# block 1

==> block_1/final_congestion.png <==
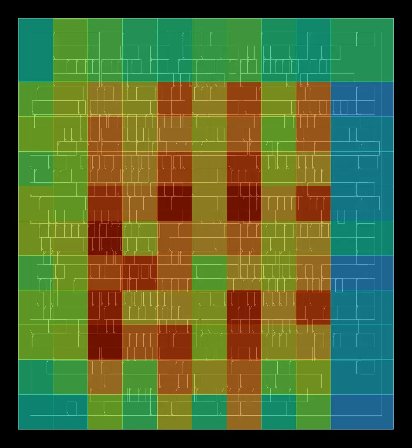
==> block_1/met2.png <==
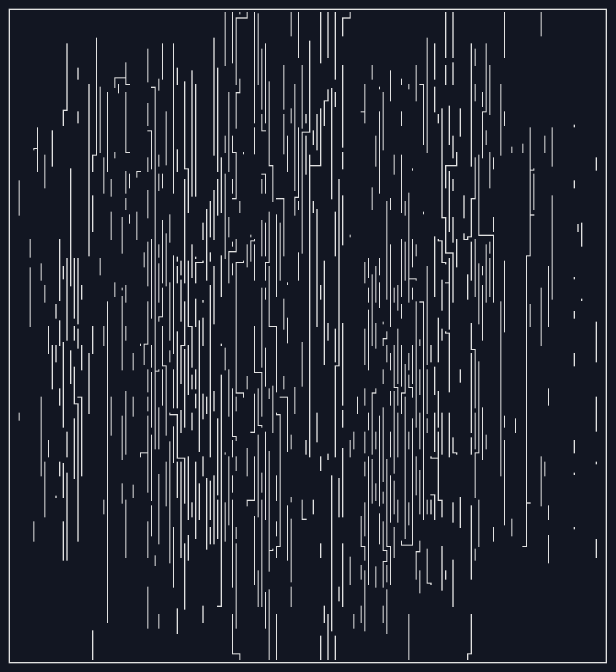
## src/rtl/prog_loader_if.sv

```systemverilog
// Byte-stream handshake and instruction-memory write bus for the program loader.
// The master modport is the loader side; the slave modport is the host/memory side.
interface prog_loader_if #(
    parameter int ADDR_W = 8
);
    logic [7:0]        in_data;
    logic              in_valid;
    logic              in_ready;
    logic              wr_en;
    logic [ADDR_W-1:0] wr_addr;
    logic [15:0]       wr_data;

    modport master (
        input  in_data,
        input  in_valid,
        output in_ready,
        output wr_en,
        output wr_addr,
        output wr_data
    );

    modport slave (
        output in_data,
        output in_valid,
        input  in_ready,
        input  wr_en,
        input  wr_addr,
        input  wr_data
    );
endinterface

```

## src/rtl/prog_loader.sv

```systemverilog
// Program loader: parses a length-prefixed big-endian byte stream into 16-bit
// instruction words, writes them from address 0 and holds the CPU until done.
module prog_loader #(
    parameter int DEPTH  = 256,
    parameter int ADDR_W = 8
) (
    input  logic              clk,
    input  logic              rst_n,
    input  logic              start_i,
    prog_loader_if.master     bus,
    output logic              cpu_hold_o,
    output logic              busy_o,
    output logic              done_o,
    output logic              error_o,
    output logic [ADDR_W:0]   words_loaded_o
);

    typedef enum logic [2:0] {
        S_IDLE, S_LEN_HI, S_LEN_LO, S_DATA_HI, S_DATA_LO, S_FLUSH, S_DONE, S_ERR
    } state_e;

    state_e            state_q, state_d;
    logic [15:0]       len_q, len_d;
    logic [7:0]        hi_q, hi_d;
    logic [ADDR_W:0]   words_q, words_d;
    logic              wr_en_q, wr_en_d;
    logic [ADDR_W-1:0] wr_addr_q, wr_addr_d;
    logic [15:0]       wr_data_q, wr_data_d;
    logic              in_ready_q, in_ready_d;
    logic              busy_q, busy_d;
    logic              done_q, done_d;
    logic              error_q, error_d;
    logic              hold_q, hold_d;

    logic              xfer_s;
    logic [15:0]       len_new_s;
    logic              len_bad_s;
    logic [ADDR_W:0]   words_inc_s;
    logic              last_s;

    assign xfer_s      = bus.in_valid && in_ready_q;
    assign len_new_s   = {len_q[15:8], bus.in_data};
    assign len_bad_s   = (len_new_s == 16'h0000) || (len_new_s > 16'(DEPTH));
    assign words_inc_s = words_q + {{ADDR_W{1'b0}}, 1'b1};
    assign last_s      = (16'(words_inc_s) == len_q);

    // Next-state, datapath updates and registered-output decode of the next state.
    always_comb begin
        state_d   = state_q;
        len_d     = len_q;
        hi_d      = hi_q;
        words_d   = words_q;
        wr_en_d   = 1'b0;
        wr_addr_d = wr_addr_q;
        wr_data_d = wr_data_q;

        case (state_q)
            S_IDLE, S_DONE, S_ERR: begin
                if (start_i) begin
                    state_d = S_LEN_HI;
                    words_d = {(ADDR_W+1){1'b0}};
                end else begin
                    state_d = state_q;
                end
            end
            S_LEN_HI: begin
                if (xfer_s) begin
                    len_d   = {bus.in_data, 8'h00};
                    state_d = S_LEN_LO;
                end else begin
                    state_d = S_LEN_HI;
                end
            end
            S_LEN_LO: begin
                if (xfer_s) begin
                    len_d   = len_new_s;
                    state_d = len_bad_s ? S_ERR : S_DATA_HI;
                end else begin
                    state_d = S_LEN_LO;
                end
            end
            S_DATA_HI: begin
                if (xfer_s) begin
                    hi_d    = bus.in_data;
                    state_d = S_DATA_LO;
                end else begin
                    state_d = S_DATA_HI;
                end
            end
            S_DATA_LO: begin
                if (xfer_s) begin
                    wr_en_d   = 1'b1;
                    wr_addr_d = words_q[ADDR_W-1:0];
                    wr_data_d = {hi_q, bus.in_data};
                    words_d   = words_inc_s;
                    state_d   = last_s ? S_FLUSH : S_DATA_HI;
                end else begin
                    state_d = S_DATA_LO;
                end
            end
            // Gives the final write a cycle to land before the CPU is released.
            S_FLUSH: state_d = S_DONE;
            default: state_d = S_IDLE;
        endcase

        in_ready_d = (state_d == S_LEN_HI) || (state_d == S_LEN_LO) ||
                     (state_d == S_DATA_HI) || (state_d == S_DATA_LO);
        busy_d     = in_ready_d || (state_d == S_FLUSH);
        done_d     = (state_d == S_DONE);
        error_d    = (state_d == S_ERR);
        hold_d     = (state_d != S_DONE);
    end

    // State and output registers.
    always_ff @(posedge clk or negedge rst_n) begin
        if (!rst_n) begin
            state_q    <= S_IDLE;
            len_q      <= 16'h0000;
            hi_q       <= 8'h00;
            words_q    <= {(ADDR_W+1){1'b0}};
            wr_en_q    <= 1'b0;
            wr_addr_q  <= {ADDR_W{1'b0}};
            wr_data_q  <= 16'h0000;
            in_ready_q <= 1'b0;
            busy_q     <= 1'b0;
            done_q     <= 1'b0;
            error_q    <= 1'b0;
            hold_q     <= 1'b1;
        end else begin
            state_q    <= state_d;
            len_q      <= len_d;
            hi_q       <= hi_d;
            words_q    <= words_d;
            wr_en_q    <= wr_en_d;
            wr_addr_q  <= wr_addr_d;
            wr_data_q  <= wr_data_d;
            in_ready_q <= in_ready_d;
            busy_q     <= busy_d;
            done_q     <= done_d;
            error_q    <= error_d;
            hold_q     <= hold_d;
        end
    end

    assign bus.in_ready   = in_ready_q;
    assign bus.wr_en      = wr_en_q;
    assign bus.wr_addr    = wr_addr_q;
    assign bus.wr_data    = wr_data_q;
    assign cpu_hold_o     = hold_q;
    assign busy_o         = busy_q;
    assign done_o         = done_q;
    assign error_o        = error_q;
    assign words_loaded_o = words_q;

endmodule

```

## src/flat_wrapper.sv

```systemverilog
// flat-port wrapper written by rule: the top's interface ports become plain ports
module prog_loader_flat 
#(
    parameter int DEPTH  = 256,
    parameter int ADDR_W = 8
)
  (clk, rst_n, start_i, cpu_hold_o, busy_o, done_o, error_o, words_loaded_o, bus_in_data, bus_in_valid, bus_in_ready, bus_wr_en, bus_wr_addr, bus_wr_data);
  prog_loader_if #(.ADDR_W(ADDR_W)) bus_i ();
  input  logic clk;
  input  logic rst_n;
  input  logic start_i;
  output logic cpu_hold_o;
  output logic busy_o;
  output logic done_o;
  output logic error_o;
  output logic [ADDR_W:0] words_loaded_o;
  input wire logic [$bits(bus_i.in_data)-1:0] bus_in_data;
  input wire logic [$bits(bus_i.in_valid)-1:0] bus_in_valid;
  output wire logic [$bits(bus_i.in_ready)-1:0] bus_in_ready;
  output wire logic [$bits(bus_i.wr_en)-1:0] bus_wr_en;
  output wire logic [$bits(bus_i.wr_addr)-1:0] bus_wr_addr;
  output wire logic [$bits(bus_i.wr_data)-1:0] bus_wr_data;
  assign bus_i.in_data = bus_in_data;
  assign bus_i.in_valid = bus_in_valid;
  assign bus_in_ready = bus_i.in_ready;
  assign bus_wr_en = bus_i.wr_en;
  assign bus_wr_addr = bus_i.wr_addr;
  assign bus_wr_data = bus_i.wr_data;
  prog_loader #(.DEPTH(DEPTH), .ADDR_W(ADDR_W)) u_core (.clk(clk), .rst_n(rst_n), .start_i(start_i), .bus(bus_i), .cpu_hold_o(cpu_hold_o), .busy_o(busy_o), .done_o(done_o), .error_o(error_o), .words_loaded_o(words_loaded_o));
endmodule
```

## config.mk

```make
export PLATFORM = sky130hd
export DESIGN_NAME = prog_loader_flat
export DESIGN_NICKNAME = d
export VERILOG_FILES = /design/src/rtl/prog_loader_if.sv /design/src/rtl/prog_loader.sv /design/src/flat_wrapper.sv
export SDC_FILE = /design/constraint.sdc
export NUM_CORES = 1
export LEC_CHECK = 0
export ABC_AREA = 1
export ABC_CLOCK_PERIOD_IN_PS = 2500
export CAP_MARGIN = 5
export CORE_ASPECT_RATIO = 1.1
export CORE_MARGIN = 2
export CORE_UTILIZATION = 55
export CTS_BUF_LIST = sky130_fd_sc_hd__clkbuf_8
export CTS_CLUSTER_DIAMETER = 200
export CTS_CLUSTER_SIZE = 14
export DETAILED_ROUTE_END_ITERATION = 8
export GPL_ROUTABILITY_DRIVEN = 0
export PLACE_DENSITY = 0.81
export SETUP_SLACK_MARGIN = 0.02
export SYNTH_ARGS = -nofsm -noshare
export SYNTH_HDL_FRONTEND = slang
export SYNTH_SLANG_ARGS = --single-unit
export TNS_END_PERCENT = 20
```

## constraint.sdc

```tcl
create_clock -name clk -period 2.5 [get_ports clk]
set_input_delay 0.75 -clock clk [delete_from_list [all_inputs] [get_ports clk]]
set_output_delay 0.75 -clock clk [all_outputs]
set_load 0.02 [all_outputs]
```

==> out/metrics.sh <==
GLOBALROUTETOTALUTIL=0.2453
CELLPOWERDENSITY_mW_PER_MM2=1169
WIDTH_OF_THE_DIE_UM=74.53
YOSYS-TOP-CELLS-AREA='dfrtp_1 54%, nand2_1 12%, o21ai_0 5.8%, nand3_1 5.7%, inv_1 5.1%'
VIAS_PER_CELL=5.190
AREA_OF_THE_MAPPED_NETLIST_SQ_MM=0.003009
GRT_USE_MET3=0.07853
SYNTH-EDFF-COUNT=0
FF_TYPE='dfrtp_1'
ROUTE.MET3.WL_UM=348
STATUS='finished, final reports clean'
REGAREA_SQ_MM=0.001653
DETAILED_ROUTING_WIRELENGTH_ON_MET1_UM=2879
SYNTH_FLOP_COUNT=66
FIRST_GLOBAL_VIAS=2484
SYN_AVG_CELL_AREA_SQ_UM=8.429
FP_UTIL=0.5651
## Picture notes: block_1/final_congestion.png
most congested layer reported by global routing: met2
met1 track demand over resource in global routing: 0.3083
routed wire length per instance: 13.16 um
global routing usage on met2: 0.3832
Final Core Density: 0.7321

## Picture notes: block_1/met2.png
The layer carries 3140 um of wire. 368 nets have wire on it. The layer holds 48% of the routed length. The longest straight run is 45.2 um. The wires run mostly vertical.

## cells in the final DEF (no fill, tap or decap), types with 9 or more instances in the layout
cell             netlist  layout
o22ai_1               12      12
dfrtp_1               65      65
buf_4                  1       9
clkbuf_8               0      10
clkdlybuf4s50_1        0      49
inv_1                 41      41
nand3_1               34      34
nor2_1                20      20
o21ai_0               35      35
nand2_1              100     100
## cell type report
type                       count  share of cell area
inverter                      47             0.04557
multi-input combinational    236              0.2933
timing repair buffer          61              0.1547
tap                           75             0.02407
clock buffer                  10             0.03530
sequential                    66              0.4239
clock inverter                 6             0.02311
## power by group
part | total (mW) | switching, mW | internal, mW
clock | 1.00 | 0.411 | 0.590
sequential | 1.71 | 0.226 | 1.49
combinational | 1.85 | 1.07 | 0.774
## through the flow
step | hold slack, ns | instances
after global placement | 0.4561 | 485
final | 0.3333 | 501
after CTS | 0.3372 | 501
after global routing | 0.3540 | 501
after detailed placement | 0.4610 | 485
after floorplan | 0.4494 | 357
## cells by family after synthesis
logic type      count (synthesis)  share of synthesized area
fa+ha+maj                       1                   0.004157
mux                             1                   0.003327
xor+xnor                        1                   0.002911
simple gates                  177                     0.2686
compound gates                 56                     0.1010
flops                          66                     0.5493
buf+inv                        55                    0.07068

# block 2

==> block_2/metal_stack.png <==
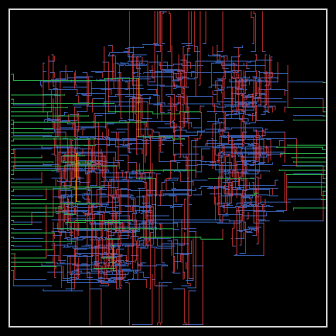
==> block_2/gate_families.png <==
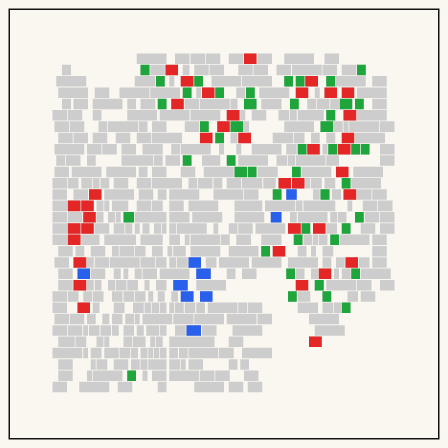
--- src/rtl/pipelined_control_unit.sv ---
// Pipelined control unit: decodes the ID opcode and carries the control bundle
// through ID/EX, EX/MEM and MEM/WB, with load-use stall, flush, freeze and retire counting.
`timescale 1ns/1ps

module pipelined_control_unit #(
  parameter int unsigned REG_ADDR_WIDTH     = 5,
  parameter bit          EXTENDED_OPCODES   = 1'b1,
  parameter bit          HAZARD_DETECT      = 1'b1,
  parameter int unsigned RETIRE_COUNT_WIDTH = 32
) (
  input  logic                          clock,
  input  logic                          resetN,
  input  logic                          idValid,
  input  logic [6:0]                    idOpcode,
  input  logic [REG_ADDR_WIDTH-1:0]     idRs1,
  input  logic [REG_ADDR_WIDTH-1:0]     idRs2,
  input  logic [REG_ADDR_WIDTH-1:0]     idRd,
  input  logic                          flushEx,
  input  logic                          freeze,
  output logic                          idStall,
  output logic                          exValid,
  output logic                          exBranchEnable,
  output logic                          exJumpEnable,
  output logic                          exImmediateEnable,
  output logic [1:0]                    exAluOperation,
  output logic [REG_ADDR_WIDTH-1:0]     exRd,
  output logic                          memValid,
  output logic                          memReadEnable,
  output logic                          memWriteEnable,
  output logic [REG_ADDR_WIDTH-1:0]     memRd,
  output logic                          wbValid,
  output logic                          wbRegisterWriteEnable,
  output logic                          wbIllegal,
  output logic [1:0]                    wbSelect,
  output logic [REG_ADDR_WIDTH-1:0]     wbRd,
  output logic [RETIRE_COUNT_WIDTH-1:0] retireCount
);

  localparam logic [6:0] OP_R      = 7'b0110011;
  localparam logic [6:0] OP_IMM    = 7'b0010011;
  localparam logic [6:0] OP_LOAD   = 7'b0000011;
  localparam logic [6:0] OP_JALR   = 7'b1100111;
  localparam logic [6:0] OP_STORE  = 7'b0100011;
  localparam logic [6:0] OP_BRANCH = 7'b1100011;
  localparam logic [6:0] OP_LUI    = 7'b0110111;
  localparam logic [6:0] OP_AUIPC  = 7'b0010111;
  localparam logic [6:0] OP_JAL    = 7'b1101111;
  localparam logic [6:0] OP_FENCE  = 7'b0001111;
  localparam logic [6:0] OP_SYSTEM = 7'b1110011;

  localparam logic [RETIRE_COUNT_WIDTH-1:0] RETIRE_ONE =
    {{(RETIRE_COUNT_WIDTH-1){1'b0}}, 1'b1};

  typedef struct packed {
    logic       branch;
    logic       jump;
    logic       mem_read;
    logic       mem_write;
    logic       reg_write;
    logic       imm;
    logic [1:0] alu_op;
    logic [1:0] wb_sel;
    logic       uses_rs1;
    logic       uses_rs2;
    logic       illegal;
  } ctrl_t;

  typedef struct packed {
    logic                      valid;
    logic                      branch;
    logic                      jump;
    logic                      imm;
    logic [1:0]                alu_op;
    logic                      mem_read;
    logic                      mem_write;
    logic                      reg_write;
    logic                      illegal;
    logic [1:0]                wb_sel;
    logic [REG_ADDR_WIDTH-1:0] rd;
  } id_ex_t;

  typedef struct packed {
    logic                      valid;
    logic                      mem_read;
    logic                      mem_write;
    logic                      reg_write;
    logic                      illegal;
    logic [1:0]                wb_sel;
    logic [REG_ADDR_WIDTH-1:0] rd;
  } ex_mem_t;

  typedef struct packed {
    logic                      valid;
    logic                      reg_write;
    logic                      illegal;
    logic [1:0]                wb_sel;
    logic [REG_ADDR_WIDTH-1:0] rd;
  } mem_wb_t;

  ctrl_t                         dec;
  id_ex_t                        id_ex, id_ex_next;
  ex_mem_t                       ex_mem, ex_mem_next;
  mem_wb_t                       mem_wb, mem_wb_next;
  logic [RETIRE_COUNT_WIDTH-1:0] retire_count;
  logic                          rs1_hit, rs2_hit, load_use;

  // NOTE: every field gets a default before the case so no path leaves a
  // variable unassigned, which would otherwise infer a latch.
  always_comb begin
    dec = '0;
    case (idOpcode)
      OP_R: begin
        dec.reg_write = 1'b1;
        dec.alu_op    = 2'b10;
        dec.uses_rs1  = 1'b1;
        dec.uses_rs2  = 1'b1;
      end
      OP_IMM: begin
        dec.reg_write = 1'b1;
        dec.imm       = 1'b1;
        dec.alu_op    = 2'b11;
        dec.uses_rs1  = 1'b1;
      end
      OP_LOAD: begin
        dec.mem_read  = 1'b1;
        dec.reg_write = 1'b1;
        dec.imm       = 1'b1;
        dec.wb_sel    = 2'b01;
        dec.uses_rs1  = 1'b1;
      end
      OP_JALR: begin
        dec.branch    = 1'b1;
        dec.jump      = 1'b1;
        dec.reg_write = 1'b1;
        dec.imm       = 1'b1;
        dec.wb_sel    = 2'b10;
        dec.uses_rs1  = 1'b1;
      end
      OP_STORE: begin
        dec.mem_write = 1'b1;
        dec.imm       = 1'b1;
        dec.uses_rs1  = 1'b1;
        dec.uses_rs2  = 1'b1;
      end
      OP_BRANCH: begin
        dec.branch    = 1'b1;
        dec.alu_op    = 2'b01;
        dec.uses_rs1  = 1'b1;
        dec.uses_rs2  = 1'b1;
      end
      OP_LUI, OP_AUIPC: begin
        dec.reg_write = 1'b1;
        dec.imm       = 1'b1;
        dec.wb_sel    = 2'b11;
      end
      OP_JAL: begin
        dec.branch    = 1'b1;
        dec.jump      = 1'b1;
        dec.reg_write = 1'b1;
        dec.imm       = 1'b1;
        dec.wb_sel    = 2'b10;
      end
      OP_FENCE, OP_SYSTEM: dec.illegal = !EXTENDED_OPCODES;
      default:             dec.illegal = 1'b1;
    endcase
  end

  // A load in EX whose result the ID instruction needs one cycle too early.
  assign rs1_hit  = dec.uses_rs1 && (id_ex.rd == idRs1);
  assign rs2_hit  = dec.uses_rs2 && (id_ex.rd == idRs2);
  assign load_use = idValid && id_ex.valid && id_ex.mem_read &&
                    (id_ex.rd != '0) && (rs1_hit || rs2_hit);
  assign idStall  = HAZARD_DETECT && load_use;

  always_comb begin
    id_ex_next = '0;
    if (idValid && !flushEx && !idStall) begin
      id_ex_next.valid     = 1'b1;
      id_ex_next.branch    = dec.branch;
      id_ex_next.jump      = dec.jump;
      id_ex_next.imm       = dec.imm;
      id_ex_next.alu_op    = dec.alu_op;
      id_ex_next.mem_read  = dec.mem_read;
      id_ex_next.mem_write = dec.mem_write;
      id_ex_next.reg_write = dec.reg_write;
      id_ex_next.illegal   = dec.illegal;
      id_ex_next.wb_sel    = dec.wb_sel;
      id_ex_next.rd        = dec.reg_write ? idRd : '0;
    end
  end

  always_comb begin
    ex_mem_next           = '0;
    ex_mem_next.valid     = id_ex.valid;
    ex_mem_next.mem_read  = id_ex.mem_read;
    ex_mem_next.mem_write = id_ex.mem_write;
    ex_mem_next.reg_write = id_ex.reg_write;
    ex_mem_next.illegal   = id_ex.illegal;
    ex_mem_next.wb_sel    = id_ex.wb_sel;
    ex_mem_next.rd        = id_ex.rd;

    mem_wb_next           = '0;
    mem_wb_next.valid     = ex_mem.valid;
    mem_wb_next.reg_write = ex_mem.reg_write;
    mem_wb_next.illegal   = ex_mem.illegal;
    mem_wb_next.wb_sel    = ex_mem.wb_sel;
    mem_wb_next.rd        = ex_mem.rd;
  end

  // NOTE: state registers use non-blocking assignments so every stage samples
  // the previous value of the stage before it, independent of statement order.
  // NOTE: every stage register is reset to a bubble; there is no storage array
  // here, so nothing is left to power up undefined.
  always_ff @(posedge clock) begin
    if (!resetN) begin
      id_ex        <= '0;
      ex_mem       <= '0;
      mem_wb       <= '0;
      retire_count <= '0;
    end else if (!freeze) begin
      id_ex  <= id_ex_next;
      ex_mem <= ex_mem_next;
      mem_wb <= mem_wb_next;
      if (mem_wb.valid && !mem_wb.illegal) begin
        retire_count <= retire_count + RETIRE_ONE;
      end
    end
  end

  assign exValid               = id_ex.valid;
  assign exBranchEnable        = id_ex.branch;
  assign exJumpEnable          = id_ex.jump;
  assign exImmediateEnable     = id_ex.imm;
  assign exAluOperation        = id_ex.alu_op;
  assign exRd                  = id_ex.rd;
  assign memValid              = ex_mem.valid;
  assign memReadEnable         = ex_mem.mem_read;
  assign memWriteEnable        = ex_mem.mem_write;
  assign memRd                 = ex_mem.rd;
  assign wbValid               = mem_wb.valid;
  assign wbRegisterWriteEnable = mem_wb.reg_write;
  assign wbIllegal             = mem_wb.illegal;
  assign wbSelect              = mem_wb.wb_sel;
  assign wbRd                  = mem_wb.rd;
  assign retireCount           = retire_count;

endmodule

--- config.mk ---
export PLATFORM = sky130hd
export DESIGN_NAME = pipelined_control_unit
export DESIGN_NICKNAME = d
export VERILOG_FILES = /design/src/rtl/pipelined_control_unit.sv
export SDC_FILE = /design/constraint.sdc
export NUM_CORES = 1
export LEC_CHECK = 0
export ABC_AREA = 0
export CAP_MARGIN = 10
export CORE_MARGIN = 10
export CORE_UTILIZATION = 49
export DETAILED_ROUTE_END_ITERATION = 6
export PLACE_DENSITY = 0.81
export RECOVER_POWER = 50
export SLEW_MARGIN = 20
export SYNTH_ARGS = -nofsm -noshare
export SYNTH_HDL_FRONTEND = slang
export SYNTH_SLANG_ARGS = --single-unit
--- constraint.sdc ---
create_clock -name clock -period 1.9 [get_ports clock]
set_input_delay 0.19 -clock clock [delete_from_list [all_inputs] [get_ports clock]]
set_output_delay 0.19 -clock clock [all_outputs]
set_load 0.01 [all_outputs]
==> out/metrics.sh <==
YS_SEQ_FRAC=0.4229
TIMING.FINAL.SETUP_VIOLATIONS=1
FAILED_CHECKS='negative setup slack'
STATUS='complete, but fails checks'
PLACEDCELLCOUNT=536
CLOCK_POWER_SHARE=0.424
START_KIND='flop'
HOLDPATHEND='exRd[4]'
WORST_SETUP_PATH_ENDPOINT='idStall'
FP_UTIL=0.5002
CLOCK_SKEW_NS=0.008314
CHIP_AREA_SQ_MM=0.01057
CLOCKNETWORKPOWER_mW=1.25
DETAILED_PLACE.AREA_SQ_MM=0.004507
CTS_TREE='built'
NONCLOCKINVERTERCOUNT=4
YOSYS-DOMINANT-COMB-FAMILY='simple AND/OR/NAND/NOR gates'
INTERNAL_POWER_mW=2.251
NNONCLKBUFFERS=131
FIN_WS_NS=-0.01881
WORSTHOLDPATHTYPE='in -> reg'
REG2REG_LAUNCH_POINT='exRd[1]'
FINAL_NET_COUNT=496
LARGEST_FANOUT_ON_THE_CRITICAL_PATH=5
CLOCK_SINK_COUNT=71
FF_TYPE='dfxtp_1'
## Picture notes: block_2/metal_stack.png
Key: met4 = orange [wire length 61.9 um]; met3 = green [wire length 1010 um]; met1 = blue [wire length 3640 um]; met2 = red [wire length 3950 um]
routed wire length per instance: 15.66 um
total vias in the final route: 2922
overall track demand over capacity in global routing: 0.1660
wire length reported by the detailed router: 8661 um

## Picture notes: block_2/gate_families.png
Key: AND and OR gates = green [cells 46, most used and2_1]; XOR/XNOR gates = red [cells 38, most used xnor2_1]; AND-OR and OR-AND gates = blue [cells 9, where center]

## cells in the mapped netlist, drive strengths merged (6+ instances only)
cell type / n / area, sq um
nand3: 16 / 92.59
xor2: 12 / 105.1
xnor2: 26 / 227.7
and3: 6 / 37.54
mux2i: 23 / 230.2
dfxtp: 71 / 1421
clkbuf: 15 / 56.30
and2: 32 / 200.2
a21oi: 6 / 30.03
o21ai: 14 / 70.07
buf: 17 / 131.4
nand4: 16 / 100.1
nor3: 7 / 35.03
nand2: 23 / 86.33
nor2b: 26 / 162.7
## metal layers
layer | share of wire | vias to the layer above | wire length [um] | global-route usage
li1 | - | 1445 | - | -
met1 | 0.42 | 1359 | 3639 | 0.1931
met2 | 0.46 | 110 | 3946 | 0.2610
met3 | 0.12 | 8 | 1013 | 0.09450
met4 | 0.0070 | 0 | 61 | 0.03529
met5 | 0 | - | 0 | 0
## kinds of logic (layout without fill, tap and decap cells)
| family | count (synthesis) | count (layout) |
|---|---|---|
| DFF | 71 | 71 |
| xor gates and xnor gates | 38 | 38 |
| adders and majority gates | 1 | 1 |
| and+or+nand+nor | 151 | 151 |
| AOI/OAI and AO/OA | 38 | 38 |
| buffers and inverters | 36 | 151 |
| muxes | 23 | 23 |

# block 3

==> block_3/gate_families.png <==
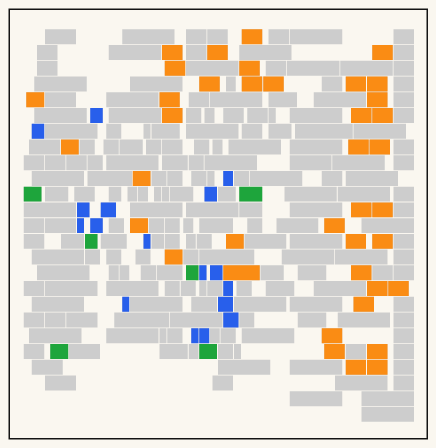
==> block_3/met2.png <==
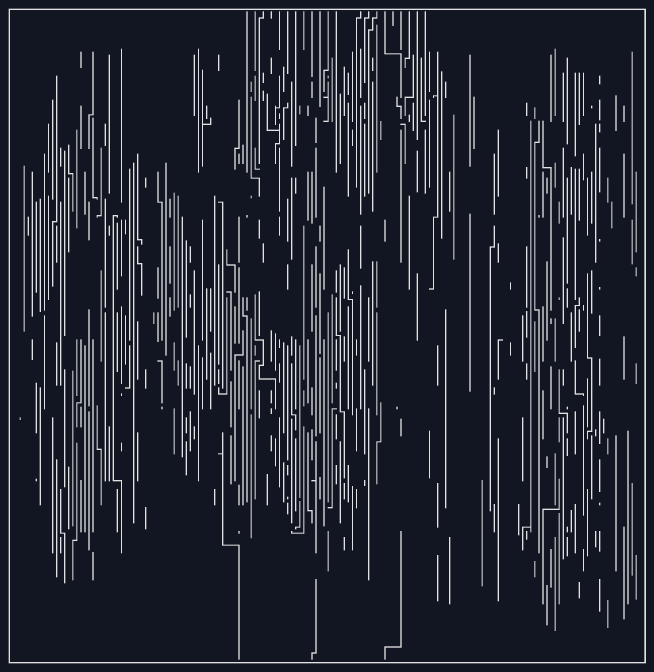
`config.mk`:
```
export PLATFORM = sky130hd
export DESIGN_NAME = ifetch_unit
export DESIGN_NICKNAME = d
export VERILOG_FILES = /design/src/rtl/ifetch_unit.sv
export SDC_FILE = /design/constraint.sdc
export NUM_CORES = 1
export LEC_CHECK = 0
export CORE_AREA = 2 2 70 72
export CTS_CLUSTER_DIAMETER = 80
export CTS_CLUSTER_SIZE = 14
export DETAILED_ROUTE_END_ITERATION = 10
export DIE_AREA = 0 0 72 74
export DONT_BUFFER_PORTS = 1
export GPL_ROUTABILITY_DRIVEN = 0
export HOLD_SLACK_MARGIN = 0.15
export PLACE_DENSITY = 0.77
export SLEW_MARGIN = 20
export SYNTH_ARGS = -nofsm -noshare
export SYNTH_HDL_FRONTEND = slang
export SYNTH_SLANG_ARGS = --single-unit
```
`constraint.sdc`:
```
create_clock -name clk -period 1.67 [get_ports clk]
set_input_delay 0.167 -clock clk [delete_from_list [all_inputs] [get_ports clk]]
set_output_delay 0.167 -clock clk [all_outputs]
set_load 0.01 [all_outputs]
```
`src/rtl/ifetch_unit.sv`:
```
// Instruction-fetch responder: samples the PC address, runs an im_req/im_ack read
// with a timeout, loads ir and issues a one-cycle enable_mem step per completed fetch.
//   state | meaning
//   IDLE  | waiting for enable_fetch; enable_mem follows branch_hold
//   BUSY  | im_req held, counting cycles until im_ack or timeout
//   DONE  | ir updated; one-cycle enable_mem / ir_valid pulse
module ifetch_unit #(
  parameter int memSize = 10,
  parameter int TIMEOUT = 15
) (
  input  logic               clk,
  input  logic               rst,
  input  logic [memSize-1:0] address,
  input  logic               enable_fetch,
  input  logic               branch_hold,
  output logic               im_req,
  output logic [memSize-1:0] im_addr,
  input  logic [31:0]        im_rdata,
  input  logic               im_ack,
  output logic [31:0]        ir,
  output logic               ir_valid,
  output logic               enable_mem,
  output logic               fetch_err
);

  localparam int CW = (TIMEOUT > 1) ? $clog2(TIMEOUT) : 1;
  localparam logic [CW-1:0] CNT_LAST = CW'(TIMEOUT - 1);

  typedef enum logic [1:0] {IDLE, BUSY, DONE} state_t;

  state_t        state;
  logic [CW-1:0] cnt;

  always_ff @(posedge clk or negedge rst) begin
    if (!rst) begin
      state      <= IDLE;
      cnt        <= '0;
      im_req     <= 1'b0;
      im_addr    <= '0;
      ir         <= 32'h0;
      ir_valid   <= 1'b0;
      enable_mem <= 1'b0;
      fetch_err  <= 1'b0;
    end else begin
      case (state)
        IDLE: begin
          ir_valid <= 1'b0;
          im_req   <= 1'b0;
          if (branch_hold) begin
            enable_mem <= 1'b1;
          end else if (enable_fetch && (&address)) begin
            // PC reset bubble: complete a NOP fetch without touching memory
            ir         <= 32'h0;
            enable_mem <= 1'b1;
            ir_valid   <= 1'b1;
            state      <= DONE;
          end else if (enable_fetch) begin
            im_addr    <= address;
            im_req     <= 1'b1;
            cnt        <= '0;
            enable_mem <= 1'b0;
            state      <= BUSY;
          end else begin
            enable_mem <= 1'b0;
          end
        end
        BUSY: begin
          if (im_ack) begin
            ir         <= im_rdata;
            im_req     <= 1'b0;
            enable_mem <= 1'b1;
            ir_valid   <= 1'b1;
            state      <= DONE;
          end else if (cnt == CNT_LAST) begin
            ir         <= 32'h0;
            fetch_err  <= 1'b1;
            im_req     <= 1'b0;
            enable_mem <= 1'b1;
            ir_valid   <= 1'b1;
            state      <= DONE;
          end else begin
            cnt <= cnt + 1'b1;
          end
        end
        DONE: begin
          enable_mem <= 1'b0;
          ir_valid   <= 1'b0;
          state      <= IDLE;
        end
        default: begin
          state <= IDLE;
        end
      endcase
    end
  end

endmodule
```
==> out/metrics.sh <==
STATUS='complete, but fails checks'
FAILED_CHECKS='negative setup slack'
FIRST_PASS_ITERS=4
FINALCRITICALPERIOD_NS=1.745
POWER.SEQUENTIAL.TOTAL_mW=2.58
CTS.ROOT.BUFFER_CELL='clkbuf_8'
FINALNONFILLERCELLS=304
SYNTHAOIAREAFRAC=0.2333
FIN_WS_NS=-0.07532
ADDER_SHARE=0.02804
STD_CELL_ROWS=25
CRITICAL-PATH-MAX-STAGE-DELAY_NS=0.46
DRT_ITER0_DRCS=121
LAYOUT_TOP_CELLS='51 x dfrtp_1, 46 x dlygate4sd3_1, 32 x a32o_1, 25 x buf_4, 8 x mux2_4'
YOSYS-DOMINANT-COMB-FAMILY='AND-OR/OR-AND gates'
TIMING.FINAL.SETUP_VIOLATIONS=44
COMBINATIONALPOWER_mW=2.06
RSZ0062_AT_GRT='true'
CRITICAL-PATH-SLOWEST-CELL='or3_4'
CP_NUM_BUF_INV=3
About block_3/gate_families.png:
Key: AND and OR gates = green [cells 6, most used and4_1]; NAND gates = blue [cells 17, where center]; AND-OR and OR-AND gates = orange [cells 39, most used a32o_1]

About block_3/met2.png:
The wires run mostly vertical. 275 nets have wire on it. The layer carries 3310 um of wire. The longest straight run is 46.6 um. The layer holds 51% of the routed length.
wire length reported by the detailed router: 6423 um
global routing usage on met2: 0.4033
total vias in the final route: 1896

[cell usage after synthesis, types with 3 or more instances]
master	count	area (sq um)
mux2_2	8	90.09
nand3_1	3	15.01
nand4_1	5	31.28
inv_1	5	18.77
a32o_1	32	320.3
a21oi_1	4	20.02
ha_1	5	62.56
o21ai_0	7	35.03
nand2_1	6	22.52
clkbuf_1	4	15.01
buf_2	5	25.02
dfrtp_1	52	1301
o31ai_1	5	37.54
a22o_1	3	26.28
nand3b_1	3	22.52
buf_6	3	33.78
[layer usage]
metal	global-route usage	wire length, um	vias to the layer above
met4	0.08595	161	0
met2	0.4033	3307	110
met1	0.2590	2330	939
li1	-	-	833
met3	0.08401	624	14
met5	0	0	-
[flip-flops by register name (all words and copies together), names as in the netlist]
register	flops
ir	32
enable_mem	1
state	2
ir_valid	1
fetch_err	1
cnt	4
im_req	1
im_addr	10
[layout make-up]
type                    instances  area, sq um  area share
flip-flops and latches         52         1303      0.3933
multi-input cells             101        978.4      0.2954
repair buffers                 83        847.1      0.2558
clock buffers                   7        86.33     0.02607
well taps                      54        67.56     0.02040
inverters                       6        22.52    0.006800
clock inverters                 1        7.507    0.002267

# block 4

==> block_4/gate_families.png <==
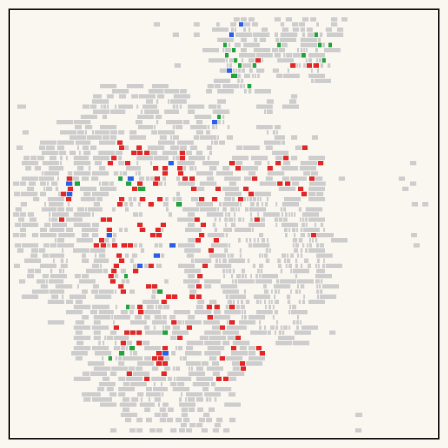
`config.mk`:
```
export PLATFORM = sky130hd
export DESIGN_NAME = pattern_detection_multi
export DESIGN_NICKNAME = d
export VERILOG_FILES = /design/src/rtl/pattern_detection_multi.sv
export SDC_FILE = /design/constraint.sdc
export NUM_CORES = 1
export LEC_CHECK = 0
export CORE_UTILIZATION = 25
export DETAILED_ROUTE_END_ITERATION = 10
export REMOVE_ABC_BUFFERS = 1
export SYNTH_ARGS = -nofsm -noshare
export SYNTH_HDL_FRONTEND = slang
export SYNTH_SLANG_ARGS = --single-unit
```
`constraint.sdc`:
```
create_clock -name clk -period 23.8 [get_ports clk]
set_input_delay 4.76 -clock clk [delete_from_list [all_inputs] [get_ports clk]]
set_output_delay 4.76 -clock clk [all_outputs]
set_load 0.005 [all_outputs]
```
`src/rtl/pattern_detection_multi.sv`:
```
// Multi-channel DSP pattern detector: per-channel masked compare against inter_P,
// with registered/combinational detect, PAST flags, hit counters and overflow/underflow.

module pattern_detection_channel #(
    parameter int WIDTH       = 48,
    parameter int COUNT_WIDTH = 8
) (
    input  logic                   clk,
    input  logic                   rst,
    input  logic                   rstp,
    input  logic                   cep,
    input  logic                   preg,
    input  logic                   stat_clear,
    input  logic [WIDTH-1:0]       inter_p,
    input  logic [WIDTH-1:0]       pat,
    input  logic [WIDTH-1:0]       mask,
    output logic                   detect,
    output logic                   bdetect,
    output logic                   detect_past,
    output logic                   bdetect_past,
    output logic [COUNT_WIDTH-1:0] hit_count
);
    logic det_c, bdet_c, det_q, bdet_q;

    // mask bit 1 marks a don't-care position
    assign det_c  = &(~(inter_p ^ pat) | mask);
    assign bdet_c = &((inter_p ^ pat) | mask);

    assign detect  = preg ? det_q  : det_c;
    assign bdetect = preg ? bdet_q : bdet_c;

    always_ff @(posedge clk or posedge rst) begin
        if (rst) begin
            det_q        <= 1'b0;
            bdet_q       <= 1'b0;
            detect_past  <= 1'b0;
            bdetect_past <= 1'b0;
            hit_count    <= '0;
        end else begin
            if (rstp) begin
                det_q  <= 1'b0;
                bdet_q <= 1'b0;
            end else if (cep) begin
                det_q  <= det_c;
                bdet_q <= bdet_c;
            end

            // PAST follows the visible outputs every clock, independent of CEP
            if (rstp) begin
                detect_past  <= 1'b0;
                bdetect_past <= 1'b0;
            end else begin
                detect_past  <= detect;
                bdetect_past <= bdetect;
            end

            if (rstp || stat_clear)
                hit_count <= '0;
            else if (cep && detect && (hit_count != '1))
                hit_count <= hit_count + COUNT_WIDTH'(1);
        end
    end
endmodule

module pattern_detection_multi #(
    parameter int WIDTH        = 48,
    parameter int NUM_PATTERNS = 2,
    parameter int COUNT_WIDTH  = 8,
    parameter int IDX_W        = (NUM_PATTERNS > 1) ? $clog2(NUM_PATTERNS) : 1
) (
    input  logic                                clk,
    input  logic                                RST,
    input  logic                                RSTP,
    input  logic                                CEP,
    input  logic [WIDTH-1:0]                    C_reg,
    input  logic [WIDTH-1:0]                    inter_P,
    input  logic                                stat_clear,
    input  logic                                configuration_input,
    input  logic                                configuration_enable,
    output logic                                configuration_output,
    output logic [NUM_PATTERNS-1:0]             PATTERNDETECT,
    output logic [NUM_PATTERNS-1:0]             PATTERNBDETECT,
    output logic [NUM_PATTERNS-1:0]             PATTERNDETECTPAST,
    output logic [NUM_PATTERNS-1:0]             PATTERNBDETECTPAST,
    output logic                                Overflow,
    output logic                                Underflow,
    output logic                                OVF_STICKY,
    output logic                                UNF_STICKY,
    output logic                                MATCH_ANY,
    output logic [IDX_W-1:0]                    MATCH_INDEX,
    output logic [NUM_PATTERNS*COUNT_WIDTH-1:0] HIT_COUNT
);
    localparam int L = 2*WIDTH*NUM_PATTERNS + 4;

    logic [L-1:0] cfg;
    logic         preg, sel_pattern;
    logic [1:0]   sel_mask;
    logic [NUM_PATTERNS-1:0][WIDTH-1:0]       pat, mask;
    logic [NUM_PATTERNS-1:0][COUNT_WIDTH-1:0] hits;

    always_ff @(posedge clk or posedge RST) begin
        if (RST)
            cfg <= '0;
        else if (configuration_enable)
            cfg <= {cfg[L-2:0], configuration_input};
    end

    assign configuration_output = cfg[L-1];
    assign preg        = cfg[0];
    assign sel_mask    = cfg[2:1];
    assign sel_pattern = cfg[3];

    always_comb begin
        for (int k = 0; k < NUM_PATTERNS; k++) begin
            pat[k]  = cfg[4 + 2*k*WIDTH +: WIDTH];
            mask[k] = cfg[4 + 2*k*WIDTH + WIDTH +: WIDTH];
        end
        // only channel 0 can take its pattern/mask from C_reg
        if (sel_pattern)
            pat[0] = C_reg;
        case (sel_mask)
            2'b01:   mask[0] = C_reg;
            2'b10:   mask[0] = {~C_reg[WIDTH-2:0], 1'b0};
            2'b11:   mask[0] = {~C_reg[WIDTH-3:0], 2'b00};
            default: mask[0] = cfg[4 + WIDTH +: WIDTH];
        endcase
    end

    for (genvar k = 0; k < NUM_PATTERNS; k++) begin : g_ch
        pattern_detection_channel #(
            .WIDTH       (WIDTH),
            .COUNT_WIDTH (COUNT_WIDTH)
        ) u_ch (
            .clk          (clk),
            .rst          (RST),
            .rstp         (RSTP),
            .cep          (CEP),
            .preg         (preg),
            .stat_clear   (stat_clear),
            .inter_p      (inter_P),
            .pat          (pat[k]),
            .mask         (mask[k]),
            .detect       (PATTERNDETECT[k]),
            .bdetect      (PATTERNBDETECT[k]),
            .detect_past  (PATTERNDETECTPAST[k]),
            .bdetect_past (PATTERNBDETECTPAST[k]),
            .hit_count    (hits[k])
        );
    end

    assign HIT_COUNT = hits;
    assign MATCH_ANY = |PATTERNDETECT;

    always_comb begin
        MATCH_INDEX = '0;
        for (int k = NUM_PATTERNS-1; k >= 0; k--)
            if (PATTERNDETECT[k])
                MATCH_INDEX = IDX_W'(k);
    end

    // result left the pattern window without landing on the inverse pattern
    assign Overflow  = PATTERNDETECTPAST[0]  & ~PATTERNDETECT[0] & ~PATTERNBDETECT[0];
    assign Underflow = PATTERNBDETECTPAST[0] & ~PATTERNDETECT[0] & ~PATTERNBDETECT[0];

    always_ff @(posedge clk or posedge RST) begin
        if (RST) begin
            OVF_STICKY <= 1'b0;
            UNF_STICKY <= 1'b0;
        end else if (RSTP || stat_clear) begin
            OVF_STICKY <= 1'b0;
            UNF_STICKY <= 1'b0;
        end else begin
            if (Overflow)  OVF_STICKY <= 1'b1;
            if (Underflow) UNF_STICKY <= 1'b1;
        end
    end
endmodule

```
==> out/metrics.sh <==
POST-ROUTE-PERIOD-UTIL=0.5521
GRT_USE_MET3=0.02125
PIN_COUNT=134
CHIP_AREA_SQ_MM=0.05135
FF2FF_PATH_DEPTH=8
GLOBAL_ROUTE_WIRE_LENGTH_BEFORE_REPAIR_UM=61820
CRIT_CELLS=9
SYNTHAOIAREAFRAC=0.09752
ADDER_SHARE=0.001984
CLOCK_SKEW_NS=0.02579
MAXSLEWHEADROOM=0.3457
FINALNONFILLERCELLS=1942
POST-ROUTE-DRC-COUNT=0
SIMPLE_GATE_AREA_FRAC=0.07560
CP_CELL_SEQUENCE='clkdlybuf4s50_1, inv_1, mux4_2, a32o_1, or4_1, or4_4, o31ai_2, or2_2, clkdlybuf4s50_1'
TOTAL_SWITCHING_POWER_mW=0.4211
CELL_WITH_THE_MOST_INSTANCES_AFTER_SYNTHESIS='dfrtp_1'
TIMING.FINAL.SETUP_VIOLATIONS=0
FINAL_NET_COUNT=1362
SEQPWRFRAC=0.380
CTS.ROOT.BUFFER_CELL='clkbuf_16'
STATUS='finished, final reports clean'
COMBINATIONALPOWER_mW=0.376
MIN_FROM='OVF_STICKY'
FIN_SETUP_TNS_NS=0
YS_SEQ_FRAC=0.4405
HOLD_SLACK_NS=0.4946
CTS_SETUP_BUFFERS=0
Notes on block_4/gate_families.png above:
Key: XOR/XNOR gates = red [cells 134, most used xnor2_1]; AND and OR gates = green [cells 27, most used or3_1]; AND-OR and OR-AND gates = blue [cells 13]

-- logic make-up (layout without fill, tap and decap cells) --
kind of cell               count (synthesis)  in the layout
adders and majority gates                  2              2
AOI/OAI and AO/OA                        191            191
xor gates and xnor gates                 134            134
muxes                                    231            231
buffers and inverters                    164            297
and+or+nand+nor                          201            201
DFF                                      222            222
-- layout make-up --
cell class | count | area [sq um]
tap | 664 | 830.8
fill | 5028 | 33850
clock inverter | 9 | 130.1
timing repair buffer | 141 | 1395
sequential | 222 | 5562
clock buffer | 41 | 818.3
inverter | 106 | 405.4
multi-input combinational | 759 | 6366
-- layer usage --
metal | wire (um) | vias up
li1 | - | 4285
met1 | 17710 | 4775
met2 | 20340 | 287
met3 | 2148 | 64
met4 | 1253 | 0
met5 | 0 | -
-- sequential cells by signal (all words and copies together), names as in the netlist --
name and flops:
g_ch.u_ch.det_q 2, g_ch.u_ch.bdet_q 2, OVF_STICKY 1, g_ch.u_ch.detect_past 2
g_ch.u_ch.hit_count 16, cfg 196, UNF_STICKY 1, g_ch.u_ch.bdetect_past 2

# block 5

==> block_5/metal_stack.png <==
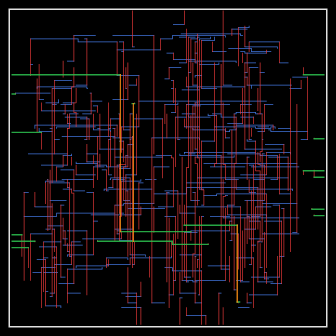
## config.mk

```make
export PLATFORM = sky130hd
export DESIGN_NAME = vecmac_seq
export DESIGN_NICKNAME = d
export VERILOG_FILES = /design/src/rtl/vecmac_pkg.sv /design/src/rtl/vecmac_acc.sv /design/src/rtl/vecmac_seq.sv
export SDC_FILE = /design/constraint.sdc
export NUM_CORES = 1
export LEC_CHECK = 0
export ABC_AREA = 1
export ABC_CLOCK_PERIOD_IN_PS = 2500
export CAP_MARGIN = 25
export CELL_PAD_IN_SITES_DETAIL_PLACEMENT = 2
export CELL_PAD_IN_SITES_GLOBAL_PLACEMENT = 2
export CORE_UTILIZATION = 25
export CTS_CLUSTER_SIZE = 30
export DETAILED_ROUTE_END_ITERATION = 10
export GPL_TIMING_DRIVEN = 1
export PLACE_DENSITY = 0.72
export RECOVER_POWER = 100
export SETUP_SLACK_MARGIN = 0.4
export SYNTH_ARGS = -nofsm -noshare
export SYNTH_HDL_FRONTEND = slang
export SYNTH_HIERARCHICAL = 1
export SYNTH_SLANG_ARGS = --single-unit
```

## constraint.sdc

```tcl
create_clock -name clk -period 2.5 [get_ports clk]
set_input_delay 0.5 -clock clk [delete_from_list [all_inputs] [get_ports clk]]
set_output_delay 0.5 -clock clk [all_outputs]
set_load 0.05 [all_outputs]
```

## src/rtl/vecmac_pkg.sv

```systemverilog
// Shared state encoding and width helpers for the vector MAC sequencer.
package vecmac_pkg;

    typedef enum logic [1:0] {
        IDLE  = 2'd0,
        FETCH = 2'd1,
        DRAIN = 2'd2,
        HOLD  = 2'd3
    } state_t;

    function automatic int f_aw(input int n);
        return $clog2(n);
    endfunction

    function automatic int f_lw(input int n);
        return $clog2(n) + 1;
    endfunction

    // Wide enough for n full-scale products without overflow.
    function automatic int f_rw(input int n, input int dw);
        return 2 * dw + $clog2(n);
    endfunction

endpackage

```

## src/rtl/vecmac_acc.sv

```systemverilog
// Registered product accumulator: load replaces the sum, acc_en adds to it.
module vecmac_acc
    import vecmac_pkg::*;
#(
    parameter int DW = 2,
    parameter int RW = 6
) (
    input  logic          clk,
    input  logic          rst,
    input  logic          load,
    input  logic          acc_en,
    input  logic [DW-1:0] a,
    input  logic [DW-1:0] b,
    output logic [RW-1:0] sum
);

    logic [2*DW-1:0] prod;
    logic [RW-1:0]   prod_ext;

    assign prod     = {{DW{1'b0}}, a} * {{DW{1'b0}}, b};
    assign prod_ext = {{(RW-2*DW){1'b0}}, prod};

    always_ff @(posedge clk or posedge rst) begin
        if (rst)
            sum <= '0;
        else if (load)
            sum <= prod_ext;
        else if (acc_en)
            sum <= sum + prod_ext;
    end

endmodule

```

## src/rtl/vecmac_seq.sv

```systemverilog
// Dot-product sequencer: address generation, MAC control and result handshake.
// Optional abort input enabled by defining VECMAC_SEQ_ABORT_EN.
module vecmac_seq
    import vecmac_pkg::*;
#(
    parameter int N  = 4,
    parameter int DW = 2,
    localparam int AW = f_aw(N),
    localparam int LW = f_lw(N),
    localparam int RW = f_rw(N, DW)
) (
    input  logic          clk,
    input  logic          rst,
    input  logic          start,
    input  logic [LW-1:0] len,
`ifdef VECMAC_SEQ_ABORT_EN
    input  logic          abort,
`endif
    output logic          rd_en,
    output logic [AW-1:0] rd_addr,
    input  logic [DW-1:0] rd_a,
    input  logic [DW-1:0] rd_b,
    output logic          busy,
    output logic [RW-1:0] res_data,
    output logic          res_valid,
    input  logic          res_ready
);

    state_t        state, state_nxt;
    logic          rd_en_nxt;
    logic [AW-1:0] rd_addr_nxt;
    logic [LW-1:0] len_q, len_nxt;
    logic          zload;
    logic          dv, first;
    logic          abort_req;

`ifdef VECMAC_SEQ_ABORT_EN
    assign abort_req = abort;
`else
    assign abort_req = 1'b0;
`endif

    always_ff @(posedge clk or posedge rst) begin
        if (rst) begin
            state     <= IDLE;
            rd_en     <= 1'b0;
            rd_addr   <= '0;
            len_q     <= '0;
            busy      <= 1'b0;
            res_valid <= 1'b0;
            dv        <= 1'b0;
            first     <= 1'b0;
        end else begin
            state     <= state_nxt;
            rd_en     <= rd_en_nxt;
            rd_addr   <= rd_addr_nxt;
            len_q     <= len_nxt;
            busy      <= (state_nxt != IDLE);
            res_valid <= (state_nxt == HOLD);
            // Operand data lags the read strobe by one cycle.
            dv        <= rd_en;
            first     <= rd_en && (rd_addr == '0);
        end
    end

    always_comb begin
        state_nxt   = state;
        rd_en_nxt   = 1'b0;
        rd_addr_nxt = rd_addr;
        len_nxt     = len_q;
        zload       = 1'b0;
        unique case (state)
            IDLE: if (start) begin
                if (len == '0) begin
                    state_nxt = HOLD;
                    zload     = 1'b1;
                end else begin
                    state_nxt   = FETCH;
                    len_nxt     = (len > LW'(N)) ? LW'(N) : len;
                    rd_en_nxt   = 1'b1;
                    rd_addr_nxt = '0;
                end
            end
            FETCH: begin
                if ({1'b0, rd_addr} == len_q - LW'(1)) begin
                    state_nxt = DRAIN;
                end else begin
                    rd_en_nxt   = 1'b1;
                    rd_addr_nxt = rd_addr + AW'(1);
                end
            end
            DRAIN: state_nxt = HOLD;
            HOLD:  if (res_ready) state_nxt = IDLE;
            default: state_nxt = IDLE;
        endcase
        if (abort_req && (state == FETCH || state == DRAIN)) begin
            state_nxt   = IDLE;
            rd_en_nxt   = 1'b0;
            rd_addr_nxt = rd_addr;
        end
    end

    // A zero-length job loads a zero product so the result reads 0.
    logic          acc_load, acc_en;
    logic [DW-1:0] acc_a;

    assign acc_load = zload || (dv && first);
    assign acc_en   = dv && !first && !zload;
    assign acc_a    = zload ? '0 : rd_a;

    vecmac_acc #(.DW(DW), .RW(RW)) u_acc (
        .clk    (clk),
        .rst    (rst),
        .load   (acc_load),
        .acc_en (acc_en),
        .a      (acc_a),
        .b      (rd_b),
        .sum    (res_data)
    );

endmodule

```

==> out/metrics.sh <==
WL_PER_CELL_UM=14.85
DRT_ITER0_DRCS=3
DP_WORST_SETUP_SLACK_NS=-0.3907
TOTAL_LEAKAGE_POWER_nW=0.8500
CRIT_REQUIRED_NS=2.66
NNONCLKBUFFERS=38
YOSYS_AREA_SQ_MM=0.001061
YS_SH_XOR=0.01651
CRITPATHLAUNCH='state[0]'
CP_CELL_SEQUENCE='nor3_4, nand2_1, inv_4, nor2_4, nand2_2, inv_2, ha_4, ha_4, ha_4, nand3_2, nand3_2, nand2_1, nand2_2, a21oi_2, nor2_1'
GRT_MAX_DEGREE=13
WORSTHOLDPATHTYPE='reg -> reg'
STATUS='finished, final reports clean'
YS_SEQ_FRAC=0.4245
PIN_COUNT=22
CLOCK_SINK_COUNT=18
ADDER_SHARE=0.1132
FINAL_CORE_UTILIZATION=0.4093
HPWLAFTERDP_UM=2396
FLOORPLAN.TAPCELLS=50
DRT-TOTAL-WL_UM=3372
RSZ0062_AT_GRT='true'
CHIP_AREA_SQ_MM=0.004508
GRT_ANTENNA_BEFORE_REPAIR=0
CRITICAL-PATH-MAX-STAGE-DELAY_NS=0.43
## Picture notes: block_5/metal_stack.png
Key: met4 = orange [wire length 78.9 um]; met1 = blue [wire length 1190 um]; met2 = red [wire length 1990 um]; met3 = green [wire length 109 um]

-- synthesized netlist by cell type, drive strengths merged --
cell and instances:
a21oi 3, a22oi 1, dfrtp 18, fa 1, ha 8, inv 28, nand2 43, nand3 13
nand4 2, nor2 9, nor3 2, o211ai 2, o21ai 4, xnor2 2
-- worst max-delay path, delay by kind of cell, from the launching register on --
family / cells / cell delay (ns)
simple gates: 9 / 0.82
fa+ha+maj: 3 / 0.64
flops: 1 / 0.43
buf+inv: 2 / 0.15
compound gates: 1 / 0.14
-- per-layer routing --
layer	wire length [um]	vias to the layer above	GRT usage
li1	-	506	-
met1	1190	536	0.1608
met2	1994	17	0.3350
met3	108	6	0.04561
met4	78	0	0.07181
met5	0	-	0
-- where the power goes --
group	leakage [nW]	internal [mW]	switching (mW)	total (mW)
clock	0.0216	0.108	0.104	0.212
combinational	0.605	0.443	0.762	1.21
sequential	0.223	0.425	0.116	0.541
total	0.850	0.976	0.982	1.96
-- how the worst min path moves through the flow --
stage                              end  slack (ns)
final                               dv        0.41
after global placement              dv        0.39
after floorplan           u_acc/sum[0]        0.29
after global routing                dv        0.42
after detailed placement            dv        0.40
after CTS                           dv        0.42

# block 6

==> block_6/metal_stack.png <==
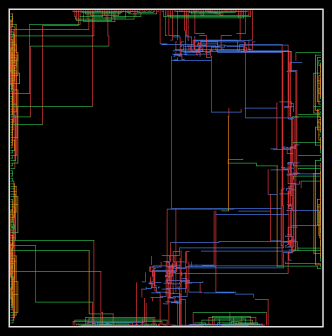
==> block_6/density.png <==
The die is cut into 16 by 17 equal tiles; white is low, dark blue is high, 0 to 100% covered.
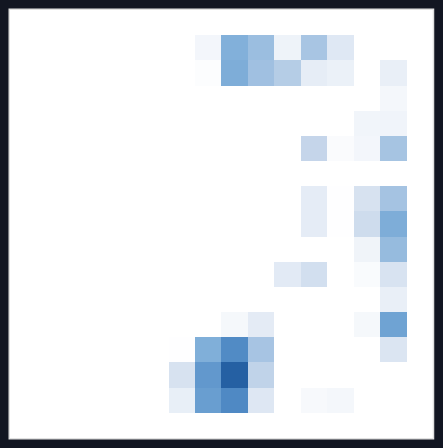
<file path="config.mk">
export PLATFORM = sky130hd
export DESIGN_NAME = mem_arbiter
export DESIGN_NICKNAME = d
export VERILOG_FILES = /design/src/rtl/mem_arbiter.sv
export SDC_FILE = /design/constraint.sdc
export NUM_CORES = 1
export LEC_CHECK = 0
export CORE_AREA = 10 10 155 157
export CTS_BUF_LIST = sky130_fd_sc_hd__clkbuf_16
export DETAILED_ROUTE_END_ITERATION = 10
export DIE_AREA = 0 0 165 167
export PLACE_DENSITY = 0.54
export SYNTH_ARGS = -nofsm -noshare
export SYNTH_HDL_FRONTEND = slang
export SYNTH_SLANG_ARGS = --single-unit
</file>
<file path="constraint.sdc">
create_clock -name clk -period 1.3 [get_ports clk]
set_clock_uncertainty 0.15 [all_clocks]
set_input_delay 0.26 -clock clk [delete_from_list [all_inputs] [get_ports clk]]
set_output_delay 0.26 -clock clk [all_outputs]
set_load 0.005 [all_outputs]
</file>
<file path="src/rtl/mem_arbiter.sv">
// mem_arbiter: two-requester round-robin arbiter in front of a single genrom
// read port. One transaction in flight at a time; each grant produces exactly
// one response two cycles later, routed back to the requester that won.
module mem_arbiter #(
    parameter int MEM_ADDR  = 4,
    parameter int MEM_EXTRA = 4,
    localparam int DW       = (2 ** MEM_EXTRA) * 8
) (
    input  logic                 clk,
    input  logic                 reset,
    // fetch requester
    input  logic                 f_req,
    input  logic [MEM_ADDR:0]    f_addr,
    input  logic [MEM_EXTRA-1:0] f_extra,
    output logic                 f_gnt,
    output logic                 f_valid,
    output logic [DW-1:0]        f_data,
    output logic                 f_error,
    // data requester
    input  logic                 d_req,
    input  logic [MEM_ADDR:0]    d_addr,
    input  logic [MEM_EXTRA-1:0] d_extra,
    output logic                 d_gnt,
    output logic                 d_valid,
    output logic [DW-1:0]        d_data,
    output logic                 d_error,
    // shared genrom port
    output logic [MEM_ADDR:0]    mem_addr,
    output logic [MEM_EXTRA-1:0] mem_extra,
    input  logic [DW-1:0]        mem_data,
    input  logic                 mem_error,
    output logic                 busy
);

    typedef enum logic [1:0] {
        IDLE  = 2'd0,
        ISSUE = 2'd1,
        RESP  = 2'd2
    } state_t;

    state_t               state_q, state_d;
    logic                 owner_q, owner_d;   // 0 = fetch, 1 = data
    logic                 last_q, last_d;     // last granted requester
    logic [MEM_ADDR:0]    addr_q, addr_d;
    logic [MEM_EXTRA-1:0] extra_q, extra_d;

    logic accept;
    logic win_data;

    // Round-robin pick and acceptance window (IDLE or RESP, never during reset)
    always_comb begin
        if (f_req && d_req) begin
            win_data = ~last_q;
        end else begin
            win_data = d_req;
        end
        accept = !reset && (state_q == IDLE || state_q == RESP) && (f_req || d_req);
    end

    // State and latched-request registers with synchronous reset
    always_ff @(posedge clk) begin
        if (reset) begin
            state_q <= IDLE;
            owner_q <= 1'b0;
            last_q  <= 1'b1;
            addr_q  <= '0;
            extra_q <= '0;
        end else begin
            state_q <= state_d;
            owner_q <= owner_d;
            last_q  <= last_d;
            addr_q  <= addr_d;
            extra_q <= extra_d;
        end
    end

    // Next-state: ISSUE always lasts one cycle; RESP chains straight into ISSUE on a new accept
    always_comb begin
        state_d = state_q;
        owner_d = owner_q;
        last_d  = last_q;
        addr_d  = addr_q;
        extra_d = extra_q;
        case (state_q)
            IDLE:    state_d = accept ? ISSUE : IDLE;
            ISSUE:   state_d = RESP;
            RESP:    state_d = accept ? ISSUE : IDLE;
            default: state_d = IDLE;
        endcase
        if (accept) begin
            owner_d = win_data;
            last_d  = win_data;
            addr_d  = win_data ? d_addr  : f_addr;
            extra_d = win_data ? d_extra : f_extra;
        end
    end

    // Outputs: grants are combinational; responses pass genrom data through in RESP
    always_comb begin
        f_gnt     = accept && !win_data;
        d_gnt     = accept &&  win_data;
        f_valid   = !reset && (state_q == RESP) && !owner_q;
        d_valid   = !reset && (state_q == RESP) &&  owner_q;
        f_error   = f_valid && mem_error;
        d_error   = d_valid && mem_error;
        f_data    = mem_data;
        d_data    = mem_data;
        busy      = !reset && (state_q != IDLE);
        mem_addr  = addr_q;
        mem_extra = extra_q;
    end

endmodule

</file>
==> out/metrics.sh <==
POST_SYNTH_INST_COUNT=333
YS_CELLS=333
FIN_WS_NS=-0.2446
YS_SH_MUX=0
STATUS='complete, but fails checks'
CELLPOWERDENSITY_mW_PER_MM2=885.3
GRT_MAX_DEGREE=17
TIMING.FINAL.SETUP_VIOLATIONS=18
REG2REG_TO='mem_addr[2]'
SYNTHAOIAREAFRAC=0.04804
YOSYS.AREA.TOP_TYPE='buf_4'
DRT-TOTAL-WL_UM=8201
GRT_REMAINING_OVERFLOW=0
CELL_WITH_THE_MOST_INSTANCES_AFTER_SYNTHESIS='buf_4'
FAILED_CHECKS='negative setup slack'
ANTENNA_CELLS=0
## Picture notes: block_6/metal_stack.png
Key: met3 = green [wire length 2000 um]; met2 = red [wire length 3510 um]; met4 = orange [wire length 869 um]; met1 = blue [wire length 1830 um]

## Picture notes: block_6/density.png
The fullest tile reaches 81%. 82% of the tiles are nearly empty. 0.40% of the tiles are over 75% full. The densest ninth of the die: bottom center.

layout make-up:
cell class                      instances  area (sq um)  area share
Timing Repair Buffer                   53         499.2      0.3162
Clock inverter                          1         3.754    0.002377
Inverter                                1         3.754    0.002377
Sequential cell                        13         265.3      0.1680
Multi-Input combinational cell         58         387.9      0.2456
Clock buffer                            3         75.07     0.04754
Tap cell                              275         344.1      0.2179
worst min-delay path by stage:
stage	start	endpoint	cells past startpoint
finish	state_q[1]	state_q[1]	1
global route	state_q[1]	state_q[1]	1
CTS	mem_extra[0]	mem_extra[0]	2
detailed placement	state_q[1]	state_q[1]	1
global placement	state_q[1]	state_q[1]	1
floorplan	f_addr[0]	mem_addr[0]	2
worst max-delay path, stage by stage (launching register included):
cell and delay, ns:
dfxtp_2 0.33, nor2_4 0.11, buf_6 0.12, nand2_4 0.05, nor3b_2 0.14, buf_2 0.13
cell families (layout without fill, tap and decap cells):
kind of cell	after synthesis	after routing
simple gates	36	37
buf+inv	263	58
compound gates	21	21
flops	13	13
registers in the layout, summed over array words and instances, names as in the netlist:
signal	count
mem_addr	5
owner_q	1
last_q	1
state_q	2
mem_extra	4

# block 7

<file path="config.mk">
export PLATFORM = sky130hd
export DESIGN_NAME = hazard_ctrl_flat
export DESIGN_NICKNAME = d
export VERILOG_FILES = /design/src/rtl/pipe_pkg.sv /design/src/rtl/hazard_ctrl_if.sv /design/src/rtl/sat_counter.sv /design/src/rtl/hazard_ctrl.sv /design/src/flat_wrapper.sv
export SDC_FILE = /design/constraint.sdc
export NUM_CORES = 1
export LEC_CHECK = 0
export CORE_ASPECT_RATIO = 1.1
export CORE_MARGIN = 2
export CORE_UTILIZATION = 31
export DETAILED_ROUTE_END_ITERATION = 12
export PLACE_DENSITY_LB_ADDON = 0.12
export SLEW_MARGIN = 10
export SYNTH_ARGS = -nofsm -noshare
export SYNTH_HDL_FRONTEND = slang
export SYNTH_SLANG_ARGS = --single-unit
export TNS_END_PERCENT = 30
</file>
<file path="constraint.sdc">
create_clock -name clk -period 2.1 [get_ports clk]
set_clock_uncertainty 0.05 [all_clocks]
set_input_delay 0.42 -clock clk [delete_from_list [all_inputs] [get_ports clk]]
set_output_delay 0.42 -clock clk [all_outputs]
set_load 0.02 [all_outputs]
</file>
<file path="src/rtl/pipe_pkg.sv">
// Shared pipeline constants and the hazard controller state encoding.
package pipe_pkg;

    localparam int unsigned     REG_W  = 5;
    localparam logic [REG_W-1:0] REG_X0 = '0;

    typedef logic [1:0] hz_state_t;

    localparam hz_state_t S_RUN      = 2'd0;
    localparam hz_state_t S_MEM_WAIT = 2'd1;
    localparam hz_state_t S_FLUSH    = 2'd2;

endpackage

</file>
<file path="src/rtl/hazard_ctrl_if.sv">
// Hazard controller bundle: pipeline status in, stall/flush/redirect controls and counters out.
interface hazard_ctrl_if #(
    parameter int unsigned CNT_W = 16
);
    logic [pipe_pkg::REG_W-1:0] ID_rs1;
    logic [pipe_pkg::REG_W-1:0] ID_rs2;
    logic                       ID_use_rs1;
    logic                       ID_use_rs2;
    logic                       ID_EX_memread;
    logic [pipe_pkg::REG_W-1:0] ID_EX_rd;
    logic                       ID_EX_branch;
    logic                       ID_EX_take;
    logic                       EX_take;
    logic                       mem_busy;

    logic                       PC_write;
    logic                       IF_ID_stall;
    logic                       IF_ID_flush;
    logic                       EX_stall;
    logic                       EX_flush;
    logic                       redirect;
    logic [CNT_W-1:0]           stall_cnt;
    logic [CNT_W-1:0]           flush_cnt;

    // Pipeline side
    modport master (
        output ID_rs1, ID_rs2, ID_use_rs1, ID_use_rs2, ID_EX_memread, ID_EX_rd,
               ID_EX_branch, ID_EX_take, EX_take, mem_busy,
        input  PC_write, IF_ID_stall, IF_ID_flush, EX_stall, EX_flush, redirect,
               stall_cnt, flush_cnt
    );

    // Controller side
    modport slave (
        input  ID_rs1, ID_rs2, ID_use_rs1, ID_use_rs2, ID_EX_memread, ID_EX_rd,
               ID_EX_branch, ID_EX_take, EX_take, mem_busy,
        output PC_write, IF_ID_stall, IF_ID_flush, EX_stall, EX_flush, redirect,
               stall_cnt, flush_cnt
    );

endinterface

</file>
<file path="src/rtl/sat_counter.sv">
// Up-counter that sticks at all-ones instead of wrapping.
module sat_counter #(
    parameter int unsigned W = 16
) (
    input  logic         clk,
    input  logic         reset,
    input  logic         inc,
    output logic [W-1:0] q
);

    logic [W-1:0] cnt_q;

    // Count enabled cycles, hold once saturated
    always_ff @(posedge clk or posedge reset) begin
        if (reset) begin
            cnt_q <= '0;
        end else if (inc && (cnt_q != '1)) begin
            cnt_q <= cnt_q + W'(1);
        end
    end

    assign q = cnt_q;

endmodule

</file>
<file path="src/rtl/hazard_ctrl.sv">
// Pipeline hazard controller: load-use bubble, memory-wait freeze, mispredict redirect/flush.
module hazard_ctrl
    import pipe_pkg::*;
#(
    parameter int unsigned FLUSH_CYCLES = 1,
    parameter int unsigned CNT_W        = 16
) (
    input logic          clk,
    input logic          reset,
    hazard_ctrl_if.slave hz
);

    hz_state_t  state_q, state_d;
    logic [1:0] fc_q, fc_d;
    logic       pm_q, pm_d;

    logic lu, mp, flush_inc;
    logic pc_write, if_id_stall, if_id_flush, ex_stall, ex_flush, redirect;

    assign lu = hz.ID_EX_memread && (hz.ID_EX_rd != REG_X0) &&
                ((hz.ID_use_rs1 && (hz.ID_rs1 == hz.ID_EX_rd)) ||
                 (hz.ID_use_rs2 && (hz.ID_rs2 == hz.ID_EX_rd)));
    assign mp = hz.ID_EX_branch && (hz.ID_EX_take != hz.EX_take);

    // Next state and raw controls; mem_busy beats mispredict beats load-use
    always_comb begin
        state_d     = state_q;
        fc_d        = fc_q;
        pm_d        = pm_q;
        flush_inc   = 1'b0;
        pc_write    = 1'b1;
        if_id_stall = 1'b0;
        if_id_flush = 1'b0;
        ex_stall    = 1'b0;
        ex_flush    = 1'b0;
        redirect    = 1'b0;

        if (hz.mem_busy) begin
            pc_write    = 1'b0;
            if_id_stall = 1'b1;
            ex_stall    = 1'b1;
            state_d     = S_MEM_WAIT;
            fc_d        = 2'd0;
            // Only a fresh entry from RUN latches the EX mispredict; a wait keeps it
            if (state_q == S_RUN) begin
                pm_d = mp;
            end else if (state_q == S_FLUSH) begin
                pm_d = 1'b0;
            end
        end else if (state_q == S_FLUSH) begin
            if_id_flush = 1'b1;
            ex_flush    = 1'b1;
            fc_d        = fc_q - 2'd1;
            if (fc_q <= 2'd1) begin
                state_d = S_RUN;
            end
        end else begin
            // RUN, or the release cycle of MEM_WAIT (pm_q is always 0 in RUN)
            state_d = S_RUN;
            pm_d    = 1'b0;
            if (mp || pm_q) begin
                redirect    = 1'b1;
                if_id_flush = 1'b1;
                ex_flush    = 1'b1;
                flush_inc   = 1'b1;
                if (FLUSH_CYCLES > 1) begin
                    fc_d    = 2'(FLUSH_CYCLES - 1);
                    state_d = S_FLUSH;
                end
            end else if (lu) begin
                pc_write    = 1'b0;
                if_id_stall = 1'b1;
                ex_flush    = 1'b1;
            end
        end
    end

    // Flush wins over stall on the same pipeline register
    assign hz.PC_write    = pc_write;
    assign hz.IF_ID_stall = if_id_stall & ~if_id_flush;
    assign hz.IF_ID_flush = if_id_flush;
    assign hz.EX_stall    = ex_stall & ~ex_flush;
    assign hz.EX_flush    = ex_flush;
    assign hz.redirect    = redirect;

    // FSM, flush countdown and pending-mispredict registers
    always_ff @(posedge clk or posedge reset) begin
        if (reset) begin
            state_q <= S_RUN;
            fc_q    <= 2'd0;
            pm_q    <= 1'b0;
        end else begin
            state_q <= state_d;
            fc_q    <= fc_d;
            pm_q    <= pm_d;
        end
    end

    sat_counter #(
        .W(CNT_W)
    ) u_stall_cnt (
        .clk  (clk),
        .reset(reset),
        .inc  (~pc_write),
        .q    (hz.stall_cnt)
    );

    sat_counter #(
        .W(CNT_W)
    ) u_flush_cnt (
        .clk  (clk),
        .reset(reset),
        .inc  (flush_inc),
        .q    (hz.flush_cnt)
    );

endmodule

</file>
<file path="src/flat_wrapper.sv">
// flat-port wrapper written by rule: the top's interface ports become plain ports
module hazard_ctrl_flat import pipe_pkg::*;
#(
    parameter int unsigned FLUSH_CYCLES = 1,
    parameter int unsigned CNT_W        = 16
)
  (clk, reset, hz_ID_rs1, hz_ID_rs2, hz_ID_use_rs1, hz_ID_use_rs2, hz_ID_EX_memread, hz_ID_EX_rd, hz_ID_EX_branch, hz_ID_EX_take, hz_EX_take, hz_mem_busy, hz_PC_write, hz_IF_ID_stall, hz_IF_ID_flush, hz_EX_stall, hz_EX_flush, hz_redirect, hz_stall_cnt, hz_flush_cnt);
  hazard_ctrl_if #(.CNT_W(CNT_W)) hz_i ();
  input logic clk;
  input logic reset;
  input wire logic [$bits(hz_i.ID_rs1)-1:0] hz_ID_rs1;
  input wire logic [$bits(hz_i.ID_rs2)-1:0] hz_ID_rs2;
  input wire logic [$bits(hz_i.ID_use_rs1)-1:0] hz_ID_use_rs1;
  input wire logic [$bits(hz_i.ID_use_rs2)-1:0] hz_ID_use_rs2;
  input wire logic [$bits(hz_i.ID_EX_memread)-1:0] hz_ID_EX_memread;
  input wire logic [$bits(hz_i.ID_EX_rd)-1:0] hz_ID_EX_rd;
  input wire logic [$bits(hz_i.ID_EX_branch)-1:0] hz_ID_EX_branch;
  input wire logic [$bits(hz_i.ID_EX_take)-1:0] hz_ID_EX_take;
  input wire logic [$bits(hz_i.EX_take)-1:0] hz_EX_take;
  input wire logic [$bits(hz_i.mem_busy)-1:0] hz_mem_busy;
  output wire logic [$bits(hz_i.PC_write)-1:0] hz_PC_write;
  output wire logic [$bits(hz_i.IF_ID_stall)-1:0] hz_IF_ID_stall;
  output wire logic [$bits(hz_i.IF_ID_flush)-1:0] hz_IF_ID_flush;
  output wire logic [$bits(hz_i.EX_stall)-1:0] hz_EX_stall;
  output wire logic [$bits(hz_i.EX_flush)-1:0] hz_EX_flush;
  output wire logic [$bits(hz_i.redirect)-1:0] hz_redirect;
  output wire logic [$bits(hz_i.stall_cnt)-1:0] hz_stall_cnt;
  output wire logic [$bits(hz_i.flush_cnt)-1:0] hz_flush_cnt;
  assign hz_i.ID_rs1 = hz_ID_rs1;
  assign hz_i.ID_rs2 = hz_ID_rs2;
  assign hz_i.ID_use_rs1 = hz_ID_use_rs1;
  assign hz_i.ID_use_rs2 = hz_ID_use_rs2;
  assign hz_i.ID_EX_memread = hz_ID_EX_memread;
  assign hz_i.ID_EX_rd = hz_ID_EX_rd;
  assign hz_i.ID_EX_branch = hz_ID_EX_branch;
  assign hz_i.ID_EX_take = hz_ID_EX_take;
  assign hz_i.EX_take = hz_EX_take;
  assign hz_i.mem_busy = hz_mem_busy;
  assign hz_PC_write = hz_i.PC_write;
  assign hz_IF_ID_stall = hz_i.IF_ID_stall;
  assign hz_IF_ID_flush = hz_i.IF_ID_flush;
  assign hz_EX_stall = hz_i.EX_stall;
  assign hz_EX_flush = hz_i.EX_flush;
  assign hz_redirect = hz_i.redirect;
  assign hz_stall_cnt = hz_i.stall_cnt;
  assign hz_flush_cnt = hz_i.flush_cnt;
  hazard_ctrl #(.FLUSH_CYCLES(FLUSH_CYCLES), .CNT_W(CNT_W)) u_core (.clk(clk), .reset(reset), .hz(hz_i));
endmodule
</file>
==> out/metrics.sh <==
STATUS='complete, but fails checks'
FAILED_CHECKS='negative setup slack'
CTS_TREE='built'
TIMING.FINAL.SETUP_VIOLATIONS=1
FF2FF_PATH_DEPTH=6
FINAL_NET_COUNT=290
AREA_OF_THE_MAPPED_NETLIST_SQ_MM=0.001813
GLOBAL_ROUTE_WIRE_LENGTH_BEFORE_REPAIR_UM=7196
REG2REG_TO='u_core.u_stall_cnt.q[1]'
SYNTHAOIAREAFRAC=0.04900
START_KIND='input port'
CRITPATHKIND='in -> out'
INTERNAL_REG_TO_REG_SETUP_SLACK_NS=0.16
WORST_PIN_SLEW_NS=0.4354
FIN_WS_NS=-0.02022
FIRST_PASS_ITERS=4
DP_WORST_SETUP_SLACK_NS=-0.8027
MIN_FROM='u_core.u_flush_cnt.q[15]'
HTREEDEPTH=2
TOP_CELLS_BY_COUNT_SYNTH='34 x dfrtp_1, 24 x xnor2_1, 17 x nand2_1'
PLACEDCELLCOUNT=332
WORST_SETUP_PATH_ENDPOINT='hz_EX_flush'
==> layer usage <==
layer | share of wire | vias up | global-route usage
li1 | - | 769 | -
met1 | 0.45 | 731 | 0.1820
met2 | 0.50 | 30 | 0.2273
met3 | 0.033 | 9 | 0.03333
met4 | 0.022 | 0 | 0.06446
met5 | 0 | - | 0
==> where the power goes <==
part	leakage, nW	switching [mW]	internal, mW
combinational	0.807	0.532	0.579
sequential	0.426	0.192	0.820
clock	0.0482	0.233	0.264
total	1.28	0.957	1.66
==> area by class of cell <==
cell class / count / area share
Sequential cell: 34 / 0.2957
Inverter: 6 / 0.007806
Timing Repair Buffer: 89 / 0.2910
Clock inverter: 1 / 0.001735
Clock buffer: 7 / 0.02992
Tap cell: 77 / 0.03339
Multi-Input combinational cell: 128 / 0.3404
==> kinds of logic (layout without fill, tap and decap cells) <==
kind of cell / after synthesis / in the layout
buf+inv: 9 / 103
flops: 34 / 34
xor+xnor: 39 / 39
simple gates: 74 / 74
fa+ha+maj: 2 / 2
mux: 3 / 3
compound gates: 10 / 10
==> worst max-delay path, cell delays in order <==
cell     delay, ns
buf_6         0.09
or4_4         0.54
o21ai_4       0.15
buf_4         0.13
nor2_1        0.03
a21o_1        0.15
buf_6         0.13
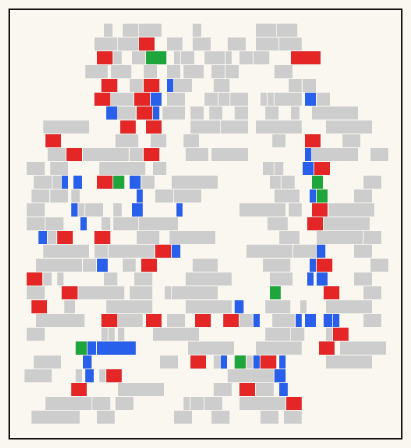
(block_7/gate_families.png)
Key: XOR/XNOR gates = red [cells 39, most used xnor2_1, where spread over the die]; AND and OR gates = green [cells 7, most used and3_1]; NAND gates = blue [cells 38, most used nand2_1]

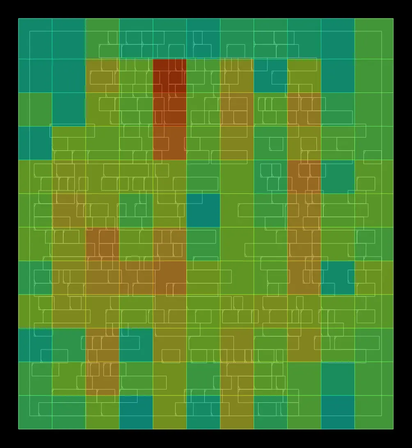
(block_7/final_congestion.png)
global routing usage on met2: 0.2273
most congested layer reported by global routing: met2
Final Core Density: 0.5065

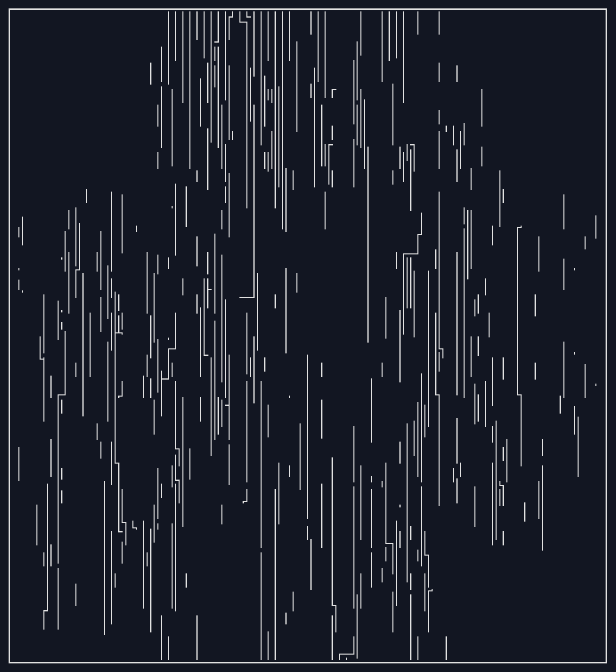
(block_7/met2.png)
The wires run mostly vertical. The longest straight run is 28.0 um. The layer carries 2140 um of wire. 249 nets have wire on it. The layer holds 50% of the routed length.
total vias in the final route: 1539
wire length reported by the detailed router: 4304 um


# block 8

==> block_8/density.png <==
The die is cut into 20 by 10 equal tiles; white is low, dark blue is high, 0 to 100% covered.
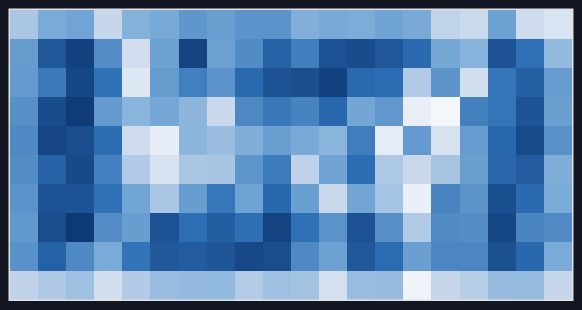
==> block_8/final_congestion.png <==
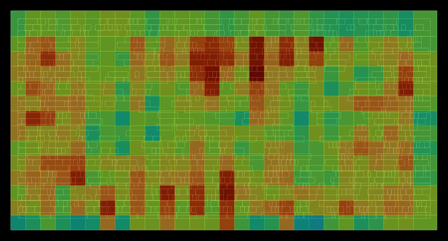
<file path="config.mk">
export PLATFORM = sky130hd
export DESIGN_NAME = pipe_stage_reg
export DESIGN_NICKNAME = d
export VERILOG_FILES = /design/src/rtl/pipe_pkg.sv /design/src/rtl/pipe_entry_reg.sv /design/src/rtl/pipe_stage_reg.sv
export SDC_FILE = /design/constraint.sdc
export NUM_CORES = 1
export LEC_CHECK = 0
export CORE_ASPECT_RATIO = 0.5
export CORE_MARGIN = 3
export CORE_UTILIZATION = 55
export DETAILED_ROUTE_END_ITERATION = 10
export DONT_BUFFER_PORTS = 1
export GPL_TIMING_DRIVEN = 1
export PLACE_DENSITY = 0.7
export RECOVER_POWER = 100
export SYNTH_ARGS = -nofsm -noshare
export SYNTH_HDL_FRONTEND = slang
export SYNTH_SLANG_ARGS = --single-unit
</file>
<file path="constraint.sdc">
create_clock -name clk_i -period 3 [get_ports clk_i]
set_clock_uncertainty 0.1 [all_clocks]
set_input_delay 0.45 -clock clk_i [delete_from_list [all_inputs] [get_ports clk_i]]
set_output_delay 0.45 -clock clk_i [all_outputs]
set_load 0.03 [all_outputs]
</file>
<file path="src/rtl/pipe_pkg.sv">
// Shared definitions for the inter-stage pipeline registers: skid FSM states,
// per-stage control widths and control-field bit positions.
package pipe_pkg;

    typedef enum logic [1:0] {
        EMPTY = 2'd0,
        FULL  = 2'd1,
        SKID  = 2'd2
    } pipe_state_e;

    // Control bundle widths for each stage boundary
    localparam int IF_ID_CTRL_W  = 1;
    localparam int ID_EX_CTRL_W  = 16;
    localparam int EX_MEM_CTRL_W = 10;
    localparam int MEM_WB_CTRL_W = 7;

    // ID/EX control field positions
    localparam int ID_EX_REGWRITE  = 0;
    localparam int ID_EX_MEMTOREG  = 1;
    localparam int ID_EX_MEMREAD   = 2;
    localparam int ID_EX_MEMWRITE  = 3;
    localparam int ID_EX_ALUSRC    = 4;
    localparam int ID_EX_ALUOP_LSB = 5;
    localparam int ID_EX_ALUOP_W   = 3;
    localparam int ID_EX_RD_LSB    = 8;
    localparam int ID_EX_RD_W      = 5;
    localparam int ID_EX_BRANCH    = 13;
    localparam int ID_EX_JUMP      = 14;
    localparam int ID_EX_REGDST    = 15;

    // EX/MEM control field positions
    localparam int EX_MEM_REGWRITE = 0;
    localparam int EX_MEM_MEMTOREG = 1;
    localparam int EX_MEM_MEMREAD  = 2;
    localparam int EX_MEM_MEMWRITE = 3;
    localparam int EX_MEM_RD_LSB   = 4;
    localparam int EX_MEM_BRANCH   = 9;

    // MEM/WB control field positions
    localparam int MEM_WB_REGWRITE = 0;
    localparam int MEM_WB_MEMTOREG = 1;
    localparam int MEM_WB_RD_LSB   = 2;

    function automatic logic [31:0] sat_inc32(input logic [31:0] v);
        return (&v) ? v : v + 32'd1;
    endfunction

endpackage

</file>
<file path="src/rtl/pipe_entry_reg.sv">
// One {ctrl, data} entry register; flush zeroes ctrl and, if CLEAR_DATA, data.
module pipe_entry_reg #(
    parameter int CTRL_W     = 16,
    parameter int PAY_W      = 96,
    parameter bit CLEAR_DATA = 1'b0
) (
    input  logic              clk_i,
    input  logic              rst_ni,
    input  logic              load_i,
    input  logic              clr_i,
    input  logic [CTRL_W-1:0] ctrl_i,
    input  logic [PAY_W-1:0]  data_i,
    output logic [CTRL_W-1:0] ctrl_o,
    output logic [PAY_W-1:0]  data_o
);

    logic [CTRL_W-1:0] ctrl_q;
    logic [PAY_W-1:0]  data_q;

    always_ff @(posedge clk_i or negedge rst_ni) begin
        if (!rst_ni) begin
            ctrl_q <= '0;
            data_q <= '0;
        end else if (clr_i) begin
            ctrl_q <= '0;
            if (CLEAR_DATA) data_q <= '0;
        end else if (load_i) begin
            ctrl_q <= ctrl_i;
            data_q <= data_i;
        end
    end

    assign ctrl_o = ctrl_q;
    assign data_o = data_q;

endmodule

</file>
<file path="src/rtl/pipe_stage_reg.sv">
// Parametrised inter-stage register with valid/ready handshake and 2-entry skid buffer.
// Optional perf counters (stall_cnt_o, flush_cnt_o) enabled by PIPE_STAGE_PERF_CNT_EN.
module pipe_stage_reg
    import pipe_pkg::*;
#(
    parameter int DATA_W     = 32,
    parameter int NUM_DATA   = 3,
    parameter int CTRL_W     = 16,
    parameter bit CLEAR_DATA = 1'b0
) (
    input  logic                       clk_i,
    input  logic                       start_i,
    input  logic                       valid_i,
    output logic                       ready_o,
    input  logic [CTRL_W-1:0]          ctrl_i,
    input  logic [NUM_DATA*DATA_W-1:0] data_i,
    input  logic                       flush_i,
    output logic                       valid_o,
    input  logic                       ready_i,
    output logic [CTRL_W-1:0]          ctrl_o,
    output logic [NUM_DATA*DATA_W-1:0] data_o
`ifdef PIPE_STAGE_PERF_CNT_EN
    ,
    output logic [31:0]                stall_cnt_o,
    output logic [31:0]                flush_cnt_o
`endif
);

    localparam int PAY_W = NUM_DATA * DATA_W;

    pipe_state_e state_q;
    logic        valid_q, ready_q;
    logic        accept, emit;
    logic        main_load, skid_load;

    logic [CTRL_W-1:0] main_ctrl_d, main_ctrl_q, skid_ctrl_q;
    logic [PAY_W-1:0]  main_data_d, main_data_q, skid_data_q;

    assign accept = valid_i & ready_q;
    assign emit   = valid_q & ready_i;

    always_comb begin
        main_load = 1'b0;
        skid_load = 1'b0;
        case (state_q)
            EMPTY: main_load = accept;
            FULL: begin
                main_load = accept & emit;
                skid_load = accept & ~emit;
            end
            SKID:    main_load = emit;
            default: ;
        endcase
    end

    // In SKID the main register refills from the skid slot, otherwise from upstream
    assign main_ctrl_d = (state_q == SKID) ? skid_ctrl_q : ctrl_i;
    assign main_data_d = (state_q == SKID) ? skid_data_q : data_i;

    always_ff @(posedge clk_i or negedge start_i) begin
        if (!start_i) begin
            state_q <= EMPTY;
            valid_q <= 1'b0;
            ready_q <= 1'b1;
        end else if (flush_i) begin
            state_q <= EMPTY;
            valid_q <= 1'b0;
            ready_q <= 1'b1;
        end else begin
            case (state_q)
                EMPTY: if (accept) begin
                    state_q <= FULL;
                    valid_q <= 1'b1;
                end
                FULL: if (emit && !accept) begin
                    state_q <= EMPTY;
                    valid_q <= 1'b0;
                end else if (accept && !emit) begin
                    state_q <= SKID;
                    ready_q <= 1'b0;
                end
                SKID: if (emit) begin
                    state_q <= FULL;
                    ready_q <= 1'b1;
                end
                default: begin
                    state_q <= EMPTY;
                    valid_q <= 1'b0;
                    ready_q <= 1'b1;
                end
            endcase
        end
    end

    pipe_entry_reg #(.CTRL_W(CTRL_W), .PAY_W(PAY_W), .CLEAR_DATA(CLEAR_DATA)) u_main (
        .clk_i  (clk_i),
        .rst_ni (start_i),
        .load_i (main_load),
        .clr_i  (flush_i),
        .ctrl_i (main_ctrl_d),
        .data_i (main_data_d),
        .ctrl_o (main_ctrl_q),
        .data_o (main_data_q)
    );

    pipe_entry_reg #(.CTRL_W(CTRL_W), .PAY_W(PAY_W), .CLEAR_DATA(CLEAR_DATA)) u_skid (
        .clk_i  (clk_i),
        .rst_ni (start_i),
        .load_i (skid_load),
        .clr_i  (flush_i),
        .ctrl_i (ctrl_i),
        .data_i (data_i),
        .ctrl_o (skid_ctrl_q),
        .data_o (skid_data_q)
    );

    assign valid_o = valid_q;
    assign ready_o = ready_q;
    assign ctrl_o  = valid_q ? main_ctrl_q : '0;
    assign data_o  = main_data_q;

`ifdef PIPE_STAGE_PERF_CNT_EN
    logic [31:0] stall_cnt_q, flush_cnt_q;

    always_ff @(posedge clk_i or negedge start_i) begin
        if (!start_i) begin
            stall_cnt_q <= '0;
            flush_cnt_q <= '0;
        end else begin
            if (valid_q && !ready_i) stall_cnt_q <= sat_inc32(stall_cnt_q);
            if (flush_i && (state_q != EMPTY || valid_i)) flush_cnt_q <= sat_inc32(flush_cnt_q);
        end
    end

    assign stall_cnt_o = stall_cnt_q;
    assign flush_cnt_o = flush_cnt_q;
`endif

endmodule
</file>
==> out/metrics.sh <==
YOSYS_AREA_SQ_MM=0.01005
CAP_VIOL_MAX_COUNT=0
HOLD_VIOLATIONS=228
SYNTH.NET_COUNT=939
PLACEDCELLCOUNT=998
REG2REG_TO='u_skid.data_o[92]'
DIE_H_UM=101.6
CTS_BUFFER_DEPTH=3
GLOBAL_ROUTE_WIRE_LENGTH_BEFORE_REPAIR_UM=38870
YS_CELLS=822
LAYOUT.CELL_AREA.NON_FILLER_SQ_MM=0.01182
HOLD_SLACK_NS=-0.4492
CRITICAL-PATH-MAX-STAGE-DELAY_NS=0.81
SYNTHESIS.YOSYS.WARNINGS=0
POSTSYNTH.ASYNCRESETSHARE=1.000
IR_DROP_mV=0.5351
STATUS='complete, but fails checks'
FAILED_CHECKS='negative hold slack'
WORST-ENDPOINT-ARRIVAL_NS=2.91
PIN_COUNT=231
Notes on block_8/density.png above:
The fullest tile reaches 97%. 27% of the tiles are over 75% full. The mean over all tiles is 57%.
core outline area: 0.01765 sq mm
Final Core Density: 0.6696
FP Util: 0.5695

Notes on block_8/final_congestion.png above:
global routing usage on met2: 0.3804
most congested layer reported by global routing: met2
routed wire length per instance: 21.42 um
met1 track demand over resource in global routing: 0.3329
overall track demand over capacity in global routing: 0.2405

## power breakdown
part / leakage [nW] / internal (mW) / switching (mW)
registers: 2.84 / 4.23 / 1.73
clock network: 0.350 / 1.57 / 1.15
logic: 2.51 / 0.910 / 0.811
total: 5.70 / 6.71 / 3.69
## critical path: cells and delay by family, from the launching register on
family        cells  cell delay [ns]
mux               1             0.39
buf+inv           1             0.37
flops             1             0.81
simple gates      2             0.81
## sequential cells by signal, summed over array words and instances (netlist names)
signal / cells
u_skid.data_o: 96
u_skid.ctrl_o: 16
u_main.ctrl_o: 16
ready_o: 1
valid_o: 1
u_main.data_o: 96
state_q: 2
## logic make-up (layout without fill, tap and decap cells)
family / Yosys count / count (layout)
AOI/OAI and AO/OA: 234 / 234
buffers and inverters: 70 / 162
and+or+nand+nor: 82 / 82
muxes: 208 / 208
DFF: 228 / 228
## final cells by class
class | instances | area (sq um)
clock buffer | 32 | 646.9
clock inverter | 5 | 53.80
fill | 1274 | 5833
inverter | 2 | 7.507
multi-input combinational | 524 | 3837
sequential | 228 | 5707
tap | 234 | 292.8
timing repair buffer | 123 | 1276

# block 9

### config.mk
export PLATFORM = sky130hd
export DESIGN_NAME = icache_fill
export DESIGN_NICKNAME = d
export VERILOG_FILES = /design/src/rtl/icache_pkg.sv /design/src/rtl/icache_refill_fsm.sv /design/src/rtl/icache_fill.sv
export SDC_FILE = /design/constraint.sdc
export NUM_CORES = 2
export LEC_CHECK = 0
export ABC_AREA = 0
export CORE_UTILIZATION = 57
export DETAILED_ROUTE_END_ITERATION = 10
export PLACE_DENSITY = 0.78
export SLEW_MARGIN = 20
export SYNTH_ARGS = -nofsm -noshare
export SYNTH_HDL_FRONTEND = slang
export SYNTH_SLANG_ARGS = --single-unit
### constraint.sdc
create_clock -name i_clk -period 8.4 [get_ports i_clk]
set_input_delay 2.52 -clock i_clk [delete_from_list [all_inputs] [get_ports i_clk]]
set_output_delay 2.52 -clock i_clk [all_outputs]
set_load 0.005 [all_outputs]
### src/rtl/icache_pkg.sv
// icache_pkg: shared FSM encoding and address-split width helpers for the instruction cache.
// Contents:
//   state_e         - refill FSM state encoding (ST_IDLE, ST_REFILL)
//   calc_offset_w() - word-offset width within a line
//   calc_index_w()  - line-index width
//   calc_tag_w()    - tag width left over from the word address
package icache_pkg;

    typedef enum logic {
        ST_IDLE   = 1'b0,
        ST_REFILL = 1'b1
    } state_e;

    function automatic int calc_offset_w(input int line_words);
        return $clog2(line_words);
    endfunction

    function automatic int calc_index_w(input int lines);
        return $clog2(lines);
    endfunction

    function automatic int calc_tag_w(input int pc_width, input int lines, input int line_words);
        return pc_width - $clog2(lines) - $clog2(line_words);
    endfunction

endpackage

### src/rtl/icache_refill_fsm.sv
// icache_refill_fsm: refill sequencer that fetches one cache line word-by-word from backing memory.
// Ports:
//   i_clk, i_arst_n - clock, asynchronous active-low reset
//   i_miss          - lookup missed (only acted on in IDLE)
//   i_flush         - invalidate pulse; marks an in-flight refill as not-to-be-validated
//   i_line          - line address (word address with offset stripped) of the missing fetch
//   i_mem_ack       - backing word returned this cycle
//   o_idle          - FSM in IDLE (lookups allowed)
//   o_start         - IDLE->REFILL transition this cycle
//   o_mem_req       - backing-memory request
//   o_mem_addr      - backing-memory word address
//   o_wr_en/o_wr_off- write the returned word into the latched line at this offset
//   o_fill_line     - latched line address (index and tag source)
//   o_fill_done     - last word of the line accepted this cycle
//   o_fill_valid    - the finished line may be marked valid
module icache_refill_fsm
    import icache_pkg::*;
#(
    parameter int LINE_W = 28,
    parameter int OFF_W  = 2
) (
    input  logic                    i_clk,
    input  logic                    i_arst_n,
    input  logic                    i_miss,
    input  logic                    i_flush,
    input  logic [LINE_W-1:0]       i_line,
    input  logic                    i_mem_ack,
    output logic                    o_idle,
    output logic                    o_start,
    output logic                    o_mem_req,
    output logic [LINE_W+OFF_W-1:0] o_mem_addr,
    output logic                    o_wr_en,
    output logic [OFF_W-1:0]        o_wr_off,
    output logic [LINE_W-1:0]       o_fill_line,
    output logic                    o_fill_done,
    output logic                    o_fill_valid
);

    state_e              state_q, state_d;
    logic [OFF_W-1:0]    cnt_q, cnt_d;
    logic [LINE_W-1:0]   line_q, line_d;
    logic                pend_q, pend_d;

    always_ff @(posedge i_clk or negedge i_arst_n) begin
        if (!i_arst_n) begin
            state_q <= ST_IDLE;
            cnt_q   <= '0;
            line_q  <= '0;
            pend_q  <= 1'b0;
        end else begin
            state_q <= state_d;
            cnt_q   <= cnt_d;
            line_q  <= line_d;
            pend_q  <= pend_d;
        end
    end

    always_comb begin
        state_d     = state_q;
        cnt_d       = cnt_q;
        line_d      = line_q;
        pend_d      = pend_q;
        o_start     = 1'b0;
        o_mem_req   = 1'b0;
        o_wr_en     = 1'b0;
        o_fill_done = 1'b0;
        if (state_q == ST_IDLE) begin
            if (i_miss) begin
                state_d = ST_REFILL;
                line_d  = i_line;
                cnt_d   = '0;
                o_start = 1'b1;
            end
        end else begin
            o_mem_req = 1'b1;
            if (i_flush)
                pend_d = 1'b1;
            if (i_mem_ack) begin
                o_wr_en = 1'b1;
                cnt_d   = cnt_q + 1'b1;
                if (&cnt_q) begin
                    o_fill_done = 1'b1;
                    state_d     = ST_IDLE;
                    pend_d      = 1'b0;
                end
            end
        end
    end

    assign o_idle       = (state_q == ST_IDLE);
    assign o_mem_addr   = o_mem_req ? {line_q, cnt_q} : '0;
    assign o_wr_off     = cnt_q;
    assign o_fill_line  = line_q;
    // A flush on the final-ack edge must also leave the line invalid.
    assign o_fill_valid = ~pend_q & ~i_flush;

endmodule

### src/rtl/icache_fill.sv
// icache_fill: direct-mapped instruction cache with 0-cycle hits and in-order line refill.
// Ports:
//   i_clk, i_arst_n          - clock, asynchronous active-low reset
//   i_read_req, i_pc         - fetch request and word address
//   o_read_ack, o_instr      - combinational hit and instruction (0 when no ack)
//   i_flush                  - invalidate all lines
//   o_mem_req, o_mem_addr    - backing-memory word request
//   i_mem_ack, i_mem_data    - backing-memory response
//   o_hit_cnt, o_miss_cnt    - statistics, present only when ICACHE_STATS_EN is defined
module icache_fill
    import icache_pkg::*;
#(
    parameter  int INSTR_ADDR_WIDTH = 32,
    parameter  int INSTR_WIDTH      = 32,
    parameter  int LINE_WORDS       = 4,
    parameter  int LINES            = 16,
    localparam int PC_WIDTH         = INSTR_ADDR_WIDTH - 2
) (
    input  logic                   i_clk,
    input  logic                   i_arst_n,
    input  logic                   i_read_req,
    input  logic [PC_WIDTH-1:0]    i_pc,
    output logic                   o_read_ack,
    output logic [INSTR_WIDTH-1:0] o_instr,
    input  logic                   i_flush,
    output logic                   o_mem_req,
    output logic [PC_WIDTH-1:0]    o_mem_addr,
    input  logic                   i_mem_ack,
    input  logic [INSTR_WIDTH-1:0] i_mem_data
`ifdef ICACHE_STATS_EN
    ,
    output logic [31:0]            o_hit_cnt,
    output logic [31:0]            o_miss_cnt
`endif
);

    localparam int OFFSET_W = calc_offset_w(LINE_WORDS);
    localparam int INDEX_W  = calc_index_w(LINES);
    localparam int TAG_W    = calc_tag_w(PC_WIDTH, LINES, LINE_WORDS);
    localparam int LINE_W   = PC_WIDTH - OFFSET_W;

    logic [LINES-1:0]       valid_q, valid_d;
    logic [TAG_W-1:0]       tag_q  [LINES];
    logic [INSTR_WIDTH-1:0] data_q [LINES][LINE_WORDS];

    logic [OFFSET_W-1:0] pc_off;
    logic [INDEX_W-1:0]  pc_idx;
    logic [TAG_W-1:0]    pc_tag;
    logic                lookup_hit, hit, miss, idle, start;
    logic                wr_en, fill_done, fill_valid;
    logic [OFFSET_W-1:0] wr_off;
    logic [LINE_W-1:0]   fill_line;
    logic [INDEX_W-1:0]  fill_idx;
    logic [TAG_W-1:0]    fill_tag;

    assign pc_off     = i_pc[OFFSET_W-1:0];
    assign pc_idx     = i_pc[OFFSET_W +: INDEX_W];
    assign pc_tag     = i_pc[PC_WIDTH-1 -: TAG_W];
    assign lookup_hit = valid_q[pc_idx] && (tag_q[pc_idx] == pc_tag);
    assign hit        = i_read_req & idle & ~i_flush & lookup_hit;
    assign miss       = i_read_req & ~i_flush & ~lookup_hit;
    assign o_read_ack = hit;
    assign o_instr    = hit ? data_q[pc_idx][pc_off] : '0;
    assign fill_idx   = fill_line[INDEX_W-1:0];
    assign fill_tag   = fill_line[LINE_W-1 -: TAG_W];

    icache_refill_fsm #(
        .LINE_W (LINE_W),
        .OFF_W  (OFFSET_W)
    ) u_fsm (
        .i_clk        (i_clk),
        .i_arst_n     (i_arst_n),
        .i_miss       (miss),
        .i_flush      (i_flush),
        .i_line       (i_pc[PC_WIDTH-1:OFFSET_W]),
        .i_mem_ack    (i_mem_ack),
        .o_idle       (idle),
        .o_start      (start),
        .o_mem_req    (o_mem_req),
        .o_mem_addr   (o_mem_addr),
        .o_wr_en      (wr_en),
        .o_wr_off     (wr_off),
        .o_fill_line  (fill_line),
        .o_fill_done  (fill_done),
        .o_fill_valid (fill_valid)
    );

    always_comb begin
        valid_d = valid_q;
        if (fill_done && fill_valid)
            valid_d[fill_idx] = 1'b1;
        if (i_flush)
            valid_d = '0;
    end

    always_ff @(posedge i_clk or negedge i_arst_n) begin
        if (!i_arst_n)
            valid_q <= '0;
        else
            valid_q <= valid_d;
    end

    // Data and tags carry no reset; valid bits alone gate their use.
    always_ff @(posedge i_clk) begin
        if (wr_en)
            data_q[fill_idx][wr_off] <= i_mem_data;
        if (fill_done)
            tag_q[fill_idx] <= fill_tag;
    end

`ifdef ICACHE_STATS_EN
    logic [31:0] hit_cnt_q, miss_cnt_q;

    always_ff @(posedge i_clk or negedge i_arst_n) begin
        if (!i_arst_n) begin
            hit_cnt_q  <= '0;
            miss_cnt_q <= '0;
        end else begin
            if (hit)
                hit_cnt_q <= hit_cnt_q + 32'd1;
            if (start)
                miss_cnt_q <= miss_cnt_q + 32'd1;
        end
    end

    assign o_hit_cnt  = hit_cnt_q;
    assign o_miss_cnt = miss_cnt_q;
`endif

endmodule

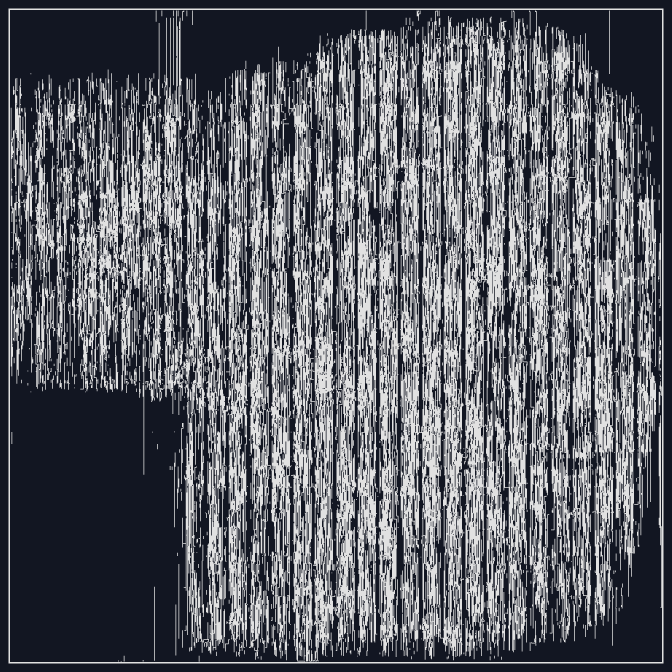
(block_9/met2.png)
The wires run mostly vertical. The layer holds 50% of the routed length. 4266 nets have wire on it. The longest straight run is 140 um. The layer carries 137 mm of wire.
global routing usage on met2: 0.5275
wire length reported by the detailed router: 275700 um
total vias in the final route: 48430

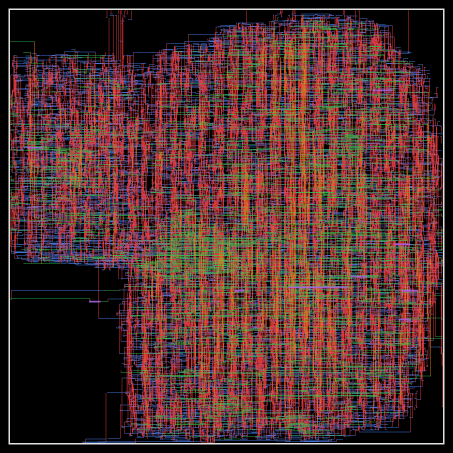
(block_9/metal_stack.png)
Key: met1 = blue [wire length 88.6 mm]; met5 = purple [wire length 153 um]; met2 = red [wire length 137 mm]; met3 = green [wire length 36.1 mm]; met4 = orange [wire length 13300 um]

[layout by cell type (no fill, tap or decap), types with 6 or more instances in the layout]
cell / n
inv_16: 6
buf_16: 29
clkinvlp_4: 8
buf_12: 44
mux2_2: 12
mux2i_1: 63
a31oi_1: 17
xor2_1: 11
clkbuf_8: 6
clkinv_2: 51
nand3_1: 13
buf_2: 20
dlymetal6s2s_1: 17
a22oi_1: 12
nor2_4: 80
nand2_1: 33
nor2_1: 42
clkbuf_1: 41
dfrtp_1: 48
edfxtp_1: 2432
o22ai_1: 10
mux2_4: 27
o21ai_0: 8
clkinv_16: 8
mux4_2: 741
xnor2_1: 17
clkinv_1: 49
and2_1: 32
a21oi_1: 7
bufinv_16: 18
nor2b_1: 38
inv_1: 9
nor3_1: 10
buf_4: 236
buf_6: 9
diode_2: 9
clkbuf_16: 228
clkdlybuf4s50_1: 68
[worst max-delay path, cell delays in order]
cell and delay (ns):
buf_12 0.13, buf_12 0.16, buf_16 0.16, buf_16 0.20, buf_4 0.18, bufbuf_16 0.32, mux4_2 0.52, mux4_2 0.51
mux4_2 0.57, nor2b_2 0.20, clkdlybuf4s50_1 0.44
==> out/metrics.sh <==
SYN_AVG_CELL_AREA_SQ_UM=24.18
DETAILED_ROUTING_WIRELENGTH_ON_MET1_UM=88570
LARGEST_FANOUT_ON_THE_CRITICAL_PATH=12
CAP_VIOL_MAX_COUNT=0
YS_SEQ_FRAC=0.7770
MI_LOGIC_AREA_SQ_MM=0.02093
CTS_BUFFER_DEPTH=3
LAYOUT.CELL_AREA.NON_FILLER_SQ_MM=0.1101
YS_SH_MUX=0.1878
STATUS='complete, but fails checks'
FAILED_CHECKS='negative setup slack'
SYNTH.NET_COUNT=4022
VIAS_PER_CELL=7.131
HOLDPATHEND='valid_q[2]'
FIN_WS_NS=-0.07095
NONCLOCKINVERTERCOUNT=10
TIMING.FINAL.SETUP_VIOLATIONS=4
FINALMAXSLEWVIOLATIONS=0
SYNTH-EDFF-COUNT=2432
CELL_WITH_THE_MOST_INSTANCES_AFTER_SYNTHESIS='edfxtp_1'
WORST_PIN_SLEW_NS=1.226

# block 10

### config.mk
export PLATFORM = sky130hd
export DESIGN_NAME = ifetch_pc_unit_flat
export DESIGN_NICKNAME = d
export VERILOG_FILES = /design/src/rtl/ifetch_pc_unit_pkg.sv /design/src/rtl/ifetch_pc_unit_if.sv /design/src/rtl/ifetch_pc_unit_skid.sv /design/src/rtl/ifetch_pc_unit.sv /design/src/flat_wrapper.sv
export SDC_FILE = /design/constraint.sdc
export NUM_CORES = 1
export LEC_CHECK = 0
export CAP_MARGIN = 20
export CORE_MARGIN = 2
export CORE_UTILIZATION = 53
export CTS_CLUSTER_SIZE = 28
export DETAILED_ROUTE_END_ITERATION = 10
export MAX_ROUTING_LAYER = met4
export PLACE_DENSITY = 0.8
export SYNTH_ARGS = -nofsm -noshare
export SYNTH_HDL_FRONTEND = slang
export SYNTH_HIERARCHICAL = 1
export SYNTH_SLANG_ARGS = --single-unit
### constraint.sdc
create_clock -name clk -period 3.6 [get_ports clk]
set_clock_uncertainty 0.1 [all_clocks]
set_input_delay 0.72 -clock clk [delete_from_list [all_inputs] [get_ports clk]]
set_output_delay 0.72 -clock clk [all_outputs]
set_load 0.005 [all_outputs]
### src/rtl/ifetch_pc_unit_pkg.sv
// Shared types and constants for the instruction-fetch PC unit.
// Holds the fetch FSM state encoding and the branch-take decision.
package ifetch_pc_unit_pkg;

    localparam int WORD_W      = 64;
    localparam int INSTR_WIDTH = 32;
    localparam int PC_STEP     = 4;

    typedef enum logic [1:0] {
        FETCH_REQ   = 2'd0,
        FETCH_WAIT  = 2'd1,
        FETCH_DRAIN = 2'd2,
        FETCH_HOLD  = 2'd3
    } fetch_state_e;

    // ex_zero only qualifies CBZ; an unconditional B is always taken
    function automatic logic branch_taken(input logic uncond, input logic cbz, input logic zero);
        return uncond | (cbz & zero);
    endfunction

endpackage

### src/rtl/ifetch_pc_unit_if.sv
// Instruction-memory read channel: one request/address toward memory,
// ready/rvalid/rdata back.
interface ifetch_pc_unit_if
    import ifetch_pc_unit_pkg::*;
    #(parameter int WORD = WORD_W, parameter int INSTR_W = INSTR_WIDTH) ();

    logic               req;
    logic [WORD-1:0]    addr;
    logic               ready;
    logic               rvalid;
    logic [INSTR_W-1:0] rdata;

    modport master (output req, output addr, input ready, input rvalid, input rdata);
    modport slave  (input req, input addr, output ready, output rvalid, output rdata);

endinterface

### src/rtl/ifetch_pc_unit_skid.sv
// One-entry holding register for an instruction and its PC+4 while decode
// is stalled. Clear wins over load, load wins over unload.
module ifetch_pc_unit_skid
    import ifetch_pc_unit_pkg::*;
#(
    parameter int WORD    = WORD_W,
    parameter int INSTR_W = INSTR_WIDTH
) (
    input  logic               clk,
    input  logic               reset_n,
    input  logic               load,
    input  logic               unload,
    input  logic               clear,
    input  logic [INSTR_W-1:0] load_instr,
    input  logic [WORD-1:0]    load_npc,
    output logic               full,
    output logic [INSTR_W-1:0] instr,
    output logic [WORD-1:0]    npc
);

    always_ff @(posedge clk or negedge reset_n) begin
        if (!reset_n) begin
            full  <= 1'b0;
            instr <= '0;
            npc   <= '0;
        end else if (clear) begin
            full <= 1'b0;
        end else if (load) begin
            full  <= 1'b1;
            instr <= load_instr;
            npc   <= load_npc;
        end else if (unload) begin
            full <= 1'b0;
        end
    end

endmodule

### src/rtl/ifetch_pc_unit.sv
// Fetch-side PC owner: issues one outstanding imem read at a time, hands
// instruction + PC+4 to decode, and redirects on execute's branch resolution.
module ifetch_pc_unit
    import ifetch_pc_unit_pkg::*;
#(
    parameter int              WORD     = WORD_W,
    parameter int              INSTR_W  = INSTR_WIDTH,
    parameter logic [WORD-1:0] RESET_PC = '0
) (
    input  logic               clk,
    input  logic               reset_n,
    input  logic               stall,
    input  logic               ex_uncond,
    input  logic               ex_cbz,
    input  logic               ex_zero,
    input  logic [WORD-1:0]    ex_branch_target,
    ifetch_pc_unit_if.master   imem,
    output logic               if_valid,
    output logic [INSTR_W-1:0] if_instr,
    output logic [WORD-1:0]    if_npc,
    output logic               flush,
    output logic               misalign
);

    fetch_state_e       state;
    logic [WORD-1:0]    pc;
    logic [WORD-1:0]    fpc;
    logic [WORD-1:0]    fpc_next;
    logic [WORD-1:0]    target_aligned;
    logic               take;
    logic               accept;
    logic               outstanding;
    logic               skid_load;
    logic               skid_unload;
    logic               skid_full;
    logic [INSTR_W-1:0] skid_instr;
    logic [WORD-1:0]    skid_npc;

    assign take           = branch_taken(ex_uncond, ex_cbz, ex_zero);
    assign imem.req       = reset_n & (state == FETCH_REQ) & ~stall & ~take;
    assign imem.addr      = pc;
    assign accept         = imem.req & imem.ready;
    assign fpc_next       = fpc + WORD'(PC_STEP);
    assign target_aligned = {ex_branch_target[WORD-1:2], 2'b00};

    // A response landing in the redirect cycle is consumed there, so only
    // an unanswered request needs draining.
    assign outstanding = ((state == FETCH_WAIT) | (state == FETCH_DRAIN)) & ~imem.rvalid;

    assign skid_load   = (state == FETCH_WAIT) & imem.rvalid & stall & ~take;
    assign skid_unload = (state == FETCH_HOLD) & ~stall & ~take;

    ifetch_pc_unit_skid #(
        .WORD    (WORD),
        .INSTR_W (INSTR_W)
    ) u_skid (
        .clk        (clk),
        .reset_n    (reset_n),
        .load       (skid_load),
        .unload     (skid_unload),
        .clear      (take),
        .load_instr (imem.rdata),
        .load_npc   (fpc_next),
        .full       (skid_full),
        .instr      (skid_instr),
        .npc        (skid_npc)
    );

    always_ff @(posedge clk or negedge reset_n) begin
        if (!reset_n) begin
            state    <= FETCH_REQ;
            pc       <= RESET_PC;
            fpc      <= RESET_PC;
            if_valid <= 1'b0;
            if_instr <= '0;
            if_npc   <= '0;
            flush    <= 1'b0;
            misalign <= 1'b0;
        end else begin
            flush <= take;
            if (take) begin
                pc       <= target_aligned;
                if_valid <= 1'b0;
                state    <= outstanding ? FETCH_DRAIN : FETCH_REQ;
                if (ex_branch_target[1:0] != 2'b00) begin
                    misalign <= 1'b1;
                end
            end else begin
                // outputs are frozen under stall; otherwise a bubble unless refilled below
                if (!stall) begin
                    if_valid <= 1'b0;
                end
                case (state)
                    FETCH_REQ: begin
                        if (accept) begin
                            fpc   <= pc;
                            state <= FETCH_WAIT;
                        end
                    end
                    FETCH_WAIT: begin
                        if (imem.rvalid) begin
                            pc <= fpc_next;
                            if (stall) begin
                                state <= FETCH_HOLD;
                            end else begin
                                if_valid <= 1'b1;
                                if_instr <= imem.rdata;
                                if_npc   <= fpc_next;
                                state    <= FETCH_REQ;
                            end
                        end
                    end
                    FETCH_HOLD: begin
                        if (!stall) begin
                            if_valid <= skid_full;
                            if_instr <= skid_instr;
                            if_npc   <= skid_npc;
                            state    <= FETCH_REQ;
                        end
                    end
                    FETCH_DRAIN: begin
                        if (imem.rvalid) begin
                            state <= FETCH_REQ;
                        end
                    end
                    default: state <= FETCH_REQ;
                endcase
            end
        end
    end

endmodule
### src/flat_wrapper.sv
// flat-port wrapper written by rule: the top's interface ports become plain ports
module ifetch_pc_unit_flat import ifetch_pc_unit_pkg::*;
#(
    parameter int              WORD     = WORD_W,
    parameter int              INSTR_W  = INSTR_WIDTH,
    parameter logic [WORD-1:0] RESET_PC = '0
)
  (clk, reset_n, stall, ex_uncond, ex_cbz, ex_zero, ex_branch_target, if_valid, if_instr, if_npc, flush, misalign, imem_req, imem_addr, imem_ready, imem_rvalid, imem_rdata);
  ifetch_pc_unit_if #(.WORD(WORD), .INSTR_W(INSTR_W)) imem_i ();
  input  logic clk;
  input  logic reset_n;
  input  logic stall;
  input  logic ex_uncond;
  input  logic ex_cbz;
  input  logic ex_zero;
  input  logic [WORD-1:0] ex_branch_target;
  output logic if_valid;
  output logic [INSTR_W-1:0] if_instr;
  output logic [WORD-1:0] if_npc;
  output logic flush;
  output logic misalign;
  output wire logic [$bits(imem_i.req)-1:0] imem_req;
  output wire logic [$bits(imem_i.addr)-1:0] imem_addr;
  input wire logic [$bits(imem_i.ready)-1:0] imem_ready;
  input wire logic [$bits(imem_i.rvalid)-1:0] imem_rvalid;
  input wire logic [$bits(imem_i.rdata)-1:0] imem_rdata;
  assign imem_req = imem_i.req;
  assign imem_addr = imem_i.addr;
  assign imem_i.ready = imem_ready;
  assign imem_i.rvalid = imem_rvalid;
  assign imem_i.rdata = imem_rdata;
  ifetch_pc_unit #(.WORD(WORD), .INSTR_W(INSTR_W), .RESET_PC(RESET_PC)) u_core (.clk(clk), .reset_n(reset_n), .stall(stall), .ex_uncond(ex_uncond), .ex_cbz(ex_cbz), .ex_zero(ex_zero), .ex_branch_target(ex_branch_target), .imem(imem_i), .if_valid(if_valid), .if_instr(if_instr), .if_npc(if_npc), .flush(flush), .misalign(misalign));
endmodule
==> out/metrics.sh <==
STATUS='finished, final reports clean'
WORST_PATH_DOMINANT_CELL_FAMILY='buffers and inverters'
CTS_BUFFER_COUNT=36
FINALMAXSLEWVIOLATIONS=0
INTERNAL_REG_TO_REG_SETUP_SLACK_NS=0.60
POST-ROUTE-PERIOD-UTIL=0.9006
CELLPOWERDENSITY_mW_PER_MM2=647.9
CLOCK_POWER_SHARE=0.293
SYNTH_FLOP_COUNT=326
DETAILROUTE.WIRELENGTH.MET2_UM=19660
MAXSLEWHEADROOM=0.3805
WIDTH_OF_THE_DIE_UM=174.2
FIN_WS_NS=0.3577
HPWLAFTERDP_UM=27260
GRT_ANTENNA_BEFORE_REPAIR=0
FIRST_PASS_ITERS=5
FF_TYPE='dfrtp_1'
GRT_MAX_DEGREE=167
SYNTH-EDFF-COUNT=0
START_KIND='input port'
CRIT_REQUIRED_NS=2.78
FINAL.FILL_COUNT=2079
ADDER_SHARE=0.004073
INTERNAL_POWER_mW=8.829
IR_DROP_mV=0.3539
SYNTH.TOP_CELL.AREA_SHARE=0.5312
HOLD_SLACK_NS=0.2354
state kept, by name (all words and copies together) (netlist names):
name / flops
u_core/u_skid/instr: 32
u_core/state: 2
u_core/misalign: 1
u_core/flush: 1
u_core/u_skid/full: 1
u_core/if_valid: 1
u_core/imem.addr: 64
u_core/if_npc: 64
u_core/u_skid/npc: 64
u_core/fpc: 64
u_core/if_instr: 32
area by class of cell:
| cell class | count | area [sq um] | area share |
|---|---|---|---|
| Clock buffer | 47 | 1013 | 0.05179 |
| Clock inverter | 11 | 162.7 | 0.008313 |
| Inverter | 29 | 108.9 | 0.005563 |
| Multi-Input combinational cell | 969 | 6704 | 0.3426 |
| Sequential cell | 326 | 8158 | 0.4169 |
| Tap cell | 384 | 480.5 | 0.02455 |
| Timing Repair Buffer | 291 | 2940 | 0.1503 |
power groups by stage:
stage / Clock (mW) / Sequential (mW) / Combinational [mW]
after CTS: 3.77 / 5.54 / 3.41
after floorplan: 0 / 5.37 / 1.88
after detailed placement: 0 / 5.59 / 3.36
after global routing: 3.92 / 5.70 / 3.72
final: 3.71 / 5.57 / 3.40
after global placement: 0 / 5.53 / 3.24
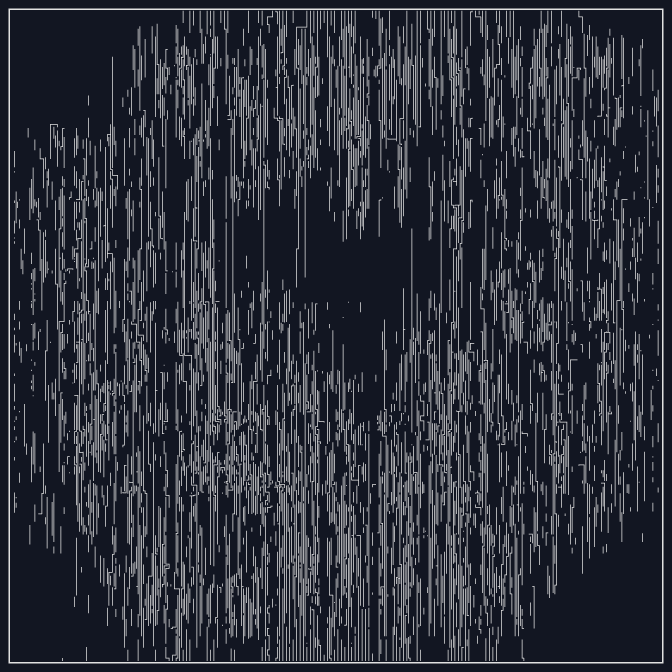
(block_10/met2.png)
1553 nets have wire on it. The layer carries 19700 um of wire. The longest straight run is 72.8 um.
wire length reported by the detailed router: 41310 um
total vias in the final route: 12020

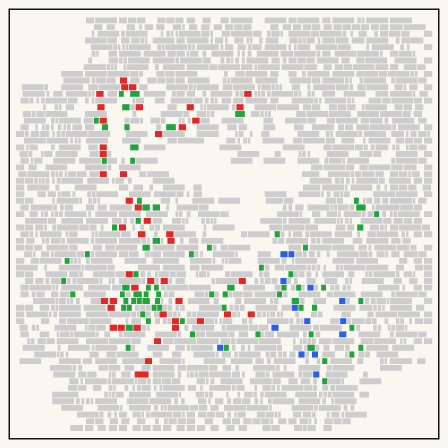
(block_10/gate_families.png)
Key: XOR/XNOR gates = red [cells 45, most used xnor2_1]; AND-OR and OR-AND gates = blue [cells 14, most used o21a_1]; AND and OR gates = green [cells 76, most used and3_1]
dominant logic cell type in the layout: dfrtp_1
non-filler cells in the finished layout: 2057
multi-input logic portion of the cell area: 0.3426

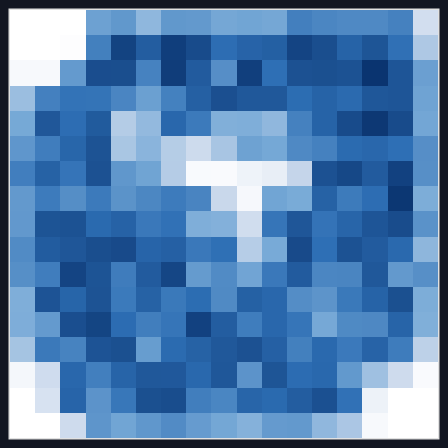
(block_10/density.png)
The die is cut into 17 by 17 equal tiles; white is low, dark blue is high, 0 to 100% covered.
40% of the tiles are over 75% full. The fullest tile reaches 98%. 4.5% of the tiles are nearly empty. The mean over all tiles is 63%.
core outline area: 0.02863 sq mm
Final Core Density: 0.6836


# block 11

[src/rtl/alu_shift_pkg.sv]
// Shared encodings and default widths for the iterative ALU shifter.
// SHIFTER_RADIX4_EN selects the 4-bit-per-step variant in dependent files.
package alu_shift_pkg;

    localparam int DEF_OPERAND_WIDTH = 32;
    localparam int DEF_SA_WIDTH      = 5;

    typedef enum logic [1:0] {
        OP_SLL  = 2'b00,
        OP_SRL  = 2'b01,
        OP_SRA  = 2'b10,
        OP_PASS = 2'b11
    } op_e;

    typedef enum logic [1:0] {
        IDLE  = 2'b00,
        SHIFT = 2'b01,
        DONE  = 2'b10
    } state_e;

endpackage

[src/rtl/alu_shift_step.sv]
// One combinational shift step: by 1, or by 4 when built with SHIFTER_RADIX4_EN.
// The amount is chosen by the caller; this block only moves bits.
module alu_shift_step
    import alu_shift_pkg::*;
#(
    parameter int operand_width = DEF_OPERAND_WIDTH
) (
    input  logic [operand_width-1:0] i_data,
    input  op_e                      i_op,
`ifdef SHIFTER_RADIX4_EN
    input  logic                     i_by4,
`endif
    output logic [operand_width-1:0] o_data
);

    localparam int W = operand_width;

    logic w_msb;
    assign w_msb = i_data[W-1];

    always_comb begin
        o_data = i_data;
        case (i_op)
            OP_SLL:  o_data = {i_data[W-2:0], 1'b0};
            OP_SRL:  o_data = {1'b0, i_data[W-1:1]};
            OP_SRA:  o_data = {w_msb, i_data[W-1:1]};
            default: o_data = i_data;
        endcase
`ifdef SHIFTER_RADIX4_EN
        if (i_by4) begin
            case (i_op)
                OP_SLL:  o_data = {i_data[W-5:0], 4'b0000};
                OP_SRL:  o_data = {4'b0000, i_data[W-1:4]};
                OP_SRA:  o_data = {{4{w_msb}}, i_data[W-1:4]};
                default: o_data = i_data;
            endcase
        end
`endif
    end

endmodule

[src/rtl/alu_iter_shifter.sv]
// Iterative shifter: FSM, step count and result registers around alu_shift_step.
// SHIFTER_RADIX4_EN enables 4-bit steps while at least 4 positions remain.
module alu_iter_shifter
    import alu_shift_pkg::*;
#(
    parameter int operand_width = DEF_OPERAND_WIDTH,
    parameter int Sa_width      = DEF_SA_WIDTH
) (
    input  logic                     clk_in,
    input  logic                     rst_in,
    input  logic                     start_in,
    input  logic [1:0]               op_in,
    input  logic [operand_width-1:0] operand_in,
    input  logic [Sa_width-1:0]      Sa_in,
    input  logic                     flush_in,
    output logic                     busy_out,
    output logic                     valid_out,
    output logic [operand_width-1:0] result_out
);

    state_e                     r_state;
    op_e                        r_op;
    logic [operand_width-1:0]   r_work;
    logic [Sa_width-1:0]        r_count;
    logic                       r_busy;
    logic                       r_valid;
    logic [operand_width-1:0]   r_result;

    logic                       w_accept;
    logic                       w_pass;
    op_e                        w_op;
    logic [operand_width-1:0]   w_step_in;
    logic [operand_width-1:0]   w_step_out;
    logic [Sa_width-1:0]        w_cnt;
    logic [Sa_width-1:0]        w_dec;
    logic [Sa_width-1:0]        w_rem;

    assign w_accept  = start_in && (r_state != SHIFT);
    assign w_pass    = (op_e'(op_in) == OP_PASS) || (Sa_in == '0);
    assign w_op      = w_accept ? op_e'(op_in) : r_op;
    assign w_step_in = w_accept ? operand_in : r_work;
    assign w_cnt     = w_accept ? Sa_in : r_count;

    // The accepting edge already performs the first step, so latency equals step count.
`ifdef SHIFTER_RADIX4_EN
    logic w_by4;
    assign w_by4 = (w_cnt >= Sa_width'(4));
    assign w_dec = w_by4 ? Sa_width'(4) : Sa_width'(1);
`else
    assign w_dec = Sa_width'(1);
`endif
    assign w_rem = w_cnt - w_dec;

    alu_shift_step #(
        .operand_width(operand_width)
    ) u_step (
        .i_data (w_step_in),
        .i_op   (w_op),
`ifdef SHIFTER_RADIX4_EN
        .i_by4  (w_by4),
`endif
        .o_data (w_step_out)
    );

    always_ff @(posedge clk_in) begin
        if (rst_in) begin
            r_state  <= IDLE;
            r_op     <= OP_SLL;
            r_work   <= '0;
            r_count  <= '0;
            r_busy   <= 1'b0;
            r_valid  <= 1'b0;
            r_result <= '0;
        end else if (flush_in) begin
            r_state <= IDLE;
            r_busy  <= 1'b0;
            r_valid <= 1'b0;
        end else begin
            r_valid <= 1'b0;
            if (w_accept) begin
                r_op <= op_e'(op_in);
                if (w_pass) begin
                    r_state  <= DONE;
                    r_result <= operand_in;
                    r_valid  <= 1'b1;
                    r_busy   <= 1'b0;
                    r_count  <= '0;
                end else if (w_rem == '0) begin
                    r_state  <= DONE;
                    r_result <= w_step_out;
                    r_valid  <= 1'b1;
                    r_busy   <= 1'b0;
                    r_count  <= '0;
                end else begin
                    r_state <= SHIFT;
                    r_work  <= w_step_out;
                    r_count <= w_rem;
                    r_busy  <= 1'b1;
                end
            end else begin
                case (r_state)
                    SHIFT: begin
                        r_work  <= w_step_out;
                        r_count <= w_rem;
                        if (w_rem == '0) begin
                            r_state  <= DONE;
                            r_result <= w_step_out;
                            r_valid  <= 1'b1;
                            r_busy   <= 1'b0;
                        end
                    end
                    DONE:    r_state <= IDLE;
                    default: r_state <= IDLE;
                endcase
            end
        end
    end

    assign busy_out   = r_busy;
    assign valid_out  = r_valid;
    assign result_out = r_result;

endmodule

[config.mk]
export PLATFORM = sky130hd
export DESIGN_NAME = alu_iter_shifter
export DESIGN_NICKNAME = d
export VERILOG_FILES = /design/src/rtl/alu_shift_pkg.sv /design/src/rtl/alu_shift_step.sv /design/src/rtl/alu_iter_shifter.sv
export SDC_FILE = /design/constraint.sdc
export NUM_CORES = 1
export LEC_CHECK = 0
export ABC_AREA = 0
export ABC_CLOCK_PERIOD_IN_PS = 3500
export CORE_MARGIN = 2
export CORE_UTILIZATION = 53
export DETAILED_ROUTE_END_ITERATION = 6
export DONT_BUFFER_PORTS = 1
export PLACE_DENSITY = 0.68
export RECOVER_POWER = 100
export SLEW_MARGIN = 25
export SYNTH_ARGS = -nofsm -noshare
export SYNTH_HDL_FRONTEND = slang
export SYNTH_SLANG_ARGS = --single-unit
[constraint.sdc]
create_clock -name clk_in -period 3.5 [get_ports clk_in]
set_clock_uncertainty 0.2 [all_clocks]
set_input_delay 0.875 -clock clk_in [delete_from_list [all_inputs] [get_ports clk_in]]
set_output_delay 0.875 -clock clk_in [all_outputs]
set_load 0.02 [all_outputs]
==> out/metrics.sh <==
WIDTH_OF_THE_DIE_UM=105.4
CRITICAL-PATH-MAX-STAGE-DELAY_NS=1.04
REGAREA_SQ_MM=0.001503
DIE_H_UM=105.4
FINAL_LAYOUT_SIZE_SUFFIX_GT1_FRAC=0.1064
YOSYS_AREA_SQ_MM=0.005454
ANTENNA_CELLS=0
CLOCK_SINK_COUNT=75
YS_SH_MUX=0.1448
CRIT_REQUIRED_NS=3.55
HOLD_SLACK_NS=0.2746
STATUS='finished, final reports clean'
WORST-ENDPOINT-ARRIVAL_NS=3.13
TOTAL_LEAKAGE_POWER_nW=1.912
YS_SEQ_FRAC=0.2753
MI_LOGIC_AREA_SQ_MM=0.003558
POST-ROUTE-PERIOD-UTIL=0.8803
FIN_WS_NS=0.4188
HPWLAFTERDP_UM=10740
GRT_REMAINING_OVERFLOW=0
DRT-TOTAL-WL_UM=15610
HOLDPATHEND='r_work[26]'
FINALNONFILLERCELLS=813
ANT_NETS=0
LAY_TOP_COUNT='nor2_1'
WORST_PIN_SLEW_NS=1.079
SYNTH.TOP_CELL.AREA_SHARE=0.2753
CTS.HOLD.BUFFERS_ADDED=0
how the worst max path moves through the flow:
stage                     cells after the start     start             end
after floorplan                              12  start_in  result_out[10]
after global placement                       10  start_in   result_out[3]
final                                         6   r_op[0]  result_out[17]
after detailed placement                     10  start_in  result_out[28]
after CTS                                    10  start_in  result_out[28]
after global routing                          6   r_op[0]  result_out[17]
area by class of cell:
| cell class | instances | area share |
|---|---|---|
| multi-input combinational | 568 | 0.6437 |
| sequential | 75 | 0.2718 |
| tap | 136 | 0.03078 |
| inverter | 8 | 0.005432 |
| clock inverter | 5 | 0.006338 |
| clock buffer | 11 | 0.02739 |
| timing repair buffer | 10 | 0.01449 |
per-layer routing:
metal | share of wire | global-route usage
met3 | 0.070 | 0.06308
met4 | 0.041 | 0.1400
met1 | 0.41 | 0.3333
met2 | 0.48 | 0.4848
met5 | 0 | 0
power by group:
part           switching (mW)  leakage, nW  internal, mW
clock network           0.329       0.0961         0.299
registers              0.0765        0.613         0.905
logic                   0.254         1.20         0.194
sequential cells by signal, summed over array words and instances (netlist names):
name	count
r_op	2
valid_out	1
result_out	32
busy_out	1
r_count	5
r_work	32
r_state	2
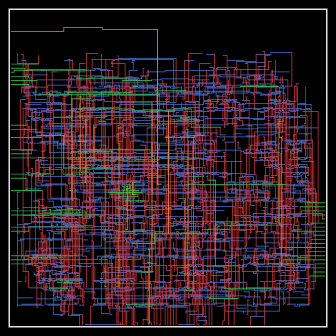
(block_11/metal_stack.png)
Key: met1 = blue [wire length 6370 um]; met3 = green [wire length 1090 um]; met4 = orange [wire length 638 um]; met2 = red [wire length 7520 um]

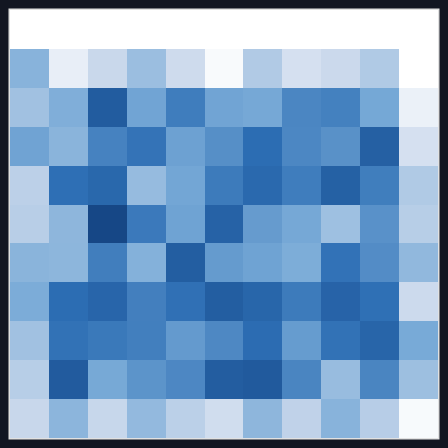
(block_11/density.png)
The die is cut into 11 by 11 equal tiles; white is low, dark blue is high, 0 to 100% covered.
The mean over all tiles is 48%. 16% of the tiles are over 75% full. 9.9% of the tiles are nearly empty. The fullest tile reaches 91%. The emptiest ninth of the die: upper right.
Final Core Density: 0.5452
FP Util: 0.5379
core outline area: 0.01014 sq mm

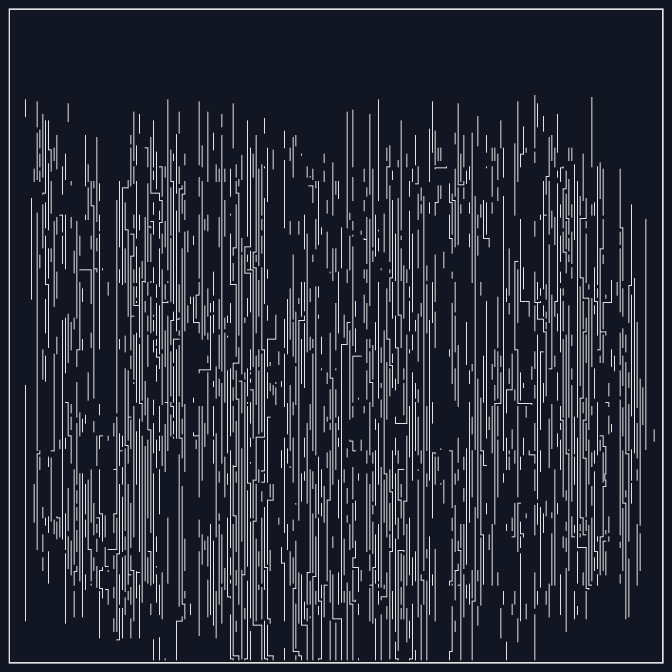
(block_11/met2.png)
The wires run mostly vertical. 590 nets have wire on it. The layer holds 48% of the routed length. The layer carries 7520 um of wire.



## Gallery

Metal layers overlaid.
(a)
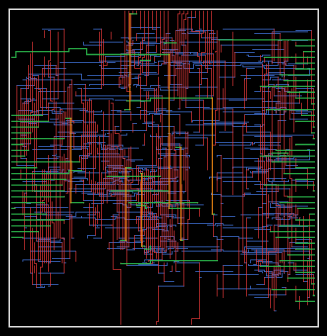
(b)
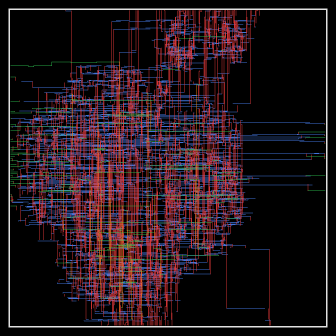
(c)
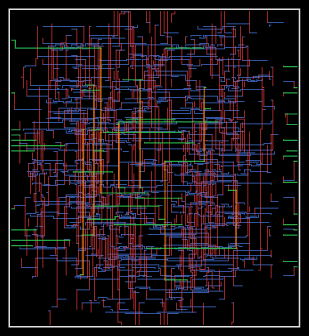
(d)
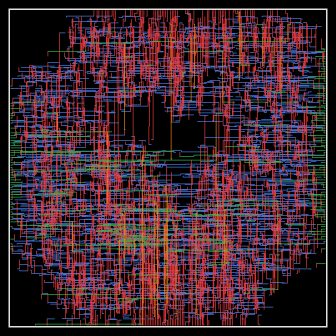
(e)
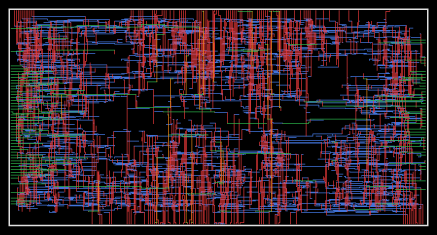
(f)
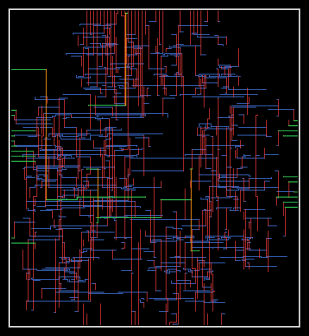
The one with the least wire is (f).
- block 7 = (f)
- block 10 = (d)
- block 3 = (a)
- block 8 = (e)
- block 4 = (b)
- block 1 = (c)


## Gallery

Met2 routing.
panel A
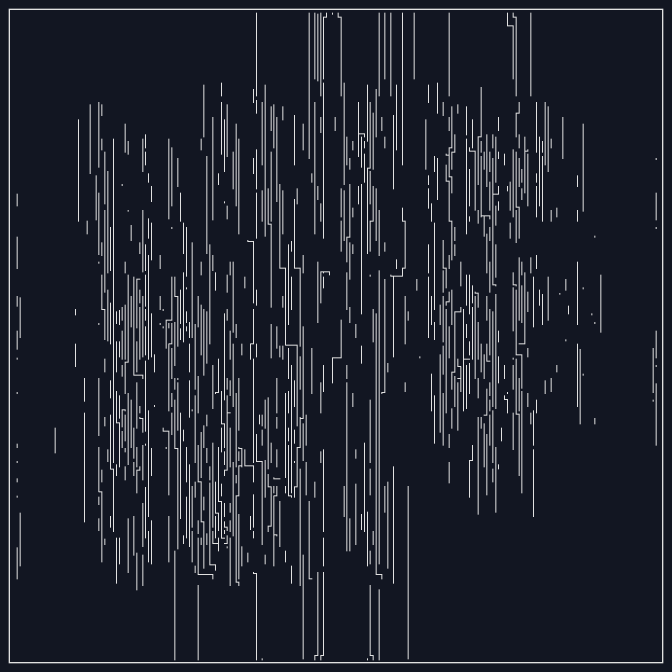
panel B
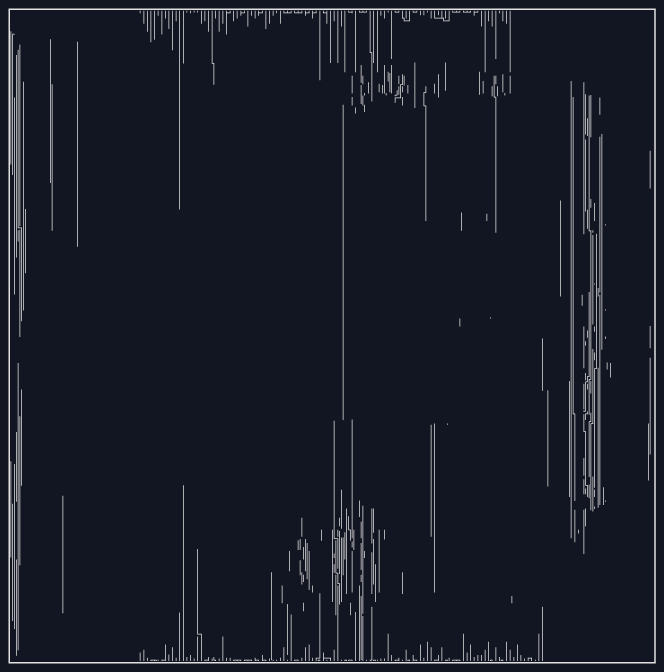
panel C
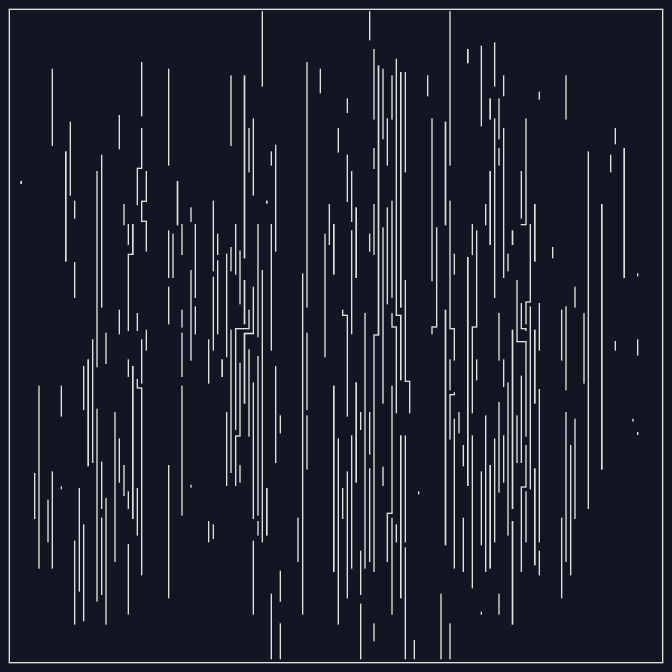
panel D
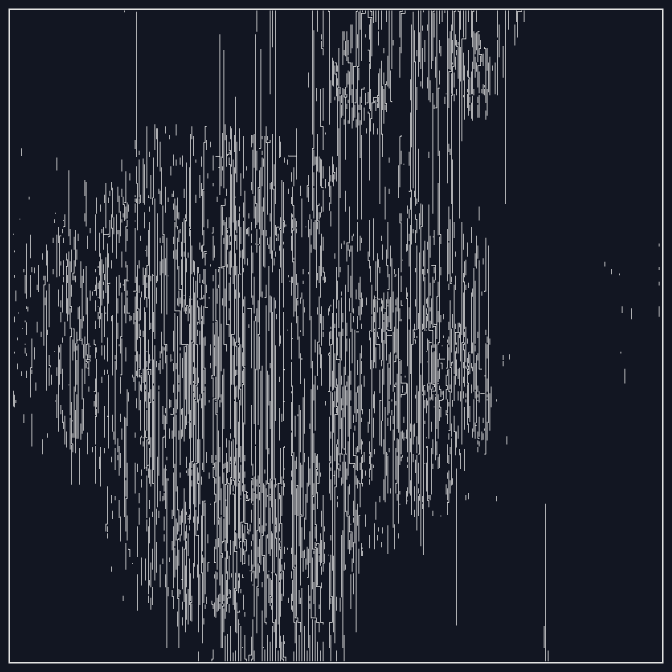
panel E
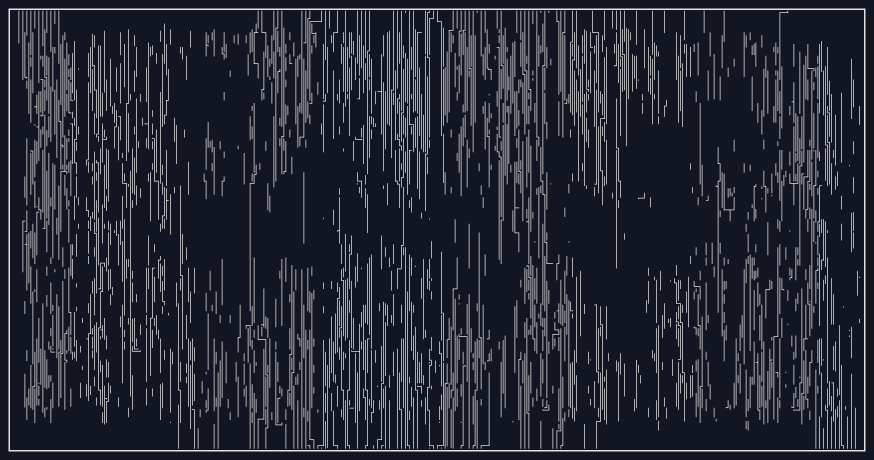
- block 2 = panel A
- block 6 = panel B
- block 5 = panel C
- block 4 = panel D
- block 8 = panel E

Power is estimated from default activity; no workload was simulated.
